# ---- block 1 ----
**Block 1: M1 wires**

Drawn at 1 px/µm. Supply wires on this layer in grey.
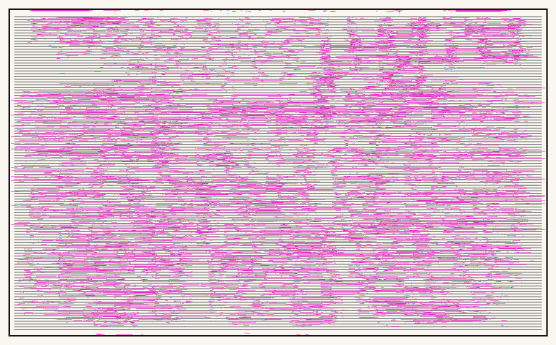

<file path="src/rtl/fsb_adapter_pkg.sv">
// Shared FSB packet definitions for the host-side adapter and its request buffer.
package fsb_adapter_pkg;

    localparam int FSB_PKT_WIDTH     = 80;
    localparam int FSB_RESP_FLAG_BIT = 79;
    localparam int OUTSTANDING_WIDTH = 8;

    typedef logic [FSB_PKT_WIDTH-1:0] fsb_pkt_t;

endpackage

</file>
<file path="src/rtl/fsb_pkt_fifo.sv">
// Valid/ready FIFO of FSB packets; head is read straight from the storage flops
// so a packet written on one edge is presented the following cycle.
module fsb_pkt_fifo
    import fsb_adapter_pkg::*;
#(
    parameter int DEPTH = 16
) (
    input  logic                   clk_i,
    input  logic                   reset_i,
    input  logic                   push_v_i,
    input  fsb_pkt_t               push_data_i,
    output logic                   push_r_o,
    output logic                   pop_v_o,
    output fsb_pkt_t               pop_data_o,
    input  logic                   pop_r_i,
    output logic [$clog2(DEPTH):0] occupancy_o
);

    localparam int AW = $clog2(DEPTH);
    localparam int CW = AW + 1;

    fsb_pkt_t        r_mem [DEPTH];
    logic [AW-1:0]   r_wr_ptr;
    logic [AW-1:0]   r_rd_ptr;
    logic [CW-1:0]   r_count;
    logic            r_push_rdy;

    logic            w_push;
    logic            w_pop;
    logic [CW-1:0]   w_count_next;

    assign w_push = push_v_i & r_push_rdy;
    assign w_pop  = (r_count != '0) & pop_r_i;

    // NOTE: always_comb assigns every output a default first so no path leaves it unassigned (no latch).
    always_comb begin
        w_count_next = r_count;
        case ({w_push, w_pop})
            2'b10:   w_count_next = r_count + CW'(1);
            2'b01:   w_count_next = r_count - CW'(1);
            default: w_count_next = r_count;
        endcase
    end

    // NOTE: sequential state uses non-blocking assignments so every flop samples pre-edge values.
    always_ff @(posedge clk_i) begin
        if (reset_i) begin
            r_wr_ptr   <= '0;
            r_rd_ptr   <= '0;
            r_count    <= '0;
            r_push_rdy <= 1'b0;
        end else begin
            if (w_push) r_wr_ptr <= r_wr_ptr + AW'(1);
            if (w_pop)  r_rd_ptr <= r_rd_ptr + AW'(1);
            r_count    <= w_count_next;
            r_push_rdy <= (w_count_next != CW'(DEPTH));
        end
    end

    // NOTE: storage is deliberately not reset; the pointers and count alone define which entries are live.
    always_ff @(posedge clk_i) begin
        if (w_push) r_mem[r_wr_ptr] <= push_data_i;
    end

    assign push_r_o    = r_push_rdy;
    assign pop_v_o     = (r_count != '0);
    assign pop_data_o  = r_mem[r_rd_ptr];
    assign occupancy_o = r_count;

endmodule

</file>
<file path="src/rtl/fsb_host_req_buffer.sv">
// Host-to-FSB request buffer with outstanding-response credit gating, a 2-entry
// response skid buffer and host-visible occupancy/credit/traffic status.
module fsb_host_req_buffer
    import fsb_adapter_pkg::*;
#(
    parameter int DEPTH           = 16,
    parameter int MAX_OUTSTANDING = 8,
    parameter int CNT_WIDTH       = 32
) (
    input  logic                         clk_i,
    input  logic                         reset_i,
    input  logic                         req_v_i,
    input  fsb_pkt_t                     req_data_i,
    output logic                         req_r_o,
    output logic                         fsb_v_o,
    output fsb_pkt_t                     fsb_data_o,
    input  logic                         fsb_r_i,
    input  logic                         fsb_resp_v_i,
    input  fsb_pkt_t                     fsb_resp_data_i,
    output logic                         fsb_resp_r_o,
    output logic                         resp_v_o,
    output fsb_pkt_t                     resp_data_o,
    input  logic                         resp_r_i,
    output logic [$clog2(DEPTH):0]       occupancy_o,
    output logic [OUTSTANDING_WIDTH-1:0] outstanding_o,
    output logic [CNT_WIDTH-1:0]         tx_count_o,
    output logic [CNT_WIDTH-1:0]         rx_count_o,
    output logic                         resp_underflow_o
);

    logic                         w_fifo_v;
    fsb_pkt_t                     w_fifo_data;
    logic                         w_gate;
    logic                         w_fsb_v;
    logic                         w_issue;
    logic                         w_inc;
    logic                         w_resp_in;
    logic                         w_resp_out;
    logic [1:0]                   w_skid_cnt_next;

    logic [OUTSTANDING_WIDTH-1:0] r_outstanding;
    logic                         r_underflow;
    logic [CNT_WIDTH-1:0]         r_tx_count;
    logic [CNT_WIDTH-1:0]         r_rx_count;
    fsb_pkt_t                     r_skid [2];
    logic                         r_skid_wr;
    logic                         r_skid_rd;
    logic [1:0]                   r_skid_cnt;
    logic                         r_resp_rdy;

    fsb_pkt_fifo #(.DEPTH(DEPTH)) u_req_fifo (
        .clk_i       (clk_i),
        .reset_i     (reset_i),
        .push_v_i    (req_v_i),
        .push_data_i (req_data_i),
        .push_r_o    (req_r_o),
        .pop_v_o     (w_fifo_v),
        .pop_data_o  (w_fifo_data),
        .pop_r_i     (fsb_r_i & ~w_gate),
        .occupancy_o (occupancy_o)
    );

    // A response-expecting head waits for a free credit; nothing behind it may pass.
    assign w_gate    = w_fifo_data[FSB_RESP_FLAG_BIT] &&
                       (r_outstanding == OUTSTANDING_WIDTH'(MAX_OUTSTANDING));
    assign w_fsb_v   = w_fifo_v & ~w_gate;
    assign w_issue   = w_fsb_v & fsb_r_i;
    assign w_inc     = w_issue & w_fifo_data[FSB_RESP_FLAG_BIT];
    assign w_resp_in = fsb_resp_v_i & r_resp_rdy;

    always_ff @(posedge clk_i) begin
        if (reset_i) begin
            r_outstanding <= '0;
            r_underflow   <= 1'b0;
            r_tx_count    <= '0;
            r_rx_count    <= '0;
        end else begin
            if (w_resp_in && (r_outstanding == '0)) r_underflow <= 1'b1;
            if (w_inc && !w_resp_in)
                r_outstanding <= r_outstanding + OUTSTANDING_WIDTH'(1);
            else if (!w_inc && w_resp_in && (r_outstanding != '0))
                r_outstanding <= r_outstanding - OUTSTANDING_WIDTH'(1);
            if (w_issue)   r_tx_count <= r_tx_count + CNT_WIDTH'(1);
            if (w_resp_in) r_rx_count <= r_rx_count + CNT_WIDTH'(1);
        end
    end

    assign w_resp_out = (r_skid_cnt != 2'd0) & resp_r_i;

    always_comb begin
        w_skid_cnt_next = r_skid_cnt;
        case ({w_resp_in, w_resp_out})
            2'b10:   w_skid_cnt_next = r_skid_cnt + 2'd1;
            2'b01:   w_skid_cnt_next = r_skid_cnt - 2'd1;
            default: w_skid_cnt_next = r_skid_cnt;
        endcase
    end

    // Ready is registered from the next entry count, so it never admits a third entry.
    always_ff @(posedge clk_i) begin
        if (reset_i) begin
            r_skid_wr  <= 1'b0;
            r_skid_rd  <= 1'b0;
            r_skid_cnt <= 2'd0;
            r_resp_rdy <= 1'b0;
        end else begin
            if (w_resp_in)  r_skid_wr <= ~r_skid_wr;
            if (w_resp_out) r_skid_rd <= ~r_skid_rd;
            r_skid_cnt <= w_skid_cnt_next;
            r_resp_rdy <= (w_skid_cnt_next != 2'd2);
        end
    end

    always_ff @(posedge clk_i) begin
        if (w_resp_in) r_skid[r_skid_wr] <= fsb_resp_data_i;
    end

    assign fsb_v_o          = w_fsb_v;
    assign fsb_data_o       = w_fifo_data;
    assign fsb_resp_r_o     = r_resp_rdy;
    assign resp_v_o         = (r_skid_cnt != 2'd0);
    assign resp_data_o      = r_skid[r_skid_rd];
    assign outstanding_o    = r_outstanding;
    assign tx_count_o       = r_tx_count;
    assign rx_count_o       = r_rx_count;
    assign resp_underflow_o = r_underflow;

endmodule

</file>
<file path="config.mk">
export PLATFORM = sky130hd
export DESIGN_NAME = fsb_host_req_buffer
export DESIGN_NICKNAME = d
export VERILOG_FILES = /design/src/rtl/fsb_adapter_pkg.sv /design/src/rtl/fsb_pkt_fifo.sv /design/src/rtl/fsb_host_req_buffer.sv
export SDC_FILE = /design/constraint.sdc
export NUM_CORES = 1
export LEC_CHECK = 0
export CORE_ASPECT_RATIO = 0.6
export CORE_MARGIN = 4
export CORE_UTILIZATION = 35
export CTS_CLUSTER_SIZE = 12
export DETAILED_ROUTE_END_ITERATION = 10
export GPL_TIMING_DRIVEN = 0
export PLACE_DENSITY_LB_ADDON = 0.05
export SYNTH_ARGS = -nofsm -noshare
export SYNTH_HDL_FRONTEND = slang
export SYNTH_HIERARCHICAL = 1
export SYNTH_SLANG_ARGS = --single-unit
</file>
<file path="constraint.sdc">
create_clock -name clk_i -period 11.2 [get_ports clk_i]
set_input_delay 2.24 -clock clk_i [delete_from_list [all_inputs] [get_ports clk_i]]
set_output_delay 2.24 -clock clk_i [all_outputs]
set_load 0.01 [all_outputs]
</file>
# ---- block 2 ----
### src/rtl/tr_pkg.sv
`default_nettype none
// ----------------------------------------------------------------------------
// tr_pkg : state/zone types and zone-to-period mapping for tr_step_regulator
// Rev 1.0
// ----------------------------------------------------------------------------
package tr_pkg;

  typedef enum logic [1:0] {
    OFF      = 2'd0,
    HOLD     = 2'd1,
    TRACK    = 2'd2,
    DIR_WAIT = 2'd3
  } state_t;

  typedef enum logic [1:0] {
    Z_NONE   = 2'd0,
    Z_FINE   = 2'd1,
    Z_MID    = 2'd2,
    Z_COARSE = 2'd3
  } zone_t;

  // A zone of NONE never reaches the step generator while tracking, so 0 is a safe filler.
  function automatic int zone_period(zone_t z, int p_coarse, int p_mid, int p_fine);
    int p;
    case (z)
      Z_COARSE: p = p_coarse;
      Z_MID:    p = p_mid;
      Z_FINE:   p = p_fine;
      default:  p = 0;
    endcase
    return p;
  endfunction

endpackage
`default_nettype wire

### src/rtl/tr_step_regulator_if.sv
`default_nettype none
// ----------------------------------------------------------------------------
// tr_step_regulator_if : ADC sample input and step/dir driver pins
// Rev 1.0
// ----------------------------------------------------------------------------
interface tr_step_regulator_if #(
  parameter int WIDTH_IN = 12
);
  logic                data_valid;
  logic [WIDTH_IN-1:0] x;
  logic [WIDTH_IN-1:0] x0;
  logic [WIDTH_IN-1:0] dx1;
  logic [WIDTH_IN-1:0] dx2;
  logic                drv_step;
  logic                drv_dir;
  logic                drv_SM;

  modport master (
    output data_valid, x, x0, dx1, dx2,
    input  drv_step, drv_dir, drv_SM
  );

  modport slave (
    input  data_valid, x, x0, dx1, dx2,
    output drv_step, drv_dir, drv_SM
  );
endinterface
`default_nettype wire

### src/rtl/tr_step_gen.sv
`default_nettype none
// ----------------------------------------------------------------------------
// tr_step_gen : step period counter and fixed-width, never-truncated pulse timer
// Rev 1.0
// ----------------------------------------------------------------------------
module tr_step_gen #(
  parameter int WIDTH_WORK = 17,
  parameter int PULSE_W    = 50
) (
  input  wire logic                  clk,
  input  wire logic                  rst_n,
  input  wire logic                  run,
  input  wire logic [WIDTH_WORK-1:0] period,
  output logic                       start,
  output logic                       drv_step
);

  localparam logic [WIDTH_WORK-1:0] c_PW_LOAD = WIDTH_WORK'(PULSE_W - 1);
  localparam logic [WIDTH_WORK-1:0] c_ONE     = WIDTH_WORK'(1);

  logic [WIDTH_WORK-1:0] r_period_cnt;
  logic [WIDTH_WORK-1:0] r_pulse_cnt;

  // The start cycle is itself the first high cycle, so a pulse begins on TRACK entry.
  assign start    = run && (r_period_cnt == '0) && (r_pulse_cnt == '0);
  assign drv_step = start || (r_pulse_cnt != '0);

  always_ff @(posedge clk or negedge rst_n) begin
    if (!rst_n) begin
      r_period_cnt <= '0;
      r_pulse_cnt  <= '0;
    end else begin
      if (start) begin
        r_pulse_cnt <= c_PW_LOAD;
      end else if (r_pulse_cnt != '0) begin
        r_pulse_cnt <= r_pulse_cnt - c_ONE;
      end

      if (!run) begin
        r_period_cnt <= '0;
      end else if (start) begin
        r_period_cnt <= (period == '0) ? '0 : period - c_ONE;
      end else if (r_period_cnt != '0) begin
        r_period_cnt <= r_period_cnt - c_ONE;
      end
    end
  end

endmodule
`default_nettype wire

### src/rtl/tr_step_regulator.sv
`default_nettype none
// ----------------------------------------------------------------------------
// tr_step_regulator : closed-loop step/dir regulator with speed zones and dead zone
// Rev 1.0
// ----------------------------------------------------------------------------
module tr_step_regulator
  import tr_pkg::*;
#(
  parameter int WIDTH_IN   = 12,
  parameter int WIDTH_WORK = 17,
  parameter int DEADZONE   = 19,
  parameter int CONST      = 0,
  parameter int PULSE_W    = 50,
  parameter int DIR_SETUP  = 250,
  parameter int P_COARSE   = 800,
  parameter int P_MID      = 39600,
  parameter int P_FINE     = 80000
) (
  input  wire logic                  clk,
  input  wire logic                  rst_n,
  input  wire logic                  enable,
  tr_step_regulator_if.slave         bus,
  output logic [WIDTH_WORK-1:0]      step_cnt,
  output logic [1:0]                 zone,
  output logic                       in_hold
);

  if (PULSE_W >= P_COARSE) begin : g_chk_pulse
    $error("PULSE_W must be smaller than P_COARSE");
  end
  if (CONST >= DEADZONE) begin : g_chk_hyst
    $error("CONST must be smaller than DEADZONE");
  end
  if (P_FINE >= (1 << WIDTH_WORK)) begin : g_chk_width
    $error("P_FINE does not fit in WIDTH_WORK bits");
  end
  if (DIR_SETUP < 1) begin : g_chk_setup
    $error("DIR_SETUP must be at least 1");
  end

  localparam logic [WIDTH_IN-1:0]   c_DEADZONE   = WIDTH_IN'(DEADZONE);
  localparam logic [WIDTH_IN-1:0]   c_CONST      = WIDTH_IN'(CONST);
  localparam logic [WIDTH_WORK-1:0] c_SETUP_LOAD = WIDTH_WORK'(DIR_SETUP - 1);
  localparam logic [WIDTH_WORK-1:0] c_ONE        = WIDTH_WORK'(1);

  logic [WIDTH_IN-1:0]   r_x, r_x0, r_dx1, r_dx2;
  logic [WIDTH_IN-1:0]   r_absdx;
  logic                  r_sign;
  zone_t                 r_zone;
  logic                  w_lt;
  logic [WIDTH_IN-1:0]   w_absdx;
  zone_t                 w_zone;
  logic [WIDTH_WORK-1:0] w_period;
  logic                  w_run;
  logic                  w_start;
  logic                  w_step;

  state_t                r_state;
  logic                  r_dir;
  logic                  r_sm;
  logic                  r_in_hold;
  logic                  r_dir_done;
  logic [WIDTH_WORK-1:0] r_setup_cnt;
  logic [WIDTH_WORK-1:0] r_step_cnt;

  always_ff @(posedge clk or negedge rst_n) begin
    if (!rst_n) begin
      r_x   <= '0;
      r_x0  <= '0;
      r_dx1 <= '0;
      r_dx2 <= '0;
    end else if (bus.data_valid) begin
      r_x   <= bus.x;
      r_x0  <= bus.x0;
      r_dx1 <= bus.dx1;
      r_dx2 <= bus.dx2;
    end
  end

  assign w_lt    = (r_x < r_x0);
  assign w_absdx = w_lt ? (r_x0 - r_x) : (r_x - r_x0);

  // Coarse is tested first, so an inverted dx1/dx2 pair still resolves deterministically.
  always_comb begin
    w_zone = Z_NONE;
    if (w_absdx >= r_dx2) begin
      w_zone = Z_COARSE;
    end else if (w_absdx >= r_dx1) begin
      w_zone = Z_MID;
    end else if (w_absdx != '0) begin
      w_zone = Z_FINE;
    end
  end

  always_ff @(posedge clk or negedge rst_n) begin
    if (!rst_n) begin
      r_absdx <= '0;
      r_sign  <= 1'b0;
      r_zone  <= Z_NONE;
    end else begin
      r_absdx <= w_absdx;
      r_sign  <= w_lt;
      r_zone  <= w_zone;
    end
  end

  assign w_period = WIDTH_WORK'(zone_period(r_zone, P_COARSE, P_MID, P_FINE));
  assign w_run    = (r_state == TRACK);

  tr_step_gen #(
    .WIDTH_WORK (WIDTH_WORK),
    .PULSE_W    (PULSE_W)
  ) u_step_gen (
    .clk      (clk),
    .rst_n    (rst_n),
    .run      (w_run),
    .period   (w_period),
    .start    (w_start),
    .drv_step (w_step)
  );

  always_ff @(posedge clk or negedge rst_n) begin
    if (!rst_n) begin
      r_state     <= OFF;
      r_dir       <= 1'b0;
      r_sm        <= 1'b0;
      r_in_hold   <= 1'b0;
      r_dir_done  <= 1'b0;
      r_setup_cnt <= '0;
    end else if (!enable) begin
      r_state   <= OFF;
      r_sm      <= 1'b0;
      r_in_hold <= 1'b0;
    end else begin
      case (r_state)
        OFF: begin
          r_state   <= HOLD;
          r_sm      <= 1'b1;
          r_in_hold <= 1'b1;
        end
        HOLD: begin
          if (r_absdx > c_DEADZONE) begin
            r_in_hold  <= 1'b0;
            r_dir_done <= 1'b0;
            r_state    <= (r_sign == r_dir) ? TRACK : DIR_WAIT;
          end
        end
        TRACK: begin
          if (r_absdx <= c_CONST) begin
            r_state   <= HOLD;
            r_in_hold <= 1'b1;
          end else if (r_sign != r_dir) begin
            r_state    <= DIR_WAIT;
            r_dir_done <= 1'b0;
          end
        end
        DIR_WAIT: begin
          // Direction only flips once the pin is low, so an in-flight pulse keeps its old dir.
          if (!r_dir_done) begin
            if (!w_step) begin
              r_dir       <= ~r_dir;
              r_dir_done  <= 1'b1;
              r_setup_cnt <= c_SETUP_LOAD;
            end
          end else if (r_setup_cnt != '0) begin
            r_setup_cnt <= r_setup_cnt - c_ONE;
          end else begin
            r_state <= TRACK;
          end
        end
        default: r_state <= OFF;
      endcase
    end
  end

  always_ff @(posedge clk or negedge rst_n) begin
    if (!rst_n) begin
      r_step_cnt <= '0;
    end else if (w_start) begin
      r_step_cnt <= r_dir ? (r_step_cnt - c_ONE) : (r_step_cnt + c_ONE);
    end
  end

  assign bus.drv_step = w_step;
  assign bus.drv_dir  = r_dir;
  assign bus.drv_SM   = r_sm;
  assign step_cnt     = r_step_cnt;
  assign zone         = r_zone;
  assign in_hold      = r_in_hold;

endmodule
`default_nettype wire

### src/flat_wrapper.sv
// flat-port wrapper written by rule: the top's interface ports become plain ports
module tr_step_regulator_flat import tr_pkg::*;
#(
  parameter int WIDTH_IN   = 12,
  parameter int WIDTH_WORK = 17,
  parameter int DEADZONE   = 19,
  parameter int CONST      = 0,
  parameter int PULSE_W    = 50,
  parameter int DIR_SETUP  = 250,
  parameter int P_COARSE   = 800,
  parameter int P_MID      = 39600,
  parameter int P_FINE     = 80000
)
  (clk, rst_n, enable, step_cnt, zone, in_hold, bus_data_valid, bus_x, bus_x0, bus_dx1, bus_dx2, bus_drv_step, bus_drv_dir, bus_drv_SM);
  tr_step_regulator_if #(.WIDTH_IN(WIDTH_IN)) bus_i ();
  input  wire logic clk;
  input  wire logic rst_n;
  input  wire logic enable;
  output logic [WIDTH_WORK-1:0] step_cnt;
  output logic [1:0] zone;
  output logic in_hold;
  input wire logic [$bits(bus_i.data_valid)-1:0] bus_data_valid;
  input wire logic [$bits(bus_i.x)-1:0] bus_x;
  input wire logic [$bits(bus_i.x0)-1:0] bus_x0;
  input wire logic [$bits(bus_i.dx1)-1:0] bus_dx1;
  input wire logic [$bits(bus_i.dx2)-1:0] bus_dx2;
  output wire logic [$bits(bus_i.drv_step)-1:0] bus_drv_step;
  output wire logic [$bits(bus_i.drv_dir)-1:0] bus_drv_dir;
  output wire logic [$bits(bus_i.drv_SM)-1:0] bus_drv_SM;
  assign bus_i.data_valid = bus_data_valid;
  assign bus_i.x = bus_x;
  assign bus_i.x0 = bus_x0;
  assign bus_i.dx1 = bus_dx1;
  assign bus_i.dx2 = bus_dx2;
  assign bus_drv_step = bus_i.drv_step;
  assign bus_drv_dir = bus_i.drv_dir;
  assign bus_drv_SM = bus_i.drv_SM;
  tr_step_regulator #(.WIDTH_IN(WIDTH_IN), .WIDTH_WORK(WIDTH_WORK), .DEADZONE(DEADZONE), .CONST(CONST), .PULSE_W(PULSE_W), .DIR_SETUP(DIR_SETUP), .P_COARSE(P_COARSE), .P_MID(P_MID), .P_FINE(P_FINE)) u_core (.clk(clk), .rst_n(rst_n), .enable(enable), .bus(bus_i), .step_cnt(step_cnt), .zone(zone), .in_hold(in_hold));
endmodule
### config.mk
export PLATFORM = sky130hd
export DESIGN_NAME = tr_step_regulator_flat
export DESIGN_NICKNAME = d
export VERILOG_FILES = /design/src/rtl/tr_pkg.sv /design/src/rtl/tr_step_regulator_if.sv /design/src/rtl/tr_step_gen.sv /design/src/rtl/tr_step_regulator.sv /design/src/flat_wrapper.sv
export SDC_FILE = /design/constraint.sdc
export NUM_CORES = 1
export LEC_CHECK = 0
export CAP_MARGIN = 10
export CORE_UTILIZATION = 63
export DETAILED_ROUTE_END_ITERATION = 10
export PLACE_DENSITY_LB_ADDON = 0.15
export SYNTH_ARGS = -nofsm -noshare
export SYNTH_HDL_FRONTEND = slang
export SYNTH_SLANG_ARGS = --single-unit
export TNS_END_PERCENT = 20
### constraint.sdc
create_clock -name clk -period 12.6 [get_ports clk]
set_input_delay 1.26 -clock clk [delete_from_list [all_inputs] [get_ports clk]]
set_output_delay 1.26 -clock clk [all_outputs]
set_load 0.05 [all_outputs]

==> layout pictures side by side <==
The clock network.
Plate I
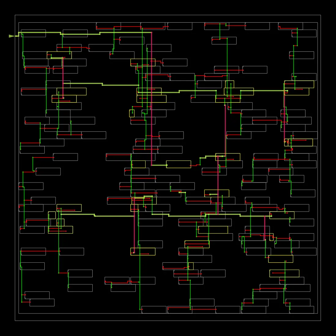
Plate II
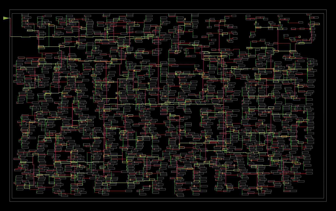
| picture | from |
|---|---|
| Plate I | block 2 |
| Plate II | block 1 |

**Block 1: metal 3**

Drawn at 1 px/µm. Cells faint in the background.
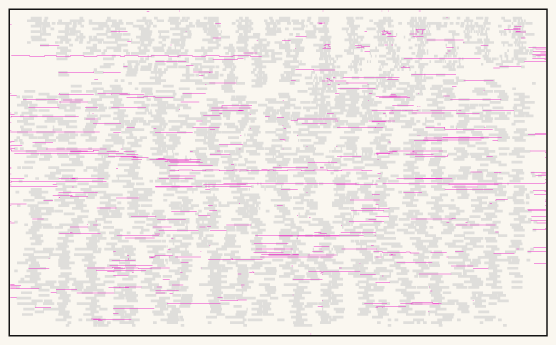
- share of all routed wire: 5.0%
- nets with wire on the layer: 271
- longest straight run: 162 µm
- wire length on this layer: 7,900 µm
- main direction: horizontal

**Block 1: clock distribution**

Drawn at 1 px/µm.
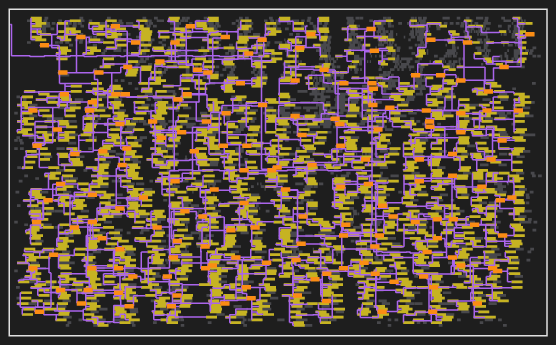
- cells driving clock nets: orange (count 164)
- flip-flops: yellow (count 1,537)
- clock wires: purple (length 19,500 µm)
- routed clock nets: 165
- flops lie: widely spread
relative contribution of the clock network to total power: 0.351
clock skew: 25.9 ps
reported clock group power: 4.92 mW

## Picture notes: 'M1 wires' of block 1
- wire length on this layer: 68.2 mm
- main direction: horizontal
- share of all routed wire: 43%
- longest straight run: 116 µm

==> impl.org, block 1 <==
#+TITLE: Flow metrics

** Synth
- Seq/Total Area, Yosys :: 0.771
- Post-synth the commonest register cell is edfxtp_1.
- Ys cells :: 2,603
- After synthesis, the netlist uses 59 different library cells.

** Global route
- Fraction of met3 tracks used by global routing :: 0.0330
- The first global-routing pass estimated around 230,000 µm of wire.

** Routing
- Average detailed-routed wire length per instance :: ~28 µm
- The detail route stage leaves a number of antenna-violating nets equal to 0.
- Highest routing layer actually used :: met5
- Sum of routed wire length over all layers :: approximately 160,000 µm

** Clock network
- Hold buffer count at cts :: 0
- Level count of the clock H-tree :: 4

** Power
- Of the total power, registers draw 0.459.
- Leakage power :: ~22 nW
- Summed over all sequential cells, the power is about 6.4 mW.

** Outcome
- The flow ran to the end, and the final reports show no timing, DRC or antenna violations.

** Placement
- Placed instance area :: a little under 70,000 µm²
- In this run, placement finished with an instance count of approximately 5,300.

** Worst hold path
- Hold Crit Start :: resp_underflow_o$_SDFFE_PP0P_
- The path with the worst hold slack has its endpoint at resp_underflow_o$_SDFFE_PP0P_.
- Worst hold path type :: register to register

** Setup path
- CP arrival :: between 5000 and 6000 ps
- For reference, the critical path is captured by fsb_v_o.

** Cells and area
- Once layout is complete, the cells apart from fillers number approximately 5,600.
- approximately 920 cells are multi-input combinational gates.
- Comb area share :: 0.178

** Floorplanning
- Die Span X :: between 500 and 600 µm
==> block 1: cell families (layout without fill, tap and decap cells) <==
kind of cell | count (synthesis) | count (layout) | synth area share
AND/OR/NAND/NOR | 281 | 281 | 0.0245
buffers and inverters | 144 | 913 | 0.0122
multiplexers | 490 | 490 | 0.171
other | 0 | 6 | 0
flip-flops | 1537 | 1537 | 0.771
adder cells (fa/ha/maj) | 18 | 18 | 0.00397
XOR/XNOR | 60 | 60 | 0.00897
AND-OR/OR-AND | 73 | 73 | 0.00807
==> block 1: registers in the layout, indices dropped and copies added, names as in the netlist, named ones only <==
name                    count
fsb_resp_r_o                1
outstanding_o               8
r_skid                    160
r_skid_cnt                  2
r_skid_rd                   1
r_skid_wr                   1
resp_underflow_o            1
rx_count_o                 32
tx_count_o                 32
u_req_fifo/occupancy_o      5
u_req_fifo/push_r_o         1
u_req_fifo/r_mem         1280
u_req_fifo/r_rd_ptr         4
u_req_fifo/r_wr_ptr         4
==> block 1: worst max-delay path, cell delays in order, from the launching register on <==
cell	delay (ps)
dfxtp_1	340
clkbuf_1	230
clkbuf_1	940
clkbuf_1	800
mux4_2	410
mux4_2	570
nand4_1	360
and2_1	210
clkdlybuf4s50_1	540
**Block 2: placement density heat map**

Drawn at 3 px/µm. The die is cut into 11 by 11 equal tiles; white is low, dark blue is high, 0 to 100% covered.
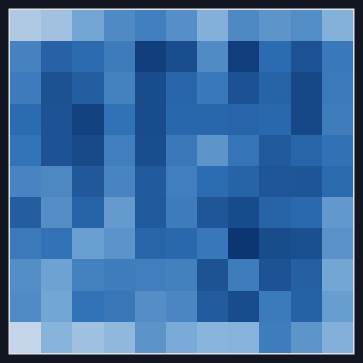
- emptiest ninth of the die: bottom left
- mean over tiles: 71%
- fullest tile: 98%
- tiles over 75% full: 44%
starting density of the core: 0.653
Core Region: 12,200 µm²

==> impl.org, block 2 <==
#+TITLE: Flow metrics

** Synth
- Synth unique cells :: ~70
- For reference, the post-synthesis area per instance comes to between 9 and 10 µm².

** Routing
- Number of DRC markers in iteration 0 :: between 400 and 500

** Power
- Total power normalized to cell area comes to between 150 and 200 nW/µm².

** Global route
- The number of global-route vias before repair is 6,375.

** Setup path
- Slack of the worst reg-to-reg path :: between 7000 and 8000 ps
- Broken down by cell family, the worst path's largest delay share belongs to simple AND/OR/NAND/NOR gates.
- Crit path kind :: register to primary output

** STA
- The final timing report counts setup violations totalling 0.
- Part of the cycle the worst path needs :: 0.407

** Flow run
- Number of max-capacitance violations reported :: 0

** Cells and area
- Total number of nets in the final design :: between 1,000 and 1,500
- Share of cells above drive strength 1 :: 0.0541

** Outcome
- The flow ran to the end, and the final reports show no timing, DRC or antenna violations.

** Placement
- Number of port buffers :: around 74
[block 2: state kept, by name, indices dropped and copies added, names as in the netlist]
name	count
u_core.r_setup_cnt	17
u_core.step_cnt	17
u_core.u_step_gen.r_period_cnt	17
u_core.u_step_gen.r_pulse_cnt	17
u_core.r_absdx	12
u_core.r_dx1	12
u_core.r_dx2	12
u_core.r_x0	12
u_core.r_x	12
u_core.r_state	2
u_core.zone	2
u_core.bus.drv_SM	1
u_core.bus.drv_dir	1
u_core.in_hold	1
u_core.r_dir_done	1
u_core.r_sign	1
[block 2: routing by layer]
| metal | wire, µm | GRT usage | share of wire | up-vias |
|---|---|---|---|---|
| met5 | 0 | 0 | 0 | - |
| met4 | 357 | 0.114 | 0.021 | 0 |
| li1 | - | - | - | 3101 |
| met2 | 8860 | 0.512 | 0.51 | 177 |
| met3 | 683 | 0.0598 | 0.040 | 35 |
| met1 | 7340 | 0.339 | 0.43 | 3008 |
[block 2: through the flow]
step,worst slack [ps],area [µm²],utilization
floorplan,8320,7950,-
global placement,7810,8810,0.724
detailed placement,7630,8810,0.724
CTS,7500,9480,0.779
global route,7200,9480,0.779
finish,7470,9480,0.779

# ---- block 3 ----
**Block 3: metal 3**

Drawn at 6 px/µm. Cells faint in the background.
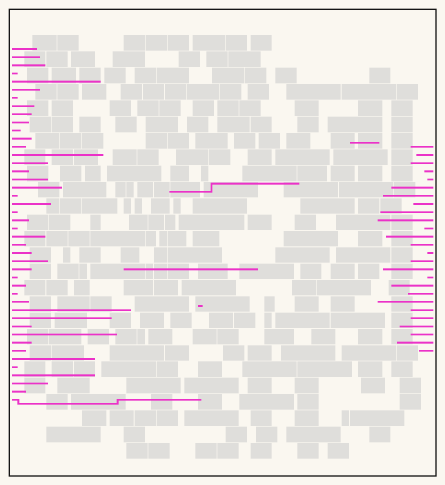

[src/rtl/mem_port_arbiter_if.sv]
// Bundle of the CPU port, loader port and memory-side signals around mem_port_arbiter.
// slave = the arbiter's view; master = requesters plus memory array.
interface mem_port_arbiter_if #(
  parameter int AW = 5,
  parameter int DW = 16
);
  logic          cpu_req;
  logic          cpu_wr;
  logic [AW-1:0] cpu_addr;
  logic [DW-1:0] cpu_wdata;
  logic          cpu_gnt;
  logic [DW-1:0] cpu_rdata;
  logic          cpu_rvalid;
  logic          cpu_stall;

  logic          ld_req;
  logic          ld_wr;
  logic [AW-1:0] ld_addr;
  logic [DW-1:0] ld_wdata;
  logic          ld_gnt;
  logic [DW-1:0] ld_rdata;
  logic          ld_rvalid;

  logic [AW-1:0] mem_addr;
  logic          mem_wr;
  logic [DW-1:0] mem_wdata;
  logic [DW-1:0] mem_rdata;

  modport slave (
    input  cpu_req, cpu_wr, cpu_addr, cpu_wdata,
    output cpu_gnt, cpu_rdata, cpu_rvalid, cpu_stall,
    input  ld_req, ld_wr, ld_addr, ld_wdata,
    output ld_gnt, ld_rdata, ld_rvalid,
    output mem_addr, mem_wr, mem_wdata,
    input  mem_rdata
  );

  modport master (
    output cpu_req, cpu_wr, cpu_addr, cpu_wdata,
    input  cpu_gnt, cpu_rdata, cpu_rvalid, cpu_stall,
    output ld_req, ld_wr, ld_addr, ld_wdata,
    input  ld_gnt, ld_rdata, ld_rvalid,
    input  mem_addr, mem_wr, mem_wdata,
    output mem_rdata
  );
endinterface

[src/rtl/mem_port_arbiter.sv]
// Shares the single-port data memory between the CPU (fixed priority) and the loader,
// with a saturating starvation counter that forces a loader slot after MAX_WAIT denials.
module mem_port_arbiter #(
  parameter int AW       = 5,
  parameter int DW       = 16,
  parameter int MAX_WAIT = 3
) (
  input logic               clk,
  input logic               Rst,
  mem_port_arbiter_if.slave bus
);
  typedef enum logic {OWN_CPU, OWN_LD} owner_e;

  localparam logic [3:0] WAIT_LIMIT = 4'(MAX_WAIT);

  logic [3:0]    wait_cnt;
  logic          ld_force;
  logic          cpu_gnt;
  logic          ld_gnt;
  logic          cpu_acc;
  logic          ld_acc;
  logic [AW-1:0] addr_sel;
  logic [DW-1:0] wdata_sel;

  logic          tag_vld;
  owner_e        tag_own;
  logic          cpu_rvalid_q;
  logic          ld_rvalid_q;
  logic [DW-1:0] cpu_rdata_q;
  logic [DW-1:0] ld_rdata_q;

  // Grants are held low for the whole reset interval, so no write can leak out.
  always_comb begin
    ld_force = bus.ld_req && (wait_cnt == WAIT_LIMIT);
    cpu_gnt  = 1'b0;
    ld_gnt   = 1'b0;
    if (!Rst) begin
      if (ld_force)         ld_gnt  = 1'b1;
      else if (bus.cpu_req) cpu_gnt = 1'b1;
      else if (bus.ld_req)  ld_gnt  = 1'b1;
    end
  end

  assign cpu_acc   = bus.cpu_req & cpu_gnt;
  assign ld_acc    = bus.ld_req & ld_gnt;
  assign addr_sel  = ld_gnt ? bus.ld_addr  : bus.cpu_addr;
  assign wdata_sel = ld_gnt ? bus.ld_wdata : bus.cpu_wdata;

  assign bus.mem_addr  = addr_sel;
  assign bus.mem_wdata = wdata_sel;
  assign bus.mem_wr    = (cpu_acc & bus.cpu_wr) | (ld_acc & bus.ld_wr);
  assign bus.cpu_gnt   = cpu_gnt;
  assign bus.ld_gnt    = ld_gnt;
  assign bus.cpu_stall = bus.cpu_req & ~cpu_gnt;

  always_ff @(posedge clk or posedge Rst) begin
    if (Rst) begin
      wait_cnt <= '0;
    end else if (ld_acc) begin
      wait_cnt <= '0;
    end else if (bus.ld_req && (wait_cnt != WAIT_LIMIT)) begin
      wait_cnt <= wait_cnt + 4'd1;
    end
  end

  // Stage 1 tags the accepted read; stage 2 is the owner's rvalid/rdata register.
  always_ff @(posedge clk or posedge Rst) begin
    if (Rst) begin
      tag_vld      <= 1'b0;
      tag_own      <= OWN_CPU;
      cpu_rvalid_q <= 1'b0;
      ld_rvalid_q  <= 1'b0;
      cpu_rdata_q  <= '0;
      ld_rdata_q   <= '0;
    end else begin
      tag_vld      <= (cpu_acc & ~bus.cpu_wr) | (ld_acc & ~bus.ld_wr);
      tag_own      <= ld_acc ? OWN_LD : OWN_CPU;
      cpu_rvalid_q <= tag_vld && (tag_own == OWN_CPU);
      ld_rvalid_q  <= tag_vld && (tag_own == OWN_LD);
      if (tag_vld && (tag_own == OWN_CPU)) cpu_rdata_q <= bus.mem_rdata;
      if (tag_vld && (tag_own == OWN_LD))  ld_rdata_q  <= bus.mem_rdata;
    end
  end

  assign bus.cpu_rvalid = cpu_rvalid_q;
  assign bus.ld_rvalid  = ld_rvalid_q;
  assign bus.cpu_rdata  = cpu_rdata_q;
  assign bus.ld_rdata   = ld_rdata_q;
endmodule

[src/flat_wrapper.sv]
// flat-port wrapper written by rule: the top's interface ports become plain ports
module mem_port_arbiter_flat 
#(
  parameter int AW       = 5,
  parameter int DW       = 16,
  parameter int MAX_WAIT = 3
)
  (clk, Rst, bus_cpu_req, bus_cpu_wr, bus_cpu_addr, bus_cpu_wdata, bus_cpu_gnt, bus_cpu_rdata, bus_cpu_rvalid, bus_cpu_stall, bus_ld_req, bus_ld_wr, bus_ld_addr, bus_ld_wdata, bus_ld_gnt, bus_ld_rdata, bus_ld_rvalid, bus_mem_addr, bus_mem_wr, bus_mem_wdata, bus_mem_rdata);
  mem_port_arbiter_if #(.AW(AW), .DW(DW)) bus_i ();
  input logic clk;
  input logic Rst;
  input wire logic [$bits(bus_i.cpu_req)-1:0] bus_cpu_req;
  input wire logic [$bits(bus_i.cpu_wr)-1:0] bus_cpu_wr;
  input wire logic [$bits(bus_i.cpu_addr)-1:0] bus_cpu_addr;
  input wire logic [$bits(bus_i.cpu_wdata)-1:0] bus_cpu_wdata;
  output wire logic [$bits(bus_i.cpu_gnt)-1:0] bus_cpu_gnt;
  output wire logic [$bits(bus_i.cpu_rdata)-1:0] bus_cpu_rdata;
  output wire logic [$bits(bus_i.cpu_rvalid)-1:0] bus_cpu_rvalid;
  output wire logic [$bits(bus_i.cpu_stall)-1:0] bus_cpu_stall;
  input wire logic [$bits(bus_i.ld_req)-1:0] bus_ld_req;
  input wire logic [$bits(bus_i.ld_wr)-1:0] bus_ld_wr;
  input wire logic [$bits(bus_i.ld_addr)-1:0] bus_ld_addr;
  input wire logic [$bits(bus_i.ld_wdata)-1:0] bus_ld_wdata;
  output wire logic [$bits(bus_i.ld_gnt)-1:0] bus_ld_gnt;
  output wire logic [$bits(bus_i.ld_rdata)-1:0] bus_ld_rdata;
  output wire logic [$bits(bus_i.ld_rvalid)-1:0] bus_ld_rvalid;
  output wire logic [$bits(bus_i.mem_addr)-1:0] bus_mem_addr;
  output wire logic [$bits(bus_i.mem_wr)-1:0] bus_mem_wr;
  output wire logic [$bits(bus_i.mem_wdata)-1:0] bus_mem_wdata;
  input wire logic [$bits(bus_i.mem_rdata)-1:0] bus_mem_rdata;
  assign bus_i.cpu_req = bus_cpu_req;
  assign bus_i.cpu_wr = bus_cpu_wr;
  assign bus_i.cpu_addr = bus_cpu_addr;
  assign bus_i.cpu_wdata = bus_cpu_wdata;
  assign bus_cpu_gnt = bus_i.cpu_gnt;
  assign bus_cpu_rdata = bus_i.cpu_rdata;
  assign bus_cpu_rvalid = bus_i.cpu_rvalid;
  assign bus_cpu_stall = bus_i.cpu_stall;
  assign bus_i.ld_req = bus_ld_req;
  assign bus_i.ld_wr = bus_ld_wr;
  assign bus_i.ld_addr = bus_ld_addr;
  assign bus_i.ld_wdata = bus_ld_wdata;
  assign bus_ld_gnt = bus_i.ld_gnt;
  assign bus_ld_rdata = bus_i.ld_rdata;
  assign bus_ld_rvalid = bus_i.ld_rvalid;
  assign bus_mem_addr = bus_i.mem_addr;
  assign bus_mem_wr = bus_i.mem_wr;
  assign bus_mem_wdata = bus_i.mem_wdata;
  assign bus_i.mem_rdata = bus_mem_rdata;
  mem_port_arbiter #(.AW(AW), .DW(DW), .MAX_WAIT(MAX_WAIT)) u_core (.clk(clk), .Rst(Rst), .bus(bus_i));
endmodule
[config.mk]
export PLATFORM = sky130hd
export DESIGN_NAME = mem_port_arbiter_flat
export DESIGN_NICKNAME = d
export VERILOG_FILES = /design/src/rtl/mem_port_arbiter_if.sv /design/src/rtl/mem_port_arbiter.sv /design/src/flat_wrapper.sv
export SDC_FILE = /design/constraint.sdc
export NUM_CORES = 1
export LEC_CHECK = 0
export CAP_MARGIN = 20
export CORE_ASPECT_RATIO = 1.1
export CORE_MARGIN = 2
export CORE_UTILIZATION = 39
export DETAILED_ROUTE_END_ITERATION = 16
export PLACE_DENSITY_LB_ADDON = 0.25
export SLEW_MARGIN = 30
export SYNTH_ARGS = -nofsm -noshare
export SYNTH_HDL_FRONTEND = slang
export SYNTH_SLANG_ARGS = --single-unit
[constraint.sdc]
create_clock -name clk -period 5.3 [get_ports clk]
set_input_delay 1.06 -clock clk [delete_from_list [all_inputs] [get_ports clk]]
set_output_delay 1.06 -clock clk [all_outputs]
set_load 0.05 [all_outputs]
# ---- block 4 ----
File: config.mk
export PLATFORM = sky130hd
export DESIGN_NAME = fetch_sequencer_flat
export DESIGN_NICKNAME = d
export VERILOG_FILES = /design/src/rtl/fetch_sequencer_if.sv /design/src/rtl/fetch_sequencer.sv /design/src/flat_wrapper.sv
export SDC_FILE = /design/constraint.sdc
export NUM_CORES = 1
export LEC_CHECK = 0
export ABC_CLOCK_PERIOD_IN_PS = 4280
export CORE_MARGIN = 1
export CORE_UTILIZATION = 40
export DETAILED_ROUTE_END_ITERATION = 10
export PLACE_DENSITY = 0.73
export SLEW_MARGIN = 15
export SYNTH_ARGS = -nofsm -noshare
export SYNTH_HDL_FRONTEND = slang
export SYNTH_SLANG_ARGS = --single-unit
File: constraint.sdc
create_clock -name clk -period 4.28 [get_ports clk]
set_input_delay 0.856 -clock clk [delete_from_list [all_inputs] [get_ports clk]]
set_output_delay 0.856 -clock clk [all_outputs]
set_load 0.02 [all_outputs]
File: src/rtl/fetch_sequencer_if.sv
// Memory read bus between the fetch sequencer (master) and the instruction RAM (slave).
// Carries the read request/address and the returned data with its ready strobe.
interface fetch_sequencer_if #(
    parameter int DATA_W = 32,
    parameter int ADDR_W = 16
);
    logic              mem_rd_req;
    logic [ADDR_W-1:0] mem_addr;
    logic [DATA_W-1:0] mem_rdata;
    logic              mem_ready;

    modport master (
        output mem_rd_req,
        output mem_addr,
        input  mem_rdata,
        input  mem_ready
    );

    modport slave (
        input  mem_rd_req,
        input  mem_addr,
        output mem_rdata,
        output mem_ready
    );
endinterface

File: src/rtl/fetch_sequencer.sv
// Fetch/decode/execute sequencer: reads instructions at pc, holds them for the datapath,
// halts on HALT_OP or a fetch timeout. Define FETCH_BRANCH_EN to add branch_take/branch_target.
module fetch_sequencer #(
    parameter int         DATA_W   = 32,
    parameter int         ADDR_W   = 16,
    parameter int         PC_STEP  = 1,
    parameter int         RESET_PC = 0,
    parameter logic [3:0] HALT_OP  = 4'hF,
    parameter int         WAIT_MAX = 15
) (
    input  logic                   clk,
    input  logic                   reset,
    fetch_sequencer_if.master      mem,
    input  logic                   exec_done,
    input  logic                   stall,
`ifdef FETCH_BRANCH_EN
    input  logic                   branch_take,
    input  logic [ADDR_W-1:0]      branch_target,
`endif
    output logic [DATA_W-1:0]      instr,
    output logic                   instr_valid,
    output logic [ADDR_W-1:0]      pc,
    output logic [1:0]             state,
    output logic                   halt,
    output logic                   timeout_err
);

    typedef enum logic [1:0] {
        S_FETCH   = 2'd0,
        S_DECODE  = 2'd1,
        S_EXECUTE = 2'd2,
        S_HALT    = 2'd3
    } state_t;

    // Wide enough to hold WAIT_MAX itself; a disabled timeout still needs a 1-bit counter.
    localparam int WAIT_W = (WAIT_MAX > 1) ? $clog2(WAIT_MAX + 1) : 1;

    state_t              state_q, state_d;
    logic [ADDR_W-1:0]   pc_q, pc_d;
    logic [DATA_W-1:0]   instr_q, instr_d;
    logic [WAIT_W-1:0]   wait_q, wait_d;
    logic                terr_q, terr_d;
    logic [ADDR_W-1:0]   retire_pc;

`ifdef FETCH_BRANCH_EN
    assign retire_pc = branch_take ? branch_target : pc_q + ADDR_W'(PC_STEP);
`else
    assign retire_pc = pc_q + ADDR_W'(PC_STEP);
`endif

    // NOTE: every register is written with <= so all of them update from the same pre-edge values.
    always_ff @(posedge clk or negedge reset) begin
        if (!reset) begin
            state_q <= S_FETCH;
            pc_q    <= ADDR_W'(RESET_PC);
            instr_q <= '0;
            wait_q  <= '0;
            terr_q  <= 1'b0;
        end else begin
            state_q <= state_d;
            pc_q    <= pc_d;
            instr_q <= instr_d;
            wait_q  <= wait_d;
            terr_q  <= terr_d;
        end
    end

    // NOTE: defaults first, so any path that does not assign a value holds it and no latch is inferred.
    always_comb begin
        state_d = state_q;
        pc_d    = pc_q;
        instr_d = instr_q;
        wait_d  = wait_q;
        terr_d  = terr_q;
        unique case (state_q)
            S_FETCH: begin
                if (!stall) begin
                    if (mem.mem_ready) begin
                        instr_d = mem.mem_rdata;
                        wait_d  = '0;
                        state_d = S_DECODE;
                    end else begin
                        wait_d = wait_q + WAIT_W'(1);
                        if (WAIT_MAX != 0 && int'(wait_q) + 1 == WAIT_MAX) begin
                            terr_d  = 1'b1;
                            state_d = S_HALT;
                        end
                    end
                end
            end
            S_DECODE: begin
                state_d = (instr_q[27:24] == HALT_OP) ? S_HALT : S_EXECUTE;
            end
            S_EXECUTE: begin
                // A stall overrides a simultaneous exec_done.
                if (exec_done && !stall) begin
                    pc_d    = retire_pc;
                    state_d = S_FETCH;
                end
            end
            S_HALT: begin
            end
            default: begin
            end
        endcase
    end

    assign mem.mem_rd_req = (state_q == S_FETCH) && !stall;
    assign mem.mem_addr   = pc_q;
    assign instr          = instr_q;
    assign instr_valid    = (state_q == S_EXECUTE);
    assign pc             = pc_q;
    assign state          = state_q;
    assign halt           = (state_q == S_HALT);
    assign timeout_err    = terr_q;

endmodule
File: src/flat_wrapper.sv
// flat-port wrapper written by rule: the top's interface ports become plain ports
module fetch_sequencer_flat 
#(
    parameter int         DATA_W   = 32,
    parameter int         ADDR_W   = 16,
    parameter int         PC_STEP  = 1,
    parameter int         RESET_PC = 0,
    parameter logic [3:0] HALT_OP  = 4'hF,
    parameter int         WAIT_MAX = 15
)
  (clk, reset, exec_done, stall, instr, instr_valid, pc, state, halt, timeout_err, mem_mem_rd_req, mem_mem_addr, mem_mem_rdata, mem_mem_ready);
  fetch_sequencer_if #(.DATA_W(DATA_W), .ADDR_W(ADDR_W)) mem_i ();
  input  logic clk;
  input  logic reset;
  input  logic exec_done;
  input  logic stall;
  output logic [DATA_W-1:0] instr;
  output logic instr_valid;
  output logic [ADDR_W-1:0] pc;
  output logic [1:0] state;
  output logic halt;
  output logic timeout_err;
  output wire logic [$bits(mem_i.mem_rd_req)-1:0] mem_mem_rd_req;
  output wire logic [$bits(mem_i.mem_addr)-1:0] mem_mem_addr;
  input wire logic [$bits(mem_i.mem_rdata)-1:0] mem_mem_rdata;
  input wire logic [$bits(mem_i.mem_ready)-1:0] mem_mem_ready;
  assign mem_mem_rd_req = mem_i.mem_rd_req;
  assign mem_mem_addr = mem_i.mem_addr;
  assign mem_i.mem_rdata = mem_mem_rdata;
  assign mem_i.mem_ready = mem_mem_ready;
  fetch_sequencer #(.DATA_W(DATA_W), .ADDR_W(ADDR_W), .PC_STEP(PC_STEP), .RESET_PC(RESET_PC), .HALT_OP(HALT_OP), .WAIT_MAX(WAIT_MAX)) u_core (.clk(clk), .reset(reset), .mem(mem_i), .exec_done(exec_done), .stall(stall), .instr(instr), .instr_valid(instr_valid), .pc(pc), .state(state), .halt(halt), .timeout_err(timeout_err));
endmodule
# ---- block 5 ----
--- src/rtl/button_event.sv ---
// Button event classifier.
// Turns a debounced button level into single-cycle event pulses: raw
// press/release edges, short press, long press, auto-repeat while long-held
// and double click. A single five-state FSM with one shared counter measures
// hold time and release gap. Every output is registered, so each event shows
// up in the cycle after the clock edge that sampled its cause.
module button_event #(
  parameter int LONG_CYCLES   = 50000000,
  parameter int GAP_CYCLES    = 12500000,
  parameter int REPEAT_CYCLES = 10000000
) (
  input  logic clk,
  input  logic rst,
  input  logic btn_level,
  output logic press_pulse,
  output logic release_pulse,
  output logic short_press,
  output logic long_press,
  output logic repeat_pulse,
  output logic double_click,
  output logic held
);

  localparam int MAX_AB  = (LONG_CYCLES > GAP_CYCLES) ? LONG_CYCLES : GAP_CYCLES;
  localparam int MAX_ALL = (MAX_AB > REPEAT_CYCLES) ? MAX_AB : REPEAT_CYCLES;
  localparam int CW      = $clog2(MAX_ALL) + 1;

  localparam logic [CW-1:0] LONG_C   = CW'(LONG_CYCLES);
  localparam logic [CW-1:0] GAP_C    = CW'(GAP_CYCLES);
  localparam logic [CW-1:0] REPEAT_C = CW'(REPEAT_CYCLES);
  localparam logic [CW-1:0] ONE_C    = CW'(1);

  typedef enum logic [2:0] {
    IDLE   = 3'd0,
    PRESS1 = 3'd1,
    LONG   = 3'd2,
    GAP    = 3'd3,
    PRESS2 = 3'd4
  } state_t;

  state_t        state;
  logic [CW-1:0] cnt;
  logic [CW-1:0] cnt_inc;
  logic          prev;

  // Counter value including the sample being taken this cycle.
  always_comb begin
    cnt_inc = cnt + ONE_C;
  end

  // Edge detect, FSM and registered event outputs. On every state change the
  // counter restarts; states that count their entry sample start it at 1.
  always_ff @(posedge clk) begin
    if (rst) begin
      state         <= IDLE;
      cnt           <= '0;
      prev          <= 1'b0;
      press_pulse   <= 1'b0;
      release_pulse <= 1'b0;
      short_press   <= 1'b0;
      long_press    <= 1'b0;
      repeat_pulse  <= 1'b0;
      double_click  <= 1'b0;
      held          <= 1'b0;
    end else begin
      prev          <= btn_level;
      press_pulse   <= btn_level & ~prev;
      release_pulse <= ~btn_level & prev;
      short_press   <= 1'b0;
      long_press    <= 1'b0;
      repeat_pulse  <= 1'b0;
      double_click  <= 1'b0;
      held          <= 1'b0;

      case (state)
        IDLE: begin
          if (btn_level) begin
            state <= PRESS1;
            cnt   <= ONE_C;
            held  <= 1'b1;
          end else begin
            cnt <= '0;
          end
        end

        PRESS1: begin
          if (!btn_level) begin
            // Released before reaching the long threshold: wait for a
            // possible second click.
            state <= GAP;
            cnt   <= ONE_C;
          end else if (cnt_inc == LONG_C) begin
            state      <= LONG;
            cnt        <= '0;
            long_press <= 1'b1;
            held       <= 1'b1;
          end else begin
            cnt  <= cnt_inc;
            held <= 1'b1;
          end
        end

        LONG: begin
          if (!btn_level) begin
            state <= IDLE;
            cnt   <= '0;
          end else if (cnt_inc == REPEAT_C) begin
            cnt          <= '0;
            repeat_pulse <= 1'b1;
            held         <= 1'b1;
          end else begin
            cnt  <= cnt_inc;
            held <= 1'b1;
          end
        end

        GAP: begin
          if (btn_level) begin
            // Second press arrived inside the window.
            state        <= PRESS2;
            cnt          <= '0;
            double_click <= 1'b1;
            held         <= 1'b1;
          end else if (cnt_inc == GAP_C) begin
            state       <= IDLE;
            cnt         <= '0;
            short_press <= 1'b1;
          end else begin
            cnt <= cnt_inc;
          end
        end

        PRESS2: begin
          // The second press of a double click is never timed.
          cnt <= '0;
          if (!btn_level) begin
            state <= IDLE;
          end else begin
            held <= 1'b1;
          end
        end

        default: begin
          state <= IDLE;
          cnt   <= '0;
        end
      endcase
    end
  end

endmodule
--- config.mk ---
export PLATFORM = sky130hd
export DESIGN_NAME = button_event
export DESIGN_NICKNAME = d
export VERILOG_FILES = /design/src/rtl/button_event.sv
export SDC_FILE = /design/constraint.sdc
export NUM_CORES = 1
export LEC_CHECK = 0
export CAP_MARGIN = 20
export CORE_ASPECT_RATIO = 2
export CORE_MARGIN = 2
export CORE_UTILIZATION = 35
export CTS_CLUSTER_SIZE = 24
export DETAILED_ROUTE_END_ITERATION = 10
export SLEW_MARGIN = 10
export SYNTH_ARGS = -nofsm -noshare
export SYNTH_HDL_FRONTEND = slang
export SYNTH_SLANG_ARGS = --single-unit
--- constraint.sdc ---
create_clock -name clk -period 9.5 [get_ports clk]
set_input_delay 1.9 -clock clk [delete_from_list [all_inputs] [get_ports clk]]
set_output_delay 1.9 -clock clk [all_outputs]
set_load 0.01 [all_outputs]
# ---- block 6 ----
### src/rtl/button_event_ctrl.sv
// -----------------------------------------------------------------------------
// button_event_ctrl
//
// Memory-mapped push-button controller for the CPU IO bus. Each raw button is
// passed through a two-flop synchroniser and a per-button debounce FSM. The
// debounced levels are readable, press edges set sticky write-1-to-clear
// pending bits, and the pending bits drive a maskable level interrupt.
//
// Register map (addr[3:2] selects, addr[1:0] ignored):
//   0x0 LEVEL        RO   {ones above NUM_BTN, level[NUM_BTN-1:0]}
//   0x4 PRESS_PEND   W1C  {zeros, press_pend[NUM_BTN-1:0]}
//   0x8 IRQ_EN       RW   press enables in [NUM_BTN-1:0],
//                         release enables in [16+NUM_BTN-1:16] (option only)
//   0xC RELEASE_PEND W1C  {zeros, release_pend} (option only, else reads 0)
//
// Optional feature macro: BTN_RELEASE_EVT_EN
//   Defined   -> release pending register, release interrupt enables.
//   Undefined -> 0xC reads 0, IRQ_EN[31:16] reads 0, release pulses unused.
//
// Ports:
//   clk      system clock, rising edge
//   rst_n    asynchronous active-low reset
//   btn_raw  raw asynchronous button inputs, 1 = pressed
//   wr_en    bus write strobe, one cycle per write
//   addr     byte offset of the register
//   wdata    write data
//   rdata    read data, combinational from addr
//   irq      registered level-high interrupt request
// -----------------------------------------------------------------------------
module button_event_ctrl #(
  parameter int NUM_BTN         = 5,
  parameter int DEBOUNCE_CYCLES = 1000000,
  parameter int CNT_W           = 20
) (
  input  logic               clk,
  input  logic               rst_n,
  input  logic [NUM_BTN-1:0] btn_raw,
  input  logic               wr_en,
  input  logic [3:0]         addr,
  input  logic [31:0]        wdata,
  output logic [31:0]        rdata,
  output logic               irq
);

  // ---------------------------------------------------------------------------
  // Elaboration-time parameter sanity checks
  // ---------------------------------------------------------------------------
  if (NUM_BTN < 1 || NUM_BTN > 16) begin : g_bad_num_btn
    $error("button_event_ctrl: NUM_BTN must be in 1..16");
  end
  if (DEBOUNCE_CYCLES < 2) begin : g_bad_debounce
    $error("button_event_ctrl: DEBOUNCE_CYCLES must be at least 2");
  end
  if ((64'd1 << CNT_W) <= 64'(DEBOUNCE_CYCLES)) begin : g_bad_cnt_w
    $error("button_event_ctrl: 2**CNT_W must exceed DEBOUNCE_CYCLES");
  end

  // ---------------------------------------------------------------------------
  // Types and constants
  // ---------------------------------------------------------------------------
  typedef enum logic [1:0] {
    S0 = 2'd0,  // stable low
    C1 = 2'd1,  // checking high
    S1 = 2'd2,  // stable high
    C0 = 2'd3   // checking low
  } btn_state_e;

  typedef enum logic [1:0] {
    REG_LEVEL   = 2'd0,
    REG_PRESS   = 2'd1,
    REG_IRQ_EN  = 2'd2,
    REG_RELEASE = 2'd3
  } reg_sel_e;

  localparam logic [31:0] BTN_MASK = (32'h1 << NUM_BTN) - 32'h1;
`ifdef BTN_RELEASE_EVT_EN
  localparam logic [31:0] IRQ_EN_MASK = BTN_MASK | (BTN_MASK << 16);
`else
  localparam logic [31:0] IRQ_EN_MASK = BTN_MASK;
`endif

  // The counter is cleared on entry to a checking state and the sample that
  // entered it is the first stable one. Accepting when the counter is about to
  // step to DEBOUNCE_CYCLES-1 means exactly DEBOUNCE_CYCLES stable samples.
  localparam logic [CNT_W-1:0] CNT_LAST = CNT_W'(DEBOUNCE_CYCLES - 2);

  // ---------------------------------------------------------------------------
  // Synchroniser
  // ---------------------------------------------------------------------------
  logic [NUM_BTN-1:0] sync1_q;
  logic [NUM_BTN-1:0] sync2_q;
  logic [NUM_BTN-1:0] btn_sync;

  // NOTE: sequential state uses non-blocking assignments so every flop samples
  // the pre-edge value of its neighbours; blocking here would collapse the
  // two synchroniser stages into one.
  always_ff @(posedge clk or negedge rst_n) begin
    if (!rst_n) begin
      sync1_q <= '0;
      sync2_q <= '0;
    end else begin
      sync1_q <= btn_raw;
      sync2_q <= sync1_q;
    end
  end

  assign btn_sync = sync2_q;

  // ---------------------------------------------------------------------------
  // Per-button debounce FSMs
  // ---------------------------------------------------------------------------
  btn_state_e         state_q [NUM_BTN];
  btn_state_e         state_d [NUM_BTN];
  logic [CNT_W-1:0]   cnt_q   [NUM_BTN];
  logic [CNT_W-1:0]   cnt_d   [NUM_BTN];
  logic [NUM_BTN-1:0] level_q;
  logic [NUM_BTN-1:0] level_d;
  logic [NUM_BTN-1:0] press_evt;
  logic [NUM_BTN-1:0] release_evt;

  // NOTE: every output of this block gets a default before the case so no
  // path leaves a signal unassigned, which would otherwise infer a latch.
  always_comb begin
    for (int i = 0; i < NUM_BTN; i++) begin
      state_d[i]     = state_q[i];
      cnt_d[i]       = cnt_q[i];
      level_d[i]     = level_q[i];
      press_evt[i]   = 1'b0;
      release_evt[i] = 1'b0;

      unique case (state_q[i])
        S0: begin
          if (btn_sync[i]) begin
            state_d[i] = C1;
            cnt_d[i]   = '0;
          end
        end
        C1: begin
          if (!btn_sync[i]) begin
            state_d[i] = S0;
            cnt_d[i]   = '0;
          end else if (cnt_q[i] == CNT_LAST) begin
            state_d[i]   = S1;
            cnt_d[i]     = '0;
            level_d[i]   = 1'b1;
            press_evt[i] = 1'b1;
          end else if (cnt_q[i] != '1) begin
            // Saturating increment; unreachable wrap is still guarded.
            cnt_d[i] = cnt_q[i] + CNT_W'(1);
          end
        end
        S1: begin
          if (!btn_sync[i]) begin
            state_d[i] = C0;
            cnt_d[i]   = '0;
          end
        end
        C0: begin
          if (btn_sync[i]) begin
            state_d[i] = S1;
            cnt_d[i]   = '0;
          end else if (cnt_q[i] == CNT_LAST) begin
            state_d[i]     = S0;
            cnt_d[i]       = '0;
            level_d[i]     = 1'b0;
            release_evt[i] = 1'b1;
          end else if (cnt_q[i] != '1) begin
            cnt_d[i] = cnt_q[i] + CNT_W'(1);
          end
        end
        default: begin
          state_d[i] = S0;
          cnt_d[i]   = '0;
        end
      endcase
    end
  end

  // NOTE: the per-button state and counter arrays are reset explicitly; a
  // reset mid-debounce must abort any check in progress.
  always_ff @(posedge clk or negedge rst_n) begin
    if (!rst_n) begin
      for (int i = 0; i < NUM_BTN; i++) begin
        state_q[i] <= S0;
        cnt_q[i]   <= '0;
      end
      level_q <= '0;
    end else begin
      for (int i = 0; i < NUM_BTN; i++) begin
        state_q[i] <= state_d[i];
        cnt_q[i]   <= cnt_d[i];
      end
      level_q <= level_d;
    end
  end

  // ---------------------------------------------------------------------------
  // Register file: pending bits, interrupt enables, interrupt
  // ---------------------------------------------------------------------------
  reg_sel_e           reg_sel;
  logic               wr_press;
  logic               wr_irq_en;
  logic [NUM_BTN-1:0] press_pend_q;
  logic [NUM_BTN-1:0] press_pend_d;
  logic [31:0]        irq_en_q;
  logic [31:0]        irq_en_d;
  logic               irq_q;
  logic               irq_d;

  assign reg_sel   = reg_sel_e'(addr[3:2]);
  assign wr_press  = wr_en && (reg_sel == REG_PRESS);
  assign wr_irq_en = wr_en && (reg_sel == REG_IRQ_EN);

`ifdef BTN_RELEASE_EVT_EN
  logic               wr_release;
  logic [NUM_BTN-1:0] release_pend_q;
  logic [NUM_BTN-1:0] release_pend_d;

  assign wr_release = wr_en && (reg_sel == REG_RELEASE);
`endif

  always_comb begin
    // Clear first, then set: a pulse coincident with a W1C keeps the bit set.
    press_pend_d = (press_pend_q & ~(wr_press ? wdata[NUM_BTN-1:0] : '0))
                 | press_evt;
    irq_en_d     = wr_irq_en ? (wdata & IRQ_EN_MASK) : irq_en_q;
    irq_d        = |(press_pend_q & irq_en_q[NUM_BTN-1:0]);
`ifdef BTN_RELEASE_EVT_EN
    release_pend_d = (release_pend_q & ~(wr_release ? wdata[NUM_BTN-1:0] : '0))
                   | release_evt;
    irq_d          = irq_d | (|(release_pend_q & irq_en_q[16 +: NUM_BTN]));
`endif
  end

  always_ff @(posedge clk or negedge rst_n) begin
    if (!rst_n) begin
      press_pend_q <= '0;
      irq_en_q     <= '0;
      irq_q        <= 1'b0;
    end else begin
      press_pend_q <= press_pend_d;
      irq_en_q     <= irq_en_d;
      irq_q        <= irq_d;
    end
  end

`ifdef BTN_RELEASE_EVT_EN
  always_ff @(posedge clk or negedge rst_n) begin
    if (!rst_n) begin
      release_pend_q <= '0;
    end else begin
      release_pend_q <= release_pend_d;
    end
  end
`endif

  assign irq = irq_q;

  // ---------------------------------------------------------------------------
  // Read mux
  // ---------------------------------------------------------------------------
  always_comb begin
    rdata = '0;
    unique case (reg_sel)
      REG_LEVEL: begin
        // Upper bits read as ones to keep the legacy button word format.
        rdata                = ~BTN_MASK;
        rdata[NUM_BTN-1:0]   = level_q;
      end
      REG_PRESS: begin
        rdata[NUM_BTN-1:0]   = press_pend_q;
      end
      REG_IRQ_EN: begin
        rdata                = irq_en_q;
      end
      REG_RELEASE: begin
`ifdef BTN_RELEASE_EVT_EN
        rdata[NUM_BTN-1:0]   = release_pend_q;
`else
        rdata                = '0;
`endif
      end
      default: rdata = '0;
    endcase
  end

  // Bits that are intentionally not used by the logic above.
  logic unused_bits;
`ifdef BTN_RELEASE_EVT_EN
  assign unused_bits = ^addr[1:0];
`else
  assign unused_bits = ^{addr[1:0], release_evt};
`endif

endmodule

### config.mk
export PLATFORM = sky130hd
export DESIGN_NAME = button_event_ctrl
export DESIGN_NICKNAME = d
export VERILOG_FILES = /design/src/rtl/button_event_ctrl.sv
export SDC_FILE = /design/constraint.sdc
export NUM_CORES = 1
export LEC_CHECK = 0
export CAP_MARGIN = 10
export CORE_MARGIN = 2
export CORE_UTILIZATION = 45
export DETAILED_ROUTE_END_ITERATION = 7
export PLACE_DENSITY_LB_ADDON = 0.3
export SKIP_CTS_REPAIR_TIMING = 1
export SYNTH_ARGS = -nofsm -noshare
export SYNTH_HDL_FRONTEND = slang
export SYNTH_SLANG_ARGS = --single-unit
### constraint.sdc
create_clock -name clk -period 3.6 [get_ports clk]
set_input_delay 0.72 -clock clk [delete_from_list [all_inputs] [get_ports clk]]
set_output_delay 0.72 -clock clk [all_outputs]
set_load 0.05 [all_outputs]

==> layout pictures side by side <==
Metal 3.
panel A
Drawn at 6 px/µm. Cells faint in the background.
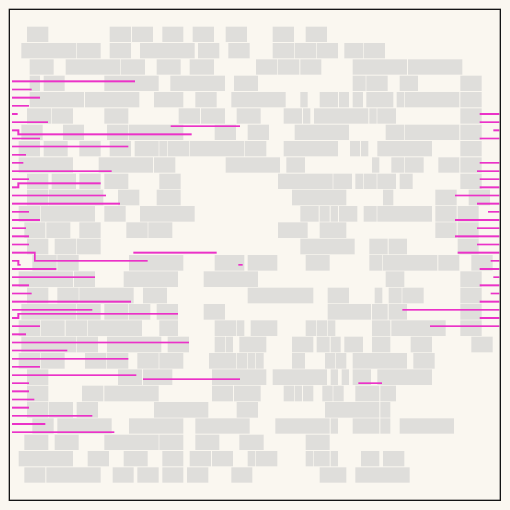
panel B
Drawn at 3 px/µm. Cells faint in the background.
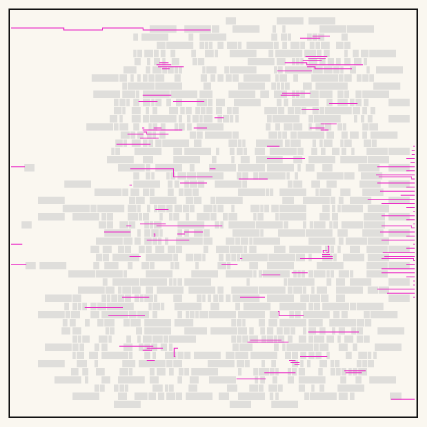
panel C
Drawn at 6 px/µm. Cells faint in the background.
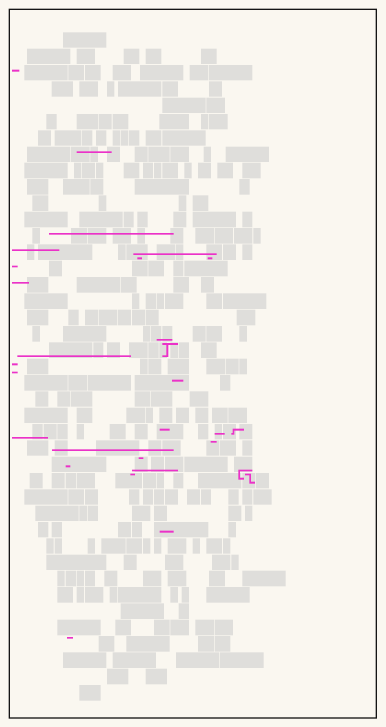
panel C: block 5
panel B: block 6
panel A: block 4
- largest die: panel B

Key to panel B:
- main direction: horizontal
- wire length on this layer: 883 µm
- share of all routed wire: 5.0%
- longest straight run: 22.3 µm

**Block 3: the clock network**

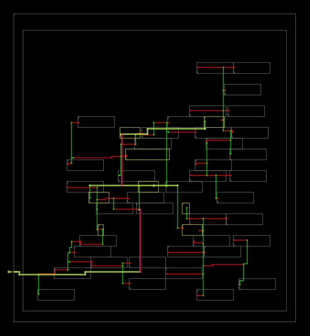
total clock sinks: 40
Inserted Clock Buffers: 5
tally of clock buffers in the finished layout: 6
latest clock arrival within the worst-skew pair: 280 ps
sequential cell count: 40

**Block 3: placement density heat map**

Drawn at 4 px/µm. The die is cut into 7 by 8 equal tiles; white is low, dark blue is high, 0 to 100% covered.
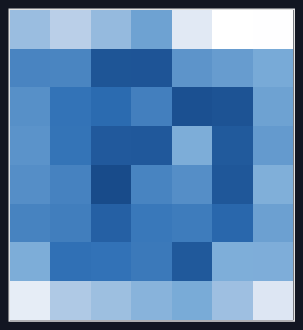
- fullest tile: 89%
- emptiest ninth of the die: top right
- nearly empty tiles: 3.6%
- tiles over 75% full: 23%
Finished Core Util: 0.701
starting density of the core: 0.409

## Picture notes: 'metal 3' of block 3
- wire length on this layer: 415 µm
- nets with wire on the layer: 72
- longest straight run: 22.1 µm
- main direction: horizontal
fraction of met3 tracks used by global routing: 0.0545
via count: 1,496
sum of routed wire length over all layers: 4540 µm

==> impl.org, block 3 <==
#+TITLE: Flow metrics

** Outcome
- The flow ran to the end, and the final reports show no timing, DRC or antenna violations.

** Routing
- The detail route stage leaves a number of antenna-violating nets equal to 0.
- The first detailed-routing pass took 4 iterations.
- After detailed routing, the number of remaining DRC violations is 0.

** Cells and area
- Signal buffers share of area :: 0.379
- The number of multi-input combinational cells in the layout is slightly below 80.
- Most numerous logic cells after layout :: clkdlybuf4s50_1, dfrtp_1, mux2_2
- Among all cell classes, the greatest summed area belongs to non-clock buffers.

** Placement
- HPWL Detailed :: between 3000 and 4000 µm
- RePlAce ended its routability-driven mode at a weighted congestion of a little over 0.7.
- Pre-CTS setup slack :: roughly 670 ps

** Global route
- Entering global routing, the biggest net connects approximately 43 pins.

** Power
- Leakage power :: 1.39 nW

** Synth
- Area share of and-or/or-and cells after synthesis :: 0.0483
- Ys cells :: roughly 130

** STA
- Counting endpoints that fail hold in the final report gives 0.
block 3: cell usage after synthesis (all sizes together), types with 2 or more instances:
cell type | count | area, µm²
inv | 6 | 22.5
nand2 | 4 | 15.0
mux2 | 53 | 653
dfrtp | 40 | 1000
a21oi | 3 | 26.3
a22o | 2 | 20.0
clkbuf | 2 | 7.51
o21ai | 2 | 10.0
buf | 4 | 50.0
block 3: report_power, final:
group	internal (mW)	total, mW	switching (mW)
sequential	0.402	0.452	0.0501
clock	0.140	0.239	0.0993
combinational	0.318	0.815	0.498
total	0.860	1.51	0.647
block 3: worst max path at each step:
| stage | from | endpoint | cells after the start |
|---|---|---|---|
| after detailed placement | bus_ld_req | bus_mem_wdata[0] | 6 |
| after floorplan | Rst | bus_mem_wr | 3 |
| after global placement | bus_ld_req | bus_mem_wdata[15] | 6 |
| after global routing | bus_ld_req | bus_mem_wdata[0] | 6 |
| after CTS | bus_ld_req | bus_mem_wdata[0] | 6 |
| final | bus_ld_req | bus_mem_addr[3] | 6 |
block 3: routing by layer:
metal,global-route usage,part of all wire,vias to the layer above
li1,-,-,715
met1,0.201,0.38,700
met5,0,0,-
met3,0.0545,0.091,4
met4,0.0509,0.0062,0
met2,0.292,0.52,77
**Block 6: M1 wires**

Drawn at 2 px/µm. Supply wires on this layer in grey.
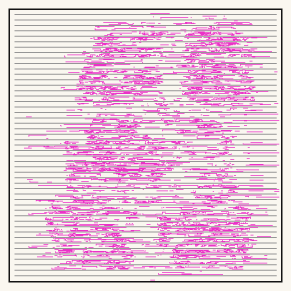
- main direction: horizontal
- wire length on this layer: 8,350 µm
- share of all routed wire: 47%

**Block 6: clock distribution**

Drawn at 3 px/µm.
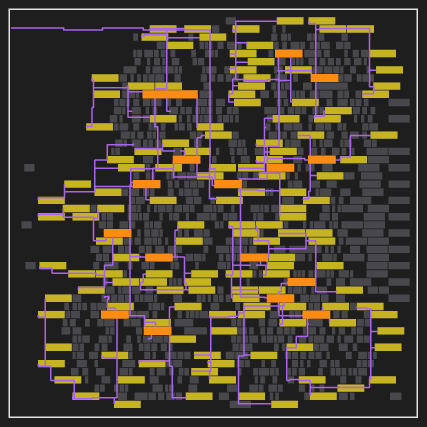
- flip-flops: yellow (count 136)
- clock wires: purple (length 1,750 µm)
- cells driving clock nets: orange (count 17)
- flops lie: widely spread

==> impl.org, block 6 <==
#+TITLE: Flow metrics

** Setup path
- Largest stage delay on the critical path :: just over 600 ps
- Origin of the critical flop-to-flop path :: cnt_q[81]$_DFFE_PN0P_
- Setup crit start :: addr[2]

** Floorplanning
- Across the placement rows, the number of tap cells is roughly 230.

** Cells and area
- The area taken by sequential standard cells is reported as 3400 µm².
- Signal buffers share of area :: 0.0945

** Synth
- Share of cell area taken by muxes after synthesis :: 0.0162
- Dominant kind of combinational cell :: AND-OR/OR-AND gates
- Yosys warning count :: 0
- Of the total synthesized cell area, the portion taken by AND-OR and OR-AND cells is 0.239.

** Global route
- The first global-routing pass estimated ~30,000 µm of wire.

** Outcome
- The run finished with clean final reports.

** Power
- For the combinational group, total power comes out at 795 µW.

** Placement
- Number of port buffers :: approximately 47
- Counting tap cells, the placed design contains a total of 1,082 instances.
- RePlAce ended its routability-driven mode at a weighted congestion of 0.813.

** STA
- Top achievable clock speed :: between 300 and 400 MHz
[block 6: path summary, 6_finish.rpt]
check	slack (ps)	end	cells past startpoint
worst min-delay path	350	cnt_q[29]$_DFFE_PN0P_	1
worst max-delay path	670	rdata[4]	6
max in group asynchronous	2480	cnt_q[59]$_DFFE_PN0P_	2
worst max register to register	1160	cnt_q[80]$_DFFE_PN0P_	6
min in group clk	350	btn_sync[0]$_DFF_PN0_	0
worst min register to register	350	btn_sync[0]$_DFF_PN0_	0
[block 6: cells in the final DEF (no fill, tap or decap), types with 6 or more instances in the layout]
cell and count:
a21o_1 8, a21oi_1 69, a22oi_1 7, a31o_2 9, a31oi_1 48, a41oi_1 16
and2_1 8, and3_1 14, and4_1 11, buf_12 34, clkbuf_16 17, clkdlybuf4s50_1 14
dfrtp_1 136, ha_1 10, inv_1 32, mux2i_1 7, nand2_1 80, nand2b_1 10
nand3_1 43, nand4_1 25, nor2_1 49, nor3_1 17, nor4_1 12, o211ai_1 7
o21ai_0 54, o22ai_1 7, o2bb2ai_1 7, o31ai_1 6, or2_2 9
[block 6: layer usage]
metal  up-vias  track usage
met1      3332        0.282
li1       3291            -
met2       198        0.308
met3        17       0.0404
met4         0       0.0677
met5         -            0
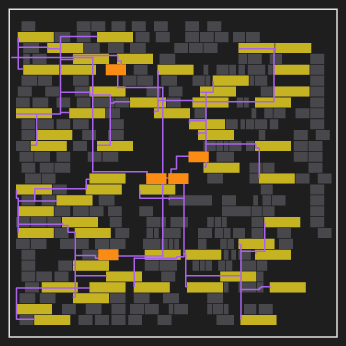
**Above:** block 4 (clock distribution).
Drawn at 4 px/µm.
- cells driving clock nets: orange (count 5)
- clock wires: purple (length 636 µm)
- flip-flops: yellow (count 55)
- flops lie: widely spread
- routed clock nets: 6
reported clock group power: 327 µW
clock skew: 2.93 ps
latest clock arrival within the worst-skew pair: 300 ps

**Block 4: placement density heat map**

Drawn at 4 px/µm. The die is cut into 8 by 8 equal tiles; white is low, dark blue is high, 0 to 100% covered.
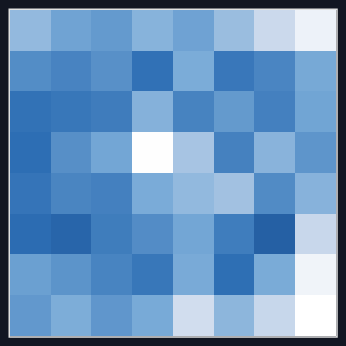
- densest ninth of the die: left middle
- mean over tiles: 53%
- tiles over 75% full: 6.2%
Core Region: 6030 µm²
starting density of the core: 0.420
Finished Core Util: 0.603

==> impl.org, block 4 <==
#+TITLE: Flow metrics

** Floorplanning
- The floorplan has 28 rows.
- The design received a total of approximately 75 well taps at floorplan.

** Synth
- In this run, the synthesized area fraction spent on and/or/nand/nor cells is recorded as 0.0988.
- Yosys stat counts 196 cells in the synthesized netlist.
- Of the total synthesized cell area, the portion taken by XOR and XNOR cells is 0.0519.
- Dominant kind of combinational cell :: multiplexers
- Async set-reset flop share out of synthesis :: 1.00

** Routing
- Sum of routed wire length over all layers :: 5000 µm
- The routed wirelength on the met1 layer is recorded as 2080 µm.
- Metal2 WL :: 2280 µm

** Cells and area
- Signal buffers share of area :: 0.293
- By instance count after routing, the leading logic cell types are clkdlybuf4s50_1, dfrtp_1, mux2_2.
- Share of cells above drive strength 1 :: 0.166
- The area growth from synthesis to layout is 43.5%.
- Registers represent a cell area share of 0.379.
- In the final design, more cell area goes to flip-flops and latches than to any other class.
- Final design instance area without fill :: ~3600 µm²
- Total number of nets in the final design :: approximately 330

** Clock network
- Total clock sinks :: 55

** Global route
- Entering global routing, the biggest net connects 33 pins.
- Fraction of met3 tracks used by global routing :: 0.0778
- First-pass GRT wire length :: just over 8000 µm

** Outcome
- The run finished with clean final reports.

** Placement
- The final weighted congestion recorded by global placement is ~0.73.

** Setup path
- Highest fanout seen on the critical path :: 9
- The script reports the combined buffer and inverter count of the critical path as 3.
- STA puts the critical path data arrival time at around 2400 ps.
-- block 4: registers in the layout, indices dropped and copies added, names as in the netlist --
name	cells
u_core.instr	32
u_core.state	2
u_core.wait_q	4
u_core.mem.mem_addr	16
u_core.timeout_err	1
-- block 4: final timing paths --
kind / from / endpoint / slack (ps) / depth (start not counted)
worst min-delay path: u_core.timeout_err$_DFFE_PN0P_ / u_core.timeout_err$_DFFE_PN0P_ / 470 / 1
max in group asynchronous: reset / u_core.state[0]$_DFFE_PN0P_ / 2950 / 2
worst max-delay path: stall / mem_mem_rd_req / 1040 / 4
worst min register to register: u_core.timeout_err$_DFFE_PN0P_ / u_core.timeout_err$_DFFE_PN0P_ / 470 / 1
min in group asynchronous: reset / u_core.instr[6]$_DFFE_PN0P_ / 520 / 1
worst max register to register: u_core.state[0]$_DFFE_PN0P_ / u_core.instr[20]$_DFFE_PN0P_ / 2350 / 6
-- block 4: report_power, final --
group          internal [mW]  leakage (nW)  switching [mW]  total (mW)
Sequential             0.716         0.680           0.138       0.854
Combinational          0.589         0.857           0.520        1.11
Clock                  0.172        0.0513           0.156       0.327
Total                   1.48          1.59           0.814        2.29
**Block 5: clock distribution**

Drawn at 4 px/µm.
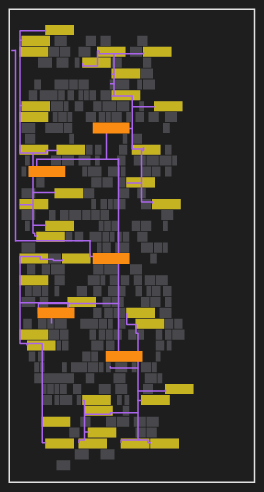
- cells driving clock nets: orange (count 5)
- clock wires: purple (length 523 µm)
- flip-flops: yellow (count 38)
- routed clock nets: 6

**Block 5: placement density heat map**

Drawn at 4 px/µm. The die is cut into 6 by 12 equal tiles; white is low, dark blue is high, 0 to 100% covered.
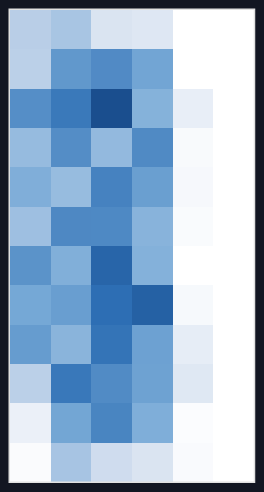
- fullest tile: 88%
- tiles over 75% full: 5.6%
- mean over tiles: 34%
- nearly empty tiles: 22%

==> impl.org, block 5 <==
#+TITLE: Flow metrics

** Power
- The power report lists cell-internal power as ~270 µW.
- The flow reports power dissipated in sequential cells as approximately 170 µW.
- Leakage power :: ~0.75 nW

** Placement
- At the placement stage, the worst setup path has a slack of between 5000 and 6000 ps.
- After detailed placement, the design holds a cell count of ~350.

** Flow run
- The number of warnings reported in the stage logs is 27.

** Cells and area
- Leaving out buffers and inverters, the combinational logic in the layout accounts for around 1300 µm².
- The register with the most flip-flops in the final layout is cnt.
- Fin cells :: roughly 360

** Synth
- Post-synth design cell area :: 2270 µm²

** Routing
- Sum of routed wire length over all layers :: 6030 µm

** Clock network
- Level count of the clock H-tree :: 2
- For the worst-skew pair, the clock arrives at the later sink with an insertion delay of ~280 ps.

** STA
- In the final report, the number of hold violations comes to 0.

** Outcome
- Status :: finished, final reports clean
block 5: synthesized netlist by cell type (all sizes together) (7+ instances only):
| master | count | share of area |
|---|---|---|
| nand4 | 12 | 0.033 |
| buf | 12 | 0.031 |
| xnor2 | 15 | 0.058 |
| inv | 15 | 0.025 |
| dfxtp | 38 | 0.34 |
| nor4 | 14 | 0.044 |
| nand2 | 18 | 0.030 |
| xor2 | 7 | 0.027 |
| clkbuf | 9 | 0.015 |
| nand3 | 13 | 0.031 |
| a211oi | 20 | 0.066 |
| a21oi | 9 | 0.020 |
| nor2 | 14 | 0.023 |
| nor3 | 12 | 0.026 |
| nand2b | 7 | 0.019 |
block 5: cell type report:
cell class              instances  area share
clock buffers                   7      0.0562
clock inverters                 1     0.00197
inverters                      15      0.0222
multi-input cells             201       0.531
flip-flops and latches         38       0.300
well taps                      86      0.0424
repair buffers                 13      0.0464
block 5: per-layer routing:
layer,track usage,vias to the layer above,wire length (µm)
met5,0,-,0
met4,0.0910,0,226
met3,0.0286,14,130
met2,0.337,39,3500
met1,0.185,1007,2170
li1,-,1021,-

# ---- block 7 ----
**Block 7: placement density heat map**

Drawn at 2 px/µm. The die is cut into 18 by 18 equal tiles; white is low, dark blue is high, 0 to 100% covered.
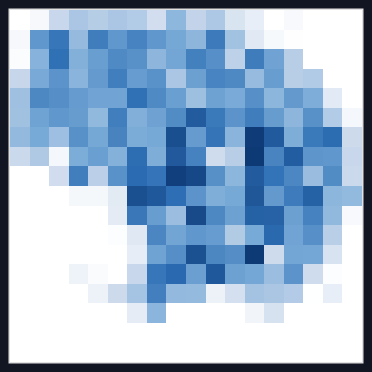

File: src/rtl/gps_pkg.sv
// Shared definitions for the GPS UART-to-GPZDA feed path: FSM encoding,
// sentence start byte and the saturating counter helper.
package gps_pkg;

    localparam int unsigned DefaultB = 8;
    localparam logic [7:0] DollarByte = 8'h24;

    typedef enum logic [1:0] {
        StHunt,
        StRestart,
        StFeed
    } state_e;

    function automatic logic [15:0] sat_inc(input logic [15:0] v);
        return (v == 16'hFFFF) ? v : v + 16'd1;
    endfunction

endpackage

File: src/rtl/gps_feed_controller_byte_fifo.sv
// Power-of-two byte FIFO with show-ahead head data and synchronous flush.
module byte_fifo
    import gps_pkg::*;
#(
    parameter int unsigned B     = DefaultB,
    parameter int unsigned Depth = 16
) (
    input  logic         clock,
    input  logic         reset_n,
    input  logic         push,
    input  logic         pop,
    input  logic         flush,
    input  logic [B-1:0] wdata,
    output logic [B-1:0] rdata,
    output logic         full,
    output logic         empty
);

    localparam int unsigned AW = $clog2(Depth);

    logic [B-1:0] mem [Depth];
    logic [AW:0]  wptr_q, rptr_q;
    logic         do_push, do_pop;

    assign empty   = (wptr_q == rptr_q);
    assign full    = (wptr_q[AW] != rptr_q[AW]) && (wptr_q[AW-1:0] == rptr_q[AW-1:0]);
    assign do_pop  = pop && !empty;
    assign do_push = push && (!full || do_pop);
    assign rdata   = mem[rptr_q[AW-1:0]];

    always_ff @(posedge clock) begin
        if (do_push && !flush) begin
            mem[wptr_q[AW-1:0]] <= wdata;
        end
    end

    always_ff @(posedge clock or negedge reset_n) begin
        if (!reset_n) begin
            wptr_q <= '0;
            rptr_q <= '0;
        end else if (flush) begin
            wptr_q <= '0;
            rptr_q <= '0;
        end else begin
            if (do_push) wptr_q <= wptr_q + (AW+1)'(1);
            if (do_pop)  rptr_q <= rptr_q + (AW+1)'(1);
        end
    end

endmodule

File: src/rtl/gps_feed_controller.sv
// Buffers UART bytes, frames GPZDA sentences on '$' and feeds them to the
// receiver with a minimum load spacing, tracking good/bad sentence outcomes.
module gps_feed_controller
    import gps_pkg::*;
#(
    parameter int unsigned B             = DefaultB,
    parameter int unsigned Depth         = 16,
    parameter int unsigned Gap           = 1,
    parameter int unsigned TimeoutCycles = 1000000
) (
    input  logic         clock,
    input  logic         reset_n,
    input  logic         rx_valid,
    input  logic [B-1:0] rx_data,
    input  logic         rx_error,
    output logic         rcv_restart,
    output logic         rcv_load,
    output logic [B-1:0] rcv_data,
    input  logic         rcv_resolve,
    input  logic         rcv_error,
    output logic         frame_good,
    output logic         frame_bad,
    output logic         overflow,
    output logic [15:0]  good_count,
    output logic [15:0]  bad_count
);

    localparam int unsigned GapW  = $clog2(Gap + 1);
    localparam int unsigned TimeW = $clog2(TimeoutCycles + 1);
    localparam logic [B-1:0] Dollar = B'(DollarByte);

    state_e           state_q;
    logic [GapW-1:0]  gap_q;
    logic [TimeW-1:0] tout_q;
    logic             first_q;

    logic         push, pop, flush, full, empty;
    logic [B-1:0] head;
    logic         push_try, rx_err_strobe, head_dollar, in_feed;
    logic         tout_hit, resync, ovf_event;

    assign push_try      = rx_valid && !rx_error;
    assign rx_err_strobe = rx_valid && rx_error;
    assign head_dollar   = !empty && (head == Dollar);
    assign in_feed       = (state_q == StFeed);
    assign tout_hit      = in_feed && empty && (tout_q == TimeW'(TimeoutCycles - 1));
    assign resync        = in_feed && head_dollar && !first_q;
    // pop never depends on the overflow abort, which keeps this loop-free
    assign ovf_event     = push_try && full && !pop;
    assign flush         = in_feed && !rcv_resolve && (rx_err_strobe || ovf_event);
    assign push          = push_try && (!full || pop);

    always_comb begin
        pop = 1'b0;
        unique case (state_q)
            StHunt:  pop = !empty && !head_dollar;
            StFeed:  pop = !rcv_resolve && !rx_err_strobe && !tout_hit && !resync &&
                           !empty && (gap_q == '0);
            default: pop = 1'b0;
        endcase
    end

    byte_fifo #(
        .B     (B),
        .Depth (Depth)
    ) u_fifo (
        .clock   (clock),
        .reset_n (reset_n),
        .push    (push),
        .pop     (pop),
        .flush   (flush),
        .wdata   (rx_data),
        .rdata   (head),
        .full    (full),
        .empty   (empty)
    );

    always_ff @(posedge clock or negedge reset_n) begin
        if (!reset_n) begin
            state_q     <= StHunt;
            gap_q       <= '0;
            tout_q      <= '0;
            first_q     <= 1'b0;
            rcv_restart <= 1'b0;
            rcv_load    <= 1'b0;
            rcv_data    <= '0;
            frame_good  <= 1'b0;
            frame_bad   <= 1'b0;
            overflow    <= 1'b0;
            good_count  <= '0;
            bad_count   <= '0;
        end else begin
            rcv_restart <= 1'b0;
            rcv_load    <= 1'b0;
            frame_good  <= 1'b0;
            frame_bad   <= 1'b0;
            if (gap_q != '0) gap_q <= gap_q - GapW'(1);

            if (ovf_event) begin
                overflow <= 1'b1;
            end else if (state_q == StHunt && head_dollar) begin
                overflow <= 1'b0;
            end

            unique case (state_q)
                StHunt: begin
                    tout_q <= '0;
                    if (head_dollar) state_q <= StRestart;
                end
                StRestart: begin
                    rcv_restart <= 1'b1;
                    first_q     <= 1'b1;
                    tout_q      <= '0;
                    state_q     <= StFeed;
                end
                StFeed: begin
                    if (rcv_resolve) begin
                        frame_good <= !rcv_error;
                        frame_bad  <= rcv_error;
                        if (rcv_error) bad_count  <= sat_inc(bad_count);
                        else           good_count <= sat_inc(good_count);
                        tout_q  <= '0;
                        state_q <= StHunt;
                    end else if (flush || tout_hit) begin
                        frame_bad <= 1'b1;
                        bad_count <= sat_inc(bad_count);
                        tout_q    <= '0;
                        state_q   <= StHunt;
                    end else if (resync) begin
                        // leave the new '$' in place so it starts the next sentence
                        frame_bad <= 1'b1;
                        bad_count <= sat_inc(bad_count);
                        tout_q    <= '0;
                        state_q   <= StRestart;
                    end else if (pop) begin
                        rcv_load <= 1'b1;
                        rcv_data <= head;
                        gap_q    <= GapW'(Gap);
                        first_q  <= 1'b0;
                        tout_q   <= '0;
                    end else if (empty) begin
                        tout_q <= tout_q + TimeW'(1);
                    end
                end
                default: state_q <= StHunt;
            endcase
        end
    end

endmodule

File: config.mk
export PLATFORM = sky130hd
export DESIGN_NAME = gps_feed_controller
export DESIGN_NICKNAME = d
export VERILOG_FILES = /design/src/rtl/gps_pkg.sv /design/src/rtl/gps_feed_controller_byte_fifo.sv /design/src/rtl/gps_feed_controller.sv
export SDC_FILE = /design/constraint.sdc
export NUM_CORES = 1
export LEC_CHECK = 0
export CAP_MARGIN = 15
export CORE_MARGIN = 2
export CORE_UTILIZATION = 31
export DETAILED_ROUTE_END_ITERATION = 7
export RECOVER_POWER = 25
export SYNTH_ARGS = -nofsm -noshare
export SYNTH_HDL_FRONTEND = slang
export SYNTH_SLANG_ARGS = --single-unit
File: constraint.sdc
create_clock -name clock -period 9.6 [get_ports clock]
set_input_delay 1.92 -clock clock [delete_from_list [all_inputs] [get_ports clock]]
set_output_delay 1.92 -clock clock [all_outputs]
set_load 0.05 [all_outputs]
# ---- block 8 ----
File: config.mk
export PLATFORM = sky130hd
export DESIGN_NAME = stream_demux_1ton
export DESIGN_NICKNAME = d
export VERILOG_FILES = /design/src/rtl/stream_demux_pkg.sv /design/src/rtl/stream_demux_slot.sv /design/src/rtl/stream_demux_1ton.sv
export SDC_FILE = /design/constraint.sdc
export NUM_CORES = 1
export LEC_CHECK = 0
export ABC_AREA = 1
export CAP_MARGIN = 20
export CORE_UTILIZATION = 40
export DETAILED_ROUTE_END_ITERATION = 10
export PLACE_DENSITY = 0.7
export SLEW_MARGIN = 20
export SYNTH_ARGS = -nofsm -noshare
export SYNTH_HDL_FRONTEND = slang
export SYNTH_SLANG_ARGS = --single-unit
File: constraint.sdc
create_clock -name clk -period 1.6 [get_ports clk]
set_input_delay 0.4 -clock clk [delete_from_list [all_inputs] [get_ports clk]]
set_output_delay 0.4 -clock clk [all_outputs]
set_load 0.05 [all_outputs]
File: src/rtl/stream_demux_pkg.sv
// stream_demux_pkg: shared defaults, select-width derivation and error-count ceiling for the 1-to-N demux
package stream_demux_pkg;
  localparam int DATA_W_DEF = 8;
  localparam int NCH_DEF = 4;
  localparam logic [7:0] ERR_MAX = 8'd255;
  function automatic int sel_w(input int n);
    return (n > 2) ? $clog2(n) : 1;
  endfunction
endpackage

File: src/rtl/stream_demux_slot.sv
// stream_demux_slot: one channel's output register and valid flag (ports: clk, rst, load, ready, d -> q, valid, free)
module stream_demux_slot
  import stream_demux_pkg::*;
#(
  parameter int DATA_W = DATA_W_DEF
) (
  input  logic              clk,
  input  logic              rst,
  input  logic              load,
  input  logic              ready,
  input  logic [DATA_W-1:0] d,
  output logic [DATA_W-1:0] q,
  output logic              valid,
  output logic              free
);
  assign free = !valid || ready;
  always_ff @(posedge clk)
    if (rst) begin
      valid <= 1'b0;
      q     <= '0;
    end else begin
      if (load) q <= d;
      valid <= load || (valid && !ready);
    end
endmodule

File: src/rtl/stream_demux_1ton.sv
// stream_demux_1ton: routes one valid/ready input stream to NCH registered output channels (unicast by sel, or broadcast), counting beats dropped for an illegal sel in err_cnt
module stream_demux_1ton
  import stream_demux_pkg::*;
#(
  parameter int DATA_W = DATA_W_DEF,
  parameter int NCH = NCH_DEF,
  localparam int SEL_W = sel_w(NCH)
) (
  input  logic                  clk,
  input  logic                  rst,
  input  logic [DATA_W-1:0]     din,
  input  logic                  din_valid,
  output logic                  din_ready,
  input  logic [SEL_W-1:0]      sel,
  input  logic                  bcast,
  output logic [NCH*DATA_W-1:0] dout,
  output logic [NCH-1:0]        dout_valid,
  input  logic [NCH-1:0]        dout_ready,
  output logic [7:0]            err_cnt
);
  logic [NCH-1:0] free;
  logic [NCH-1:0] load;
  logic           legal;
  logic           accept;
  assign legal = bcast || ({1'b0, sel} < (SEL_W + 1)'(NCH));
  // beats with an illegal sel are always taken so they can be discarded
  assign din_ready = !rst && (bcast ? &free : (legal ? free[sel] : 1'b1));
  assign accept = din_valid && din_ready;
  for (genvar k = 0; k < NCH; k++) begin : g_ch
    assign load[k] = accept && (bcast || sel == SEL_W'(k));
    stream_demux_slot #(.DATA_W(DATA_W)) u_slot (
      .clk  (clk),
      .rst  (rst),
      .load (load[k]),
      .ready(dout_ready[k]),
      .d    (din),
      .q    (dout[k*DATA_W +: DATA_W]),
      .valid(dout_valid[k]),
      .free (free[k])
    );
  end
  always_ff @(posedge clk)
    if (rst) err_cnt <= '0;
    else if (accept && !legal && err_cnt != ERR_MAX) err_cnt <= err_cnt + 8'd1;
endmodule


==> screenshots <==
M1 wires.
picture 1
Drawn at 1.5 px/µm. Supply wires on this layer in grey.
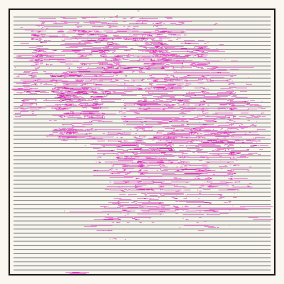
picture 2
Drawn at 4 px/µm. Supply wires on this layer in grey.
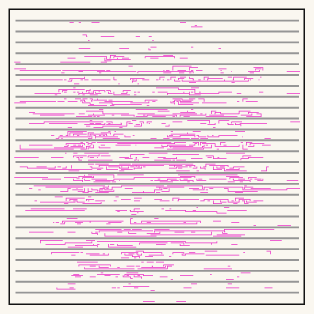
picture 2: block 8
picture 1: block 7
The one with the largest die is picture 1.

**Block 7: the clock network**

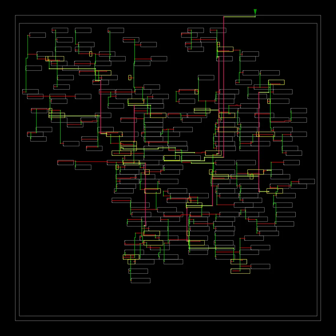
latest clock arrival within the worst-skew pair: 500 ps
Inserted Clock Buffers: 24

About 'placement density heat map' of block 7:
- nearly empty tiles: 32%
- tiles over 75% full: 7.7%
- emptiest ninth of the die: bottom left
- fullest tile: 97%
- mean over tiles: 34%
Core Region: 28,900 µm²
Finished Core Util: 0.377
starting density of the core: 0.317

==> impl.org, block 7 <==
#+TITLE: Flow metrics

** Flow run
- Number of max-capacitance violations reported :: 1

** Power
- Fraction of power consumed by sequential logic :: 0.393
- For this design the total switching power over the nets is 892 µW.
- Maximum vdd ir drop :: 137 µV

** Routing
- The detailed router placed 5,743 vias in this run.
- Number of DRC markers in iteration 0 :: slightly above 400

** Global route
- Met2 Usage GRT :: 0.227
- The number of global-route vias before repair is roughly 5,800.

** Setup path
- Origin of the critical flop-to-flop path :: u_fifo.rptr_q[1]$_DFFE_PN0P_
- STA reports a reg2reg setup slack of 5360 ps.
- The critical path runs through a total of 2 cells.
- By startpoint and endpoint, the worst setup path is classified as input port to asynchronous set/reset pin.
- Setup crit start :: reset_n
- The capture point of the critical path was reported as bad_count[15]$_DFFE_PN0P_.

** Synth
- Post-synth design cell area :: ~9200 µm²
- Yosys warning count :: 0
- Seq/Total Area, Yosys :: 0.632
- After synthesis, the share of cell area in mux cells is 0.0921.

** STA
- The worst path in the final design needs a cycle of approximately 5400 ps, including I/O delays and setup.
- Fin. max-slew vios :: about 66
- Clock skew :: approximately 14 ps

** Outcome
- The final reports fail on max-capacitance violations, max-slew violations.
- Status :: complete, but fails checks

** Clock network
- On the worst setup and hold paths after CTS, the clock-pin slew comes to ~60 ps.
- The number of hold buffers added after CTS was 0.
- Clock Path Buffers :: 3
- Post CTS Setup Buffer Count :: 0

** Cells and area
- The library cells used most frequently in the layout, excluding fill and tap cells, are edfxtp_1, dfrtp_1, clkdlybuf4s50_1.
==> block 7: through the flow <==
step | setup slack (ps) | hold slack [ps]
6_report | 4240 | 480
5_1_grt | 3370 | 499
4_1_cts | 5160 | 486
3_5_place_dp | 4630 | 473
3_3_place_gp | 4700 | 463
2_1_floorplan | 5610 | 444
==> block 7: state kept, by name (all words and copies together), names as in the netlist <==
signal / cells
rcv_data: 8
frame_bad: 1
tout_q: 20
u_fifo.mem: 128
overflow: 1
bad_count: 16
good_count: 16
frame_good: 1
gap_q: 1
u_fifo.rptr_q: 5
rcv_restart: 1
first_q: 1
state_q: 2
u_fifo.wptr_q: 5
==> block 7: cell type report <==
| class | instances | area [µm²] | area share |
|---|---|---|---|
| sequential | 206 | 5800 | 0.531 |
| multi-input combinational | 434 | 3150 | 0.289 |
| clock buffer | 29 | 641 | 0.0587 |
| timing repair buffer | 64 | 616 | 0.0564 |
| tap | 384 | 480 | 0.0440 |
| clock inverter | 15 | 179 | 0.0164 |
| inverter | 14 | 52.6 | 0.00481 |
| antenna | 1 | 2.50 | 0.000229 |
**Block 8: placement density heat map**

Drawn at 4 px/µm. The die is cut into 7 by 7 equal tiles; white is low, dark blue is high, 0 to 100% covered.
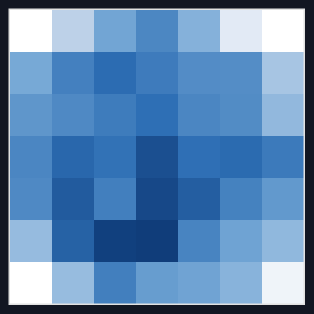
- nearly empty tiles: 6.1%
- mean over tiles: 58%
- tiles over 75% full: 20%
- emptiest ninth of the die: top right
- fullest tile: 95%

==> impl.org, block 8 <==
#+TITLE: Flow metrics

** Routing
- Metal2 WL :: 2360 µm
- The script logs the ratio of routed vias to standard cells as approximately 4.4.
- Once iteration 0 of detailed routing completed, the report listed 106 DRC markers.

** Global route
- The layer flagged by global routing as most heavily used is met2.
- Routing resource usage on met1 recorded by global route was 0.243.
- Summed over all routing layers, the global router reports a total usage of 0.187.
- Initial antenna violation count :: 0

** Synth
- Simple-gate share of the synthesized area :: 0.398
- Yosys warning count :: 0

** Power
- For this design the static power due to leakage is around 1.6 nW.

** Clock network
- Clock Path Buffers :: 2
- The CTS report gives the tree buffer count as 5.

** Cells and area
- Finished Core Util :: 0.664
- Antenna fix cells :: 0
- Area of the multi-input gates :: ~900 µm²

** Outcome
- Status :: finished, final reports clean

** STA
- Setup slack after layout :: between 30 and 40 ps
- Part of the cycle the worst path needs :: 0.981

** Worst hold path
- Looking at hold timing, the worst path starts from dout_ready[2].

** Flow run
- Count of warning messages emitted by the tools :: 27

** Floorplanning
- Die Area :: approximately 5400 µm²
block 8: Yosys cell counts, types with 2 or more instances:
master	n	area, µm²
dfxtp_1	36	721
buf_6	3	33.8
buf_4	12	90.1
clkbuf_1	3	11.3
nand4_1	32	200
nand4_4	4	85.1
nand2_4	6	67.6
clkinv_1	2	7.51
nor2_1	37	139
nor2_4	2	22.5
inv_1	79	297
inv_2	2	7.51
nand2_1	70	263
a21oi_1	5	25.0
buf_1	3	11.3
block 8: power groups by stage:
stage	logic (mW)	registers (mW)	clock network [mW]
5_1_grt	0.972	1.03	0.645
3_3_place_gp	0.882	1.04	0
2_1_floorplan	0.361	1.19	0
4_1_cts	0.905	1.02	0.597
6_report	0.911	1.02	0.585
3_5_place_dp	0.894	1.04	0
block 8: worst max-delay path: stages:
cell	delay [ps]
buf_2	130
inv_1	60
nand2_2	80
nand2_4	60
nand2_4	90
nand3_4	80
nor2_4	120
buf_12	150
block 8: registers in the layout, indices dropped and copies added (netlist names):
| signal | flops |
|---|---|
| g_ch.u_slot.q | 32 |
| g_ch.u_slot.valid | 4 |
block 8: cells by family after synthesis:
group / count (synthesis)
DFF: 36
buffers and inverters: 106
other: 1
AOI/OAI and AO/OA: 6
and+or+nand+nor: 154

# ---- block 9 ----
**Block 9: M1 wires**

Drawn at 4 px/µm. Supply wires on this layer in grey.
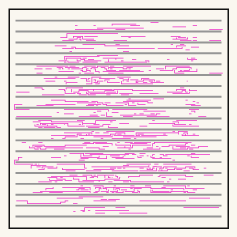

[src/rtl/traffic_controller_param_if.sv]
// Signal bundle between a traffic-light controller and its environment:
// demand and pre-emption inputs, light and status outputs.
interface traffic_controller_param_if #(
  parameter int N_DIR = 4,
  parameter int DIR_W = 2
);
  logic                 en;
  logic [N_DIR-1:0]     veh_req;
  logic                 force_req;
  logic [DIR_W-1:0]     force_dir;
  logic [3*N_DIR-1:0]   light;
  logic [DIR_W-1:0]     dir_o;
  logic [1:0]           state_o;
  logic                 phase_start;

  modport master (
    output en, veh_req, force_req, force_dir,
    input  light, dir_o, state_o, phase_start
  );

  modport slave (
    input  en, veh_req, force_req, force_dir,
    output light, dir_o, state_o, phase_start
  );
endinterface

[src/rtl/traffic_controller_param.sv]
// N-approach round-robin traffic-light controller with demand skipping,
// emergency pre-emption and flashing-yellow fallback. Lights decode from registers only.
module traffic_controller_param #(
  parameter int N_DIR      = 4,
  parameter int DIR_W      = 2,
  parameter int GREEN_CYC  = 10,
  parameter int YELLOW_CYC = 3,
  parameter int ALLRED_CYC = 2,
  parameter int FLASH_CYC  = 4,
  parameter int CNT_W      = 8
) (
  input  logic                        clk,
  input  logic                        res_n,
  traffic_controller_param_if.slave   bus
);

  typedef enum logic [1:0] {
    ST_ALLRED = 2'b00,
    ST_GREEN  = 2'b01,
    ST_YELLOW = 2'b10,
    ST_FLASH  = 2'b11
  } state_e;

  localparam logic [CNT_W-1:0] GREEN_LAST  = CNT_W'(GREEN_CYC - 1);
  localparam logic [CNT_W-1:0] YELLOW_LAST = CNT_W'(YELLOW_CYC - 1);
  localparam logic [CNT_W-1:0] ALLRED_LAST = CNT_W'(ALLRED_CYC - 1);
  localparam logic [CNT_W-1:0] FLASH_LAST  = CNT_W'(FLASH_CYC - 1);
  localparam logic [DIR_W-1:0] DIR_LAST    = DIR_W'(N_DIR - 1);
  localparam logic [DIR_W:0]   N_DIR_V     = (DIR_W + 1)'(N_DIR);

  state_e             state_q, state_d;
  logic [CNT_W-1:0]   cnt_q, cnt_d;
  logic [DIR_W-1:0]   dir_q, dir_d, next_dir;
  logic               flash_ph_q, flash_ph_d;
  logic               ps_q, ps_d;
  logic               force_valid;
  logic [3*N_DIR-1:0] light;

  // Out-of-range pre-emption targets are treated as no request at all.
  assign force_valid = bus.force_req && ({1'b0, bus.force_dir} < N_DIR_V);

  // Scan runs from farthest to nearest so the nearest demanding approach wins;
  // the current approach (k = N_DIR) is the last resort.
  always_comb begin
    next_dir = (dir_q == DIR_LAST) ? '0 : dir_q + 1'b1;
    if (force_valid) begin
      next_dir = bus.force_dir;
    end else begin
      for (int k = N_DIR; k >= 1; k--) begin
        if (bus.veh_req[DIR_W'((int'(dir_q) + k) % N_DIR)])
          next_dir = DIR_W'((int'(dir_q) + k) % N_DIR);
      end
    end
  end

  // NOTE: every next-state variable is defaulted first so no path leaves one unassigned (no latches).
  always_comb begin
    state_d    = state_q;
    cnt_d      = cnt_q;
    dir_d      = dir_q;
    flash_ph_d = flash_ph_q;
    ps_d       = 1'b0;
    if (!bus.en) begin
      if (state_q != ST_FLASH) begin
        state_d    = ST_FLASH;
        cnt_d      = '0;
        flash_ph_d = 1'b1;
      end else if (cnt_q == FLASH_LAST) begin
        cnt_d      = '0;
        flash_ph_d = ~flash_ph_q;
      end else begin
        cnt_d = cnt_q + 1'b1;
      end
    end else begin
      case (state_q)
        ST_FLASH: begin
          state_d = ST_ALLRED;
          cnt_d   = '0;
        end
        ST_ALLRED: begin
          if (cnt_q == ALLRED_LAST) begin
            state_d = ST_GREEN;
            cnt_d   = '0;
            dir_d   = next_dir;
            ps_d    = 1'b1;
          end else begin
            cnt_d = cnt_q + 1'b1;
          end
        end
        ST_GREEN: begin
          // Pre-emption to another approach truncates green; to this one, freezes it.
          if (force_valid && bus.force_dir != dir_q) begin
            state_d = ST_YELLOW;
            cnt_d   = '0;
          end else if (!force_valid) begin
            if (cnt_q == GREEN_LAST) begin
              state_d = ST_YELLOW;
              cnt_d   = '0;
            end else begin
              cnt_d = cnt_q + 1'b1;
            end
          end
        end
        ST_YELLOW: begin
          if (cnt_q == YELLOW_LAST) begin
            state_d = ST_ALLRED;
            cnt_d   = '0;
          end else begin
            cnt_d = cnt_q + 1'b1;
          end
        end
        default: ;
      endcase
    end
  end

  // NOTE: sequential state uses non-blocking assignments so all registers update together.
  always_ff @(posedge clk or negedge res_n) begin
    if (!res_n) begin
      state_q    <= ST_ALLRED;
      cnt_q      <= '0;
      dir_q      <= DIR_LAST;
      flash_ph_q <= 1'b0;
      ps_q       <= 1'b0;
    end else begin
      state_q    <= state_d;
      cnt_q      <= cnt_d;
      dir_q      <= dir_d;
      flash_ph_q <= flash_ph_d;
      ps_q       <= ps_d;
    end
  end

  always_comb begin
    light = '0;
    for (int d = 0; d < N_DIR; d++) begin
      light[3*d +: 3] = 3'b100;
      case (state_q)
        ST_GREEN:  if (DIR_W'(d) == dir_q) light[3*d +: 3] = 3'b001;
        ST_YELLOW: if (DIR_W'(d) == dir_q) light[3*d +: 3] = 3'b010;
        ST_FLASH:  light[3*d +: 3] = flash_ph_q ? 3'b010 : 3'b000;
        default: ;
      endcase
    end
  end

  assign bus.light       = light;
  assign bus.dir_o       = dir_q;
  assign bus.state_o     = state_q;
  assign bus.phase_start = ps_q;

endmodule

[src/flat_wrapper.sv]
// flat-port wrapper written by rule: the top's interface ports become plain ports
module traffic_controller_param_flat 
#(
  parameter int N_DIR      = 4,
  parameter int DIR_W      = 2,
  parameter int GREEN_CYC  = 10,
  parameter int YELLOW_CYC = 3,
  parameter int ALLRED_CYC = 2,
  parameter int FLASH_CYC  = 4,
  parameter int CNT_W      = 8
)
  (clk, res_n, bus_en, bus_veh_req, bus_force_req, bus_force_dir, bus_light, bus_dir_o, bus_state_o, bus_phase_start);
  traffic_controller_param_if #(.N_DIR(N_DIR), .DIR_W(DIR_W)) bus_i ();
  input  logic clk;
  input  logic res_n;
  input wire logic [$bits(bus_i.en)-1:0] bus_en;
  input wire logic [$bits(bus_i.veh_req)-1:0] bus_veh_req;
  input wire logic [$bits(bus_i.force_req)-1:0] bus_force_req;
  input wire logic [$bits(bus_i.force_dir)-1:0] bus_force_dir;
  output wire logic [$bits(bus_i.light)-1:0] bus_light;
  output wire logic [$bits(bus_i.dir_o)-1:0] bus_dir_o;
  output wire logic [$bits(bus_i.state_o)-1:0] bus_state_o;
  output wire logic [$bits(bus_i.phase_start)-1:0] bus_phase_start;
  assign bus_i.en = bus_en;
  assign bus_i.veh_req = bus_veh_req;
  assign bus_i.force_req = bus_force_req;
  assign bus_i.force_dir = bus_force_dir;
  assign bus_light = bus_i.light;
  assign bus_dir_o = bus_i.dir_o;
  assign bus_state_o = bus_i.state_o;
  assign bus_phase_start = bus_i.phase_start;
  traffic_controller_param #(.N_DIR(N_DIR), .DIR_W(DIR_W), .GREEN_CYC(GREEN_CYC), .YELLOW_CYC(YELLOW_CYC), .ALLRED_CYC(ALLRED_CYC), .FLASH_CYC(FLASH_CYC), .CNT_W(CNT_W)) u_core (.clk(clk), .res_n(res_n), .bus(bus_i));
endmodule
[config.mk]
export PLATFORM = sky130hd
export DESIGN_NAME = traffic_controller_param_flat
export DESIGN_NICKNAME = d
export VERILOG_FILES = /design/src/rtl/traffic_controller_param_if.sv /design/src/rtl/traffic_controller_param.sv /design/src/flat_wrapper.sv
export SDC_FILE = /design/constraint.sdc
export NUM_CORES = 1
export LEC_CHECK = 0
export ABC_CLOCK_PERIOD_IN_PS = 2600
export CORE_UTILIZATION = 50
export DETAILED_ROUTE_END_ITERATION = 8
export PLACE_DENSITY = 0.78
export SYNTH_ARGS = -nofsm -noshare
export SYNTH_HDL_FRONTEND = slang
export SYNTH_SLANG_ARGS = --single-unit
[constraint.sdc]
create_clock -name clk -period 2.6 [get_ports clk]
set_input_delay 0.26 -clock clk [delete_from_list [all_inputs] [get_ports clk]]
set_output_delay 0.26 -clock clk [all_outputs]
set_load 0.01 [all_outputs]
# ---- block 10 ----
File: src/rtl/stack_seq.sv
// stack_seq: PUSH/POP micro-sequencer for the single-bus datapath.
// Owns the stack pointer and drives MAR, RAM and register-file strobes
// for one stack transfer per start pulse.
//
// state | meaning
// IDLE  | waiting for start; sp_load honoured here
// ADDR  | iaddr high, addr presented to the MAR
// XFER  | RAM strobe plus one register strobe
// UPD   | SP stepped, done pulse; also accepts the next start
// FLT   | request rejected, done+fault pulse; also accepts the next start
module stack_seq #(
  parameter int             AW          = 8,
  parameter logic [AW-1:0]  STACK_BASE  = 8'hFF,
  parameter logic [AW-1:0]  STACK_LIMIT = 8'hC0
) (
  input  logic          clk,
  input  logic          reset,
  input  logic          start,
  input  logic          op_push,
  input  logic          op_pop,
  input  logic [2:0]    reg_sel,
  input  logic          sp_load,
  input  logic [AW-1:0] sp_din,
  output logic          busy,
  output logic          done,
  output logic          fault,
  output logic [AW-1:0] sp_out,
  output logic [AW-1:0] addr,
  output logic          iaddr,
  output logic          iram,
  output logic          eram,
  output logic          idr_0,
  output logic          idr_1,
  output logic          idr_bp,
  output logic          edr_0,
  output logic          edr_1,
  output logic          edr_bp
);

  typedef enum logic [2:0] {IDLE, ADDR, XFER, UPD, FLT} state_t;

  state_t        state_q;
  logic [AW-1:0] sp_q;
  logic [AW-1:0] addr_q;
  logic [AW-1:0] addr_d;
  logic [AW-1:0] sp_d;
  logic          busy_q, done_q, fault_q, iaddr_q, iram_q, eram_q;
  logic [2:0]    idr_q;   // bit0 r0, bit1 bp, bit2 r1 (same as reg_sel codes)
  logic [2:0]    edr_q;
  logic [2:0]    sel_q;
  logic          push_q;

  logic full, empty, sel_ok, req_bad, req_window;

  assign full    = (sp_q == STACK_LIMIT - AW'(1));
  assign empty   = (sp_q == STACK_BASE);
  assign sel_ok  = (reg_sel == 3'b001) || (reg_sel == 3'b010) || (reg_sel == 3'b100);
  assign req_bad = (op_push == op_pop) || !sel_ok || (op_push && full) || (op_pop && empty);

  // The done cycle doubles as an idle slot so requests can run every 3 cycles.
  assign req_window = (state_q == IDLE) || (state_q == UPD) || (state_q == FLT);

  // POP reads the slot just above SP; PUSH writes the free slot at SP.
  assign addr_d = op_push ? sp_q : sp_q + AW'(1);
  assign sp_d   = push_q ? sp_q - AW'(1) : sp_q + AW'(1);

  // Sequencer state, stack pointer and all registered strobes.
  always_ff @(posedge clk or negedge reset) begin
    if (!reset) begin
      state_q <= IDLE;
      sp_q    <= STACK_BASE;
      addr_q  <= '0;
      busy_q  <= 1'b0;
      done_q  <= 1'b0;
      fault_q <= 1'b0;
      iaddr_q <= 1'b0;
      iram_q  <= 1'b0;
      eram_q  <= 1'b0;
      idr_q   <= '0;
      edr_q   <= '0;
      sel_q   <= '0;
      push_q  <= 1'b0;
    end else begin
      done_q  <= 1'b0;
      iaddr_q <= 1'b0;
      iram_q  <= 1'b0;
      eram_q  <= 1'b0;
      idr_q   <= '0;
      edr_q   <= '0;
      if (req_window) begin
        busy_q <= 1'b0;
        if (start) begin
          push_q <= op_push;
          sel_q  <= reg_sel;
          if (req_bad) begin
            state_q <= FLT;
            fault_q <= 1'b1;
            done_q  <= 1'b1;
          end else begin
            state_q <= ADDR;
            fault_q <= 1'b0;
            busy_q  <= 1'b1;
            iaddr_q <= 1'b1;
            addr_q  <= addr_d;
          end
        end else begin
          state_q <= IDLE;
          if (sp_load && (state_q == IDLE)) sp_q <= sp_din;
        end
      end else begin
        case (state_q)
          ADDR: begin
            state_q <= XFER;
            if (push_q) begin
              iram_q <= 1'b1;
              edr_q  <= sel_q;
            end else begin
              eram_q <= 1'b1;
              idr_q  <= sel_q;
            end
          end
          XFER: begin
            state_q <= UPD;
            busy_q  <= 1'b0;
            done_q  <= 1'b1;
            sp_q    <= sp_d;
          end
          default: begin
            state_q <= IDLE;
            busy_q  <= 1'b0;
          end
        endcase
      end
    end
  end

  assign busy   = busy_q;
  assign done   = done_q;
  assign fault  = fault_q;
  assign sp_out = sp_q;
  assign addr   = addr_q;
  assign iaddr  = iaddr_q;
  assign iram   = iram_q;
  assign eram   = eram_q;
  assign idr_0  = idr_q[0];
  assign idr_bp = idr_q[1];
  assign idr_1  = idr_q[2];
  assign edr_0  = edr_q[0];
  assign edr_bp = edr_q[1];
  assign edr_1  = edr_q[2];

endmodule

File: config.mk
export PLATFORM = sky130hd
export DESIGN_NAME = stack_seq
export DESIGN_NICKNAME = d
export VERILOG_FILES = /design/src/rtl/stack_seq.sv
export SDC_FILE = /design/constraint.sdc
export NUM_CORES = 1
export LEC_CHECK = 0
export CAP_MARGIN = 20
export CORE_MARGIN = 5
export CORE_UTILIZATION = 44
export CTS_CLUSTER_SIZE = 8
export DETAILED_ROUTE_END_ITERATION = 8
export GPL_TIMING_DRIVEN = 0
export HOLD_SLACK_MARGIN = 0.15
export PLACE_DENSITY = 0.86
export RECOVER_POWER = 50
export SYNTH_ARGS = -nofsm -noshare
export SYNTH_HDL_FRONTEND = slang
export SYNTH_SLANG_ARGS = --single-unit
File: constraint.sdc
create_clock -name clk -period 2.1 [get_ports clk]
set_input_delay 0.42 -clock clk [delete_from_list [all_inputs] [get_ports clk]]
set_output_delay 0.42 -clock clk [all_outputs]
set_load 0.02 [all_outputs]
**Block 9: clock distribution**

Drawn at 6 px/µm.
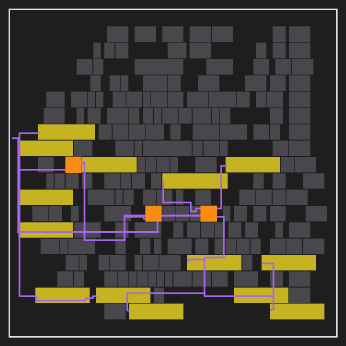
- clock wires: purple (length 225 µm)
- flip-flops: yellow (count 14)
- cells driving clock nets: orange (count 3)
- routed clock nets: 4
latest clock arrival within the worst-skew pair: 290 ps
clock skew: 12.9 ps
reported clock group power: 126 µW

**Block 9: placement density heat map**

Drawn at 6 px/µm. The die is cut into 11 by 11 equal tiles; white is low, dark blue is high, 0 to 100% covered.
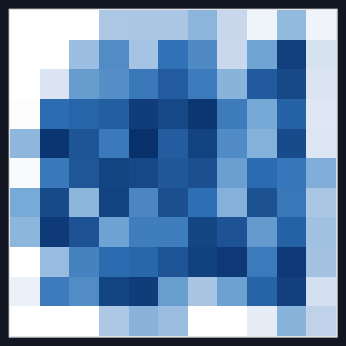
- emptiest ninth of the die: top left
- densest ninth of the die: middle
- tiles over 75% full: 36%
- nearly empty tiles: 11%
- fullest tile: 100%
Finished Core Util: 0.661
starting density of the core: 0.543
Core Region: 2520 µm²

## Picture notes: 'M1 wires' of block 9
- nets with wire on the layer: 181
- share of all routed wire: 45%
sum of routed wire length over all layers: 3180 µm
via count: 1,367
grt met1 use: 0.339

==> impl.org, block 9 <==
#+TITLE: Flow metrics

** Outcome
- The flow ran to the end, and the final reports show no timing, DRC or antenna violations.

** Cells and area
- For this run, the script counts the antenna cells in the layout as 0.
- Share of cells above drive strength 1 :: 0.0789
- Sequential cell count :: 14

** Setup path
- CP endpoint kind :: primary output
- Crit path kind :: register to primary output
- STA classifies the critical path startpoint as a register.
- According to the timing report, the data required time at the worst endpoint equals about 2300 ps.
- Cell count of the worst reg-to-reg path :: 7

** Routing
- The detail route stage leaves a number of antenna-violating nets equal to 0.

** Global route
- Initial antenna violation count :: 0

** Synth
- Share of cell area taken by muxes after synthesis :: 0.0411
- Yosys printed 0 warnings.
- Flops & latches, synth :: 14
- Yosys shows that the main logic family after synthesis is simple AND/OR/NAND/NOR gates.

** STA
- Part of the cycle the worst path needs :: 0.941
- The final timing report derives a shortest allowable period of around 2400 ps.
- Unrepaired setup endpoints after global routing :: false
- Looking at the max-slew report, the worst-margin pin has a slew of around 640 ps.

** Floorplanning
- The initialized floorplan defines 18 standard-cell rows.
## block 9: registers in the layout (all words and copies together), names as in the netlist
name,flops
u_core.bus.dir_o,2
u_core.bus.phase_start,1
u_core.bus.state_o,2
u_core.cnt_q,8
u_core.flash_ph_q,1
## block 9: synth_stat cells, types with 6 or more instances
master,number,share of area
nand2b_1,6,0.027
inv_1,8,0.022
nand2_1,12,0.033
dfrtp_1,12,0.22
nor2_1,6,0.016
a21o_1,10,0.055
a21oi_1,9,0.033
ha_1,8,0.073
o21ai_0,10,0.037
nand3_1,10,0.037
## block 9: stage by stage
| step | cells | hold WS [ps] | worst slack, ps |
|---|---|---|---|
| 6_report | 220 | 353 | 152 |
| 3_5_place_dp | 217 | 539 | 371 |
| 4_1_cts | 220 | 397 | 82.8 |
| 3_3_place_gp | 217 | 512 | 452 |
| 2_1_floorplan | 168 | -35.6 | 303 |
| 5_1_grt | 220 | 420 | 44.0 |
## block 9: power by group
part | internal [mW] | switching, mW | total (mW)
combinational | 0.555 | 0.457 | 1.01
sequential | 0.286 | 0.153 | 0.439
clock | 0.0539 | 0.0722 | 0.126
**Block 10: the clock network**

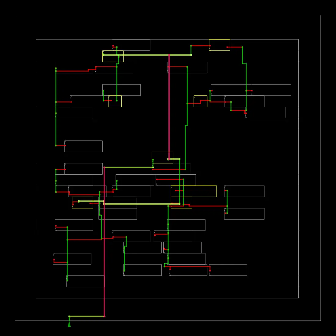
tally of clock buffers in the finished layout: 5
sequential cell count: 35
Inserted Clock Buffers: 5
total clock sinks: 35

==> impl.org, block 10 <==
#+TITLE: Flow metrics

** Cells and area
- Antenna fix cells :: 0
- Leading cell type in the layout, fill and taps excluded :: clkdlybuf4s50_1
- After routing the design area is about 2500 µm².
- Total area of sequential cells :: slightly below 900 µm²
- The finished layout holds 268 standard cells, fillers aside.
- Area of the multi-input gates :: between 800 and 900 µm²

** STA
- Hold Violations, Final :: 0
- Across all hold checks on the routed design, the worst slack comes to approximately 190 ps.
- After layout, the worst setup slack is between 30 and 40 ps.

** Setup path
- According to the timing report, the critical path is captured at sp_out[0].
- The worst setup path is launched from a register.
- The worst setup path is captured at a primary output.
- Critical path required time :: roughly 1700 ps

** Synth
- Dominant kind of combinational cell :: AND-OR/OR-AND gates
- The synthesis report gives the async set-or-reset register share as 1.00.
- Per the synthesis report, the AND-OR/OR-AND share of the synthesized area is 0.157.
- The synthesis report lists the Yosys warning total as 0.

** Power
- Leakage power :: 1.03 nW

** Outcome
- Status :: finished, final reports clean

** Global route
- Met2 Usage GRT :: 0.254

** Clock network
- Hold buffer count at cts :: 0
[block 10: where the power goes]
part | internal (mW) | total, mW | switching [mW]
Clock | 0.359 | 0.622 | 0.262
Sequential | 1.00 | 1.27 | 0.272
Combinational | 0.958 | 1.96 | 0.999
Total | 2.32 | 3.85 | 1.53
[block 10: synth_stat cells (3+ instances only)]
library cell / count / area, µm²
o21ai_0: 7 / 35.0
xnor2_1: 6 / 52.6
xor2_1: 4 / 35.0
a221o_1: 3 / 30.0
inv_1: 8 / 30.0
a21oi_1: 4 / 20.0
clkbuf_1: 3 / 11.3
and2_1: 6 / 37.5
dfrtp_1: 27 / 676
nor2_1: 9 / 33.8
mux2i_1: 3 / 30.0
dfstp_2: 8 / 210
or3_1: 3 / 18.8
nand2_1: 7 / 26.3
a31oi_1: 4 / 25.0
nor2b_1: 5 / 31.3
nor3_1: 4 / 20.0
mux2_2: 12 / 135
a211oi_1: 4 / 30.0
[block 10: registers in the layout (all words and copies together) (netlist names), 3 cells and up]
register / cells
idr_q: 3
sp_out: 8
state_q: 3
sel_q: 3
edr_q: 3
addr: 8


## Gallery

Metal 3.
shot_01.png
Drawn at 3 px/µm. Cells faint in the background.
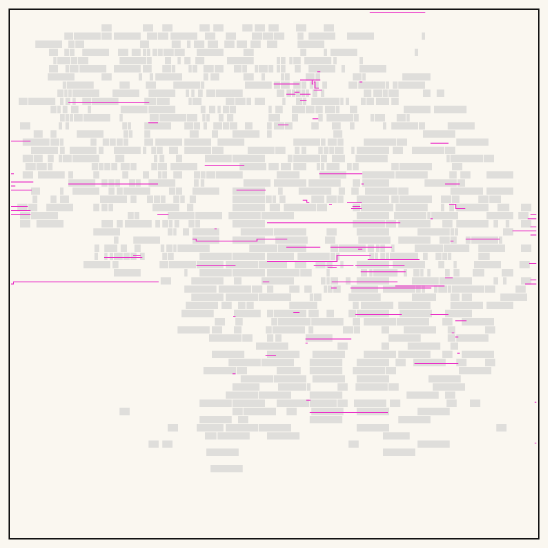
shot_02.png
Drawn at 6 px/µm. Cells faint in the background.
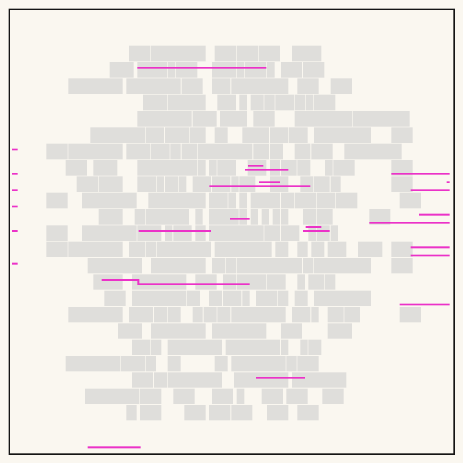
shot_03.png
Drawn at 8 px/µm. Cells faint in the background.
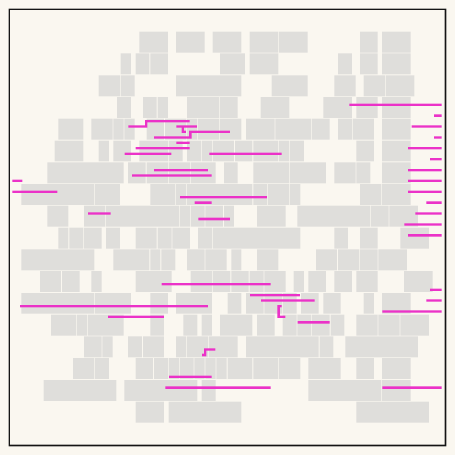
shot_04.png
Drawn at 4 px/µm. Cells faint in the background.
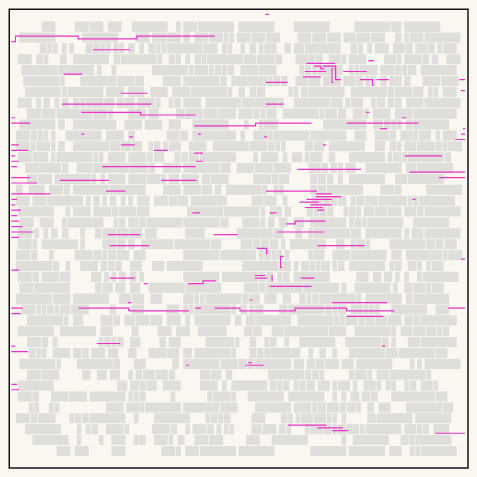
shot_05.png
Drawn at 6 px/µm. Cells faint in the background.
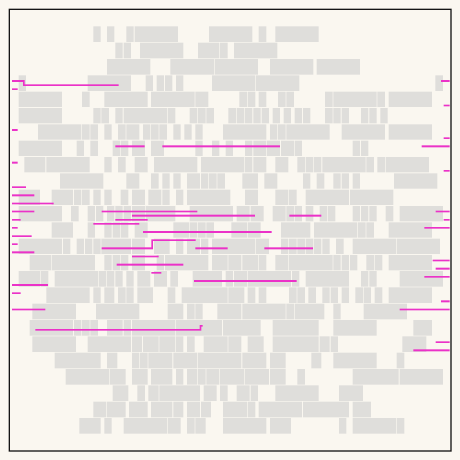
shot_02.png -> block 10
shot_04.png -> block 2
shot_01.png -> block 7
shot_03.png -> block 9
shot_05.png -> block 8
- smallest die: shot_03.png
- largest die: shot_01.png


==> gallery <==
Clock distribution.
(a)
Drawn at 4 px/µm.
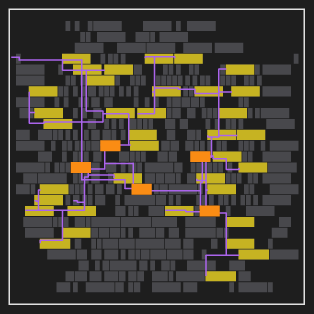
(b)
Drawn at 4 px/µm.
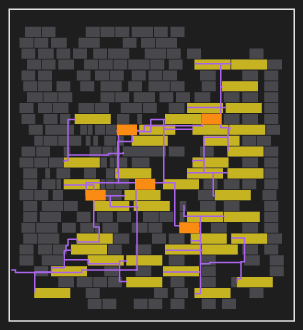
(c)
Drawn at 2 px/µm.
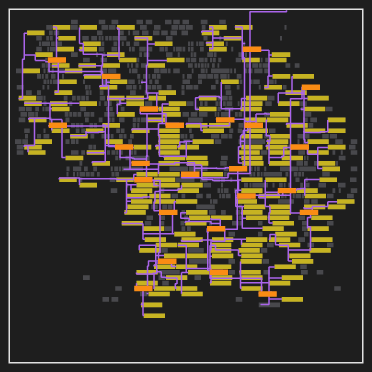
(d)
Drawn at 4 px/µm.
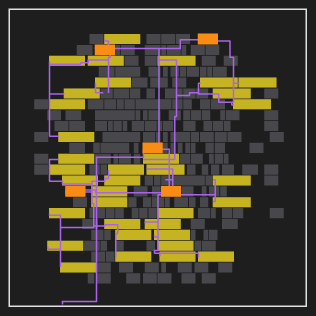
(e)
Drawn at 3 px/µm.
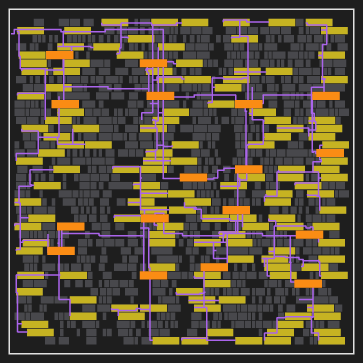
| from | picture |
|---|---|
| block 8 | (a) |
| block 7 | (c) |
| block 2 | (e) |
| block 3 | (b) |
| block 10 | (d) |
The one with the largest die is (c).
The one with the most sequential cells is (c).

Key to (e):
- cells driving clock nets: orange (count 17)
- clock wires: purple (length 1,670 µm)
- flip-flops: yellow (count 137)
- flops lie: widely spread
- routed clock nets: 18

Power figures rest on the tool's default switching activity, not on a simulated workload.
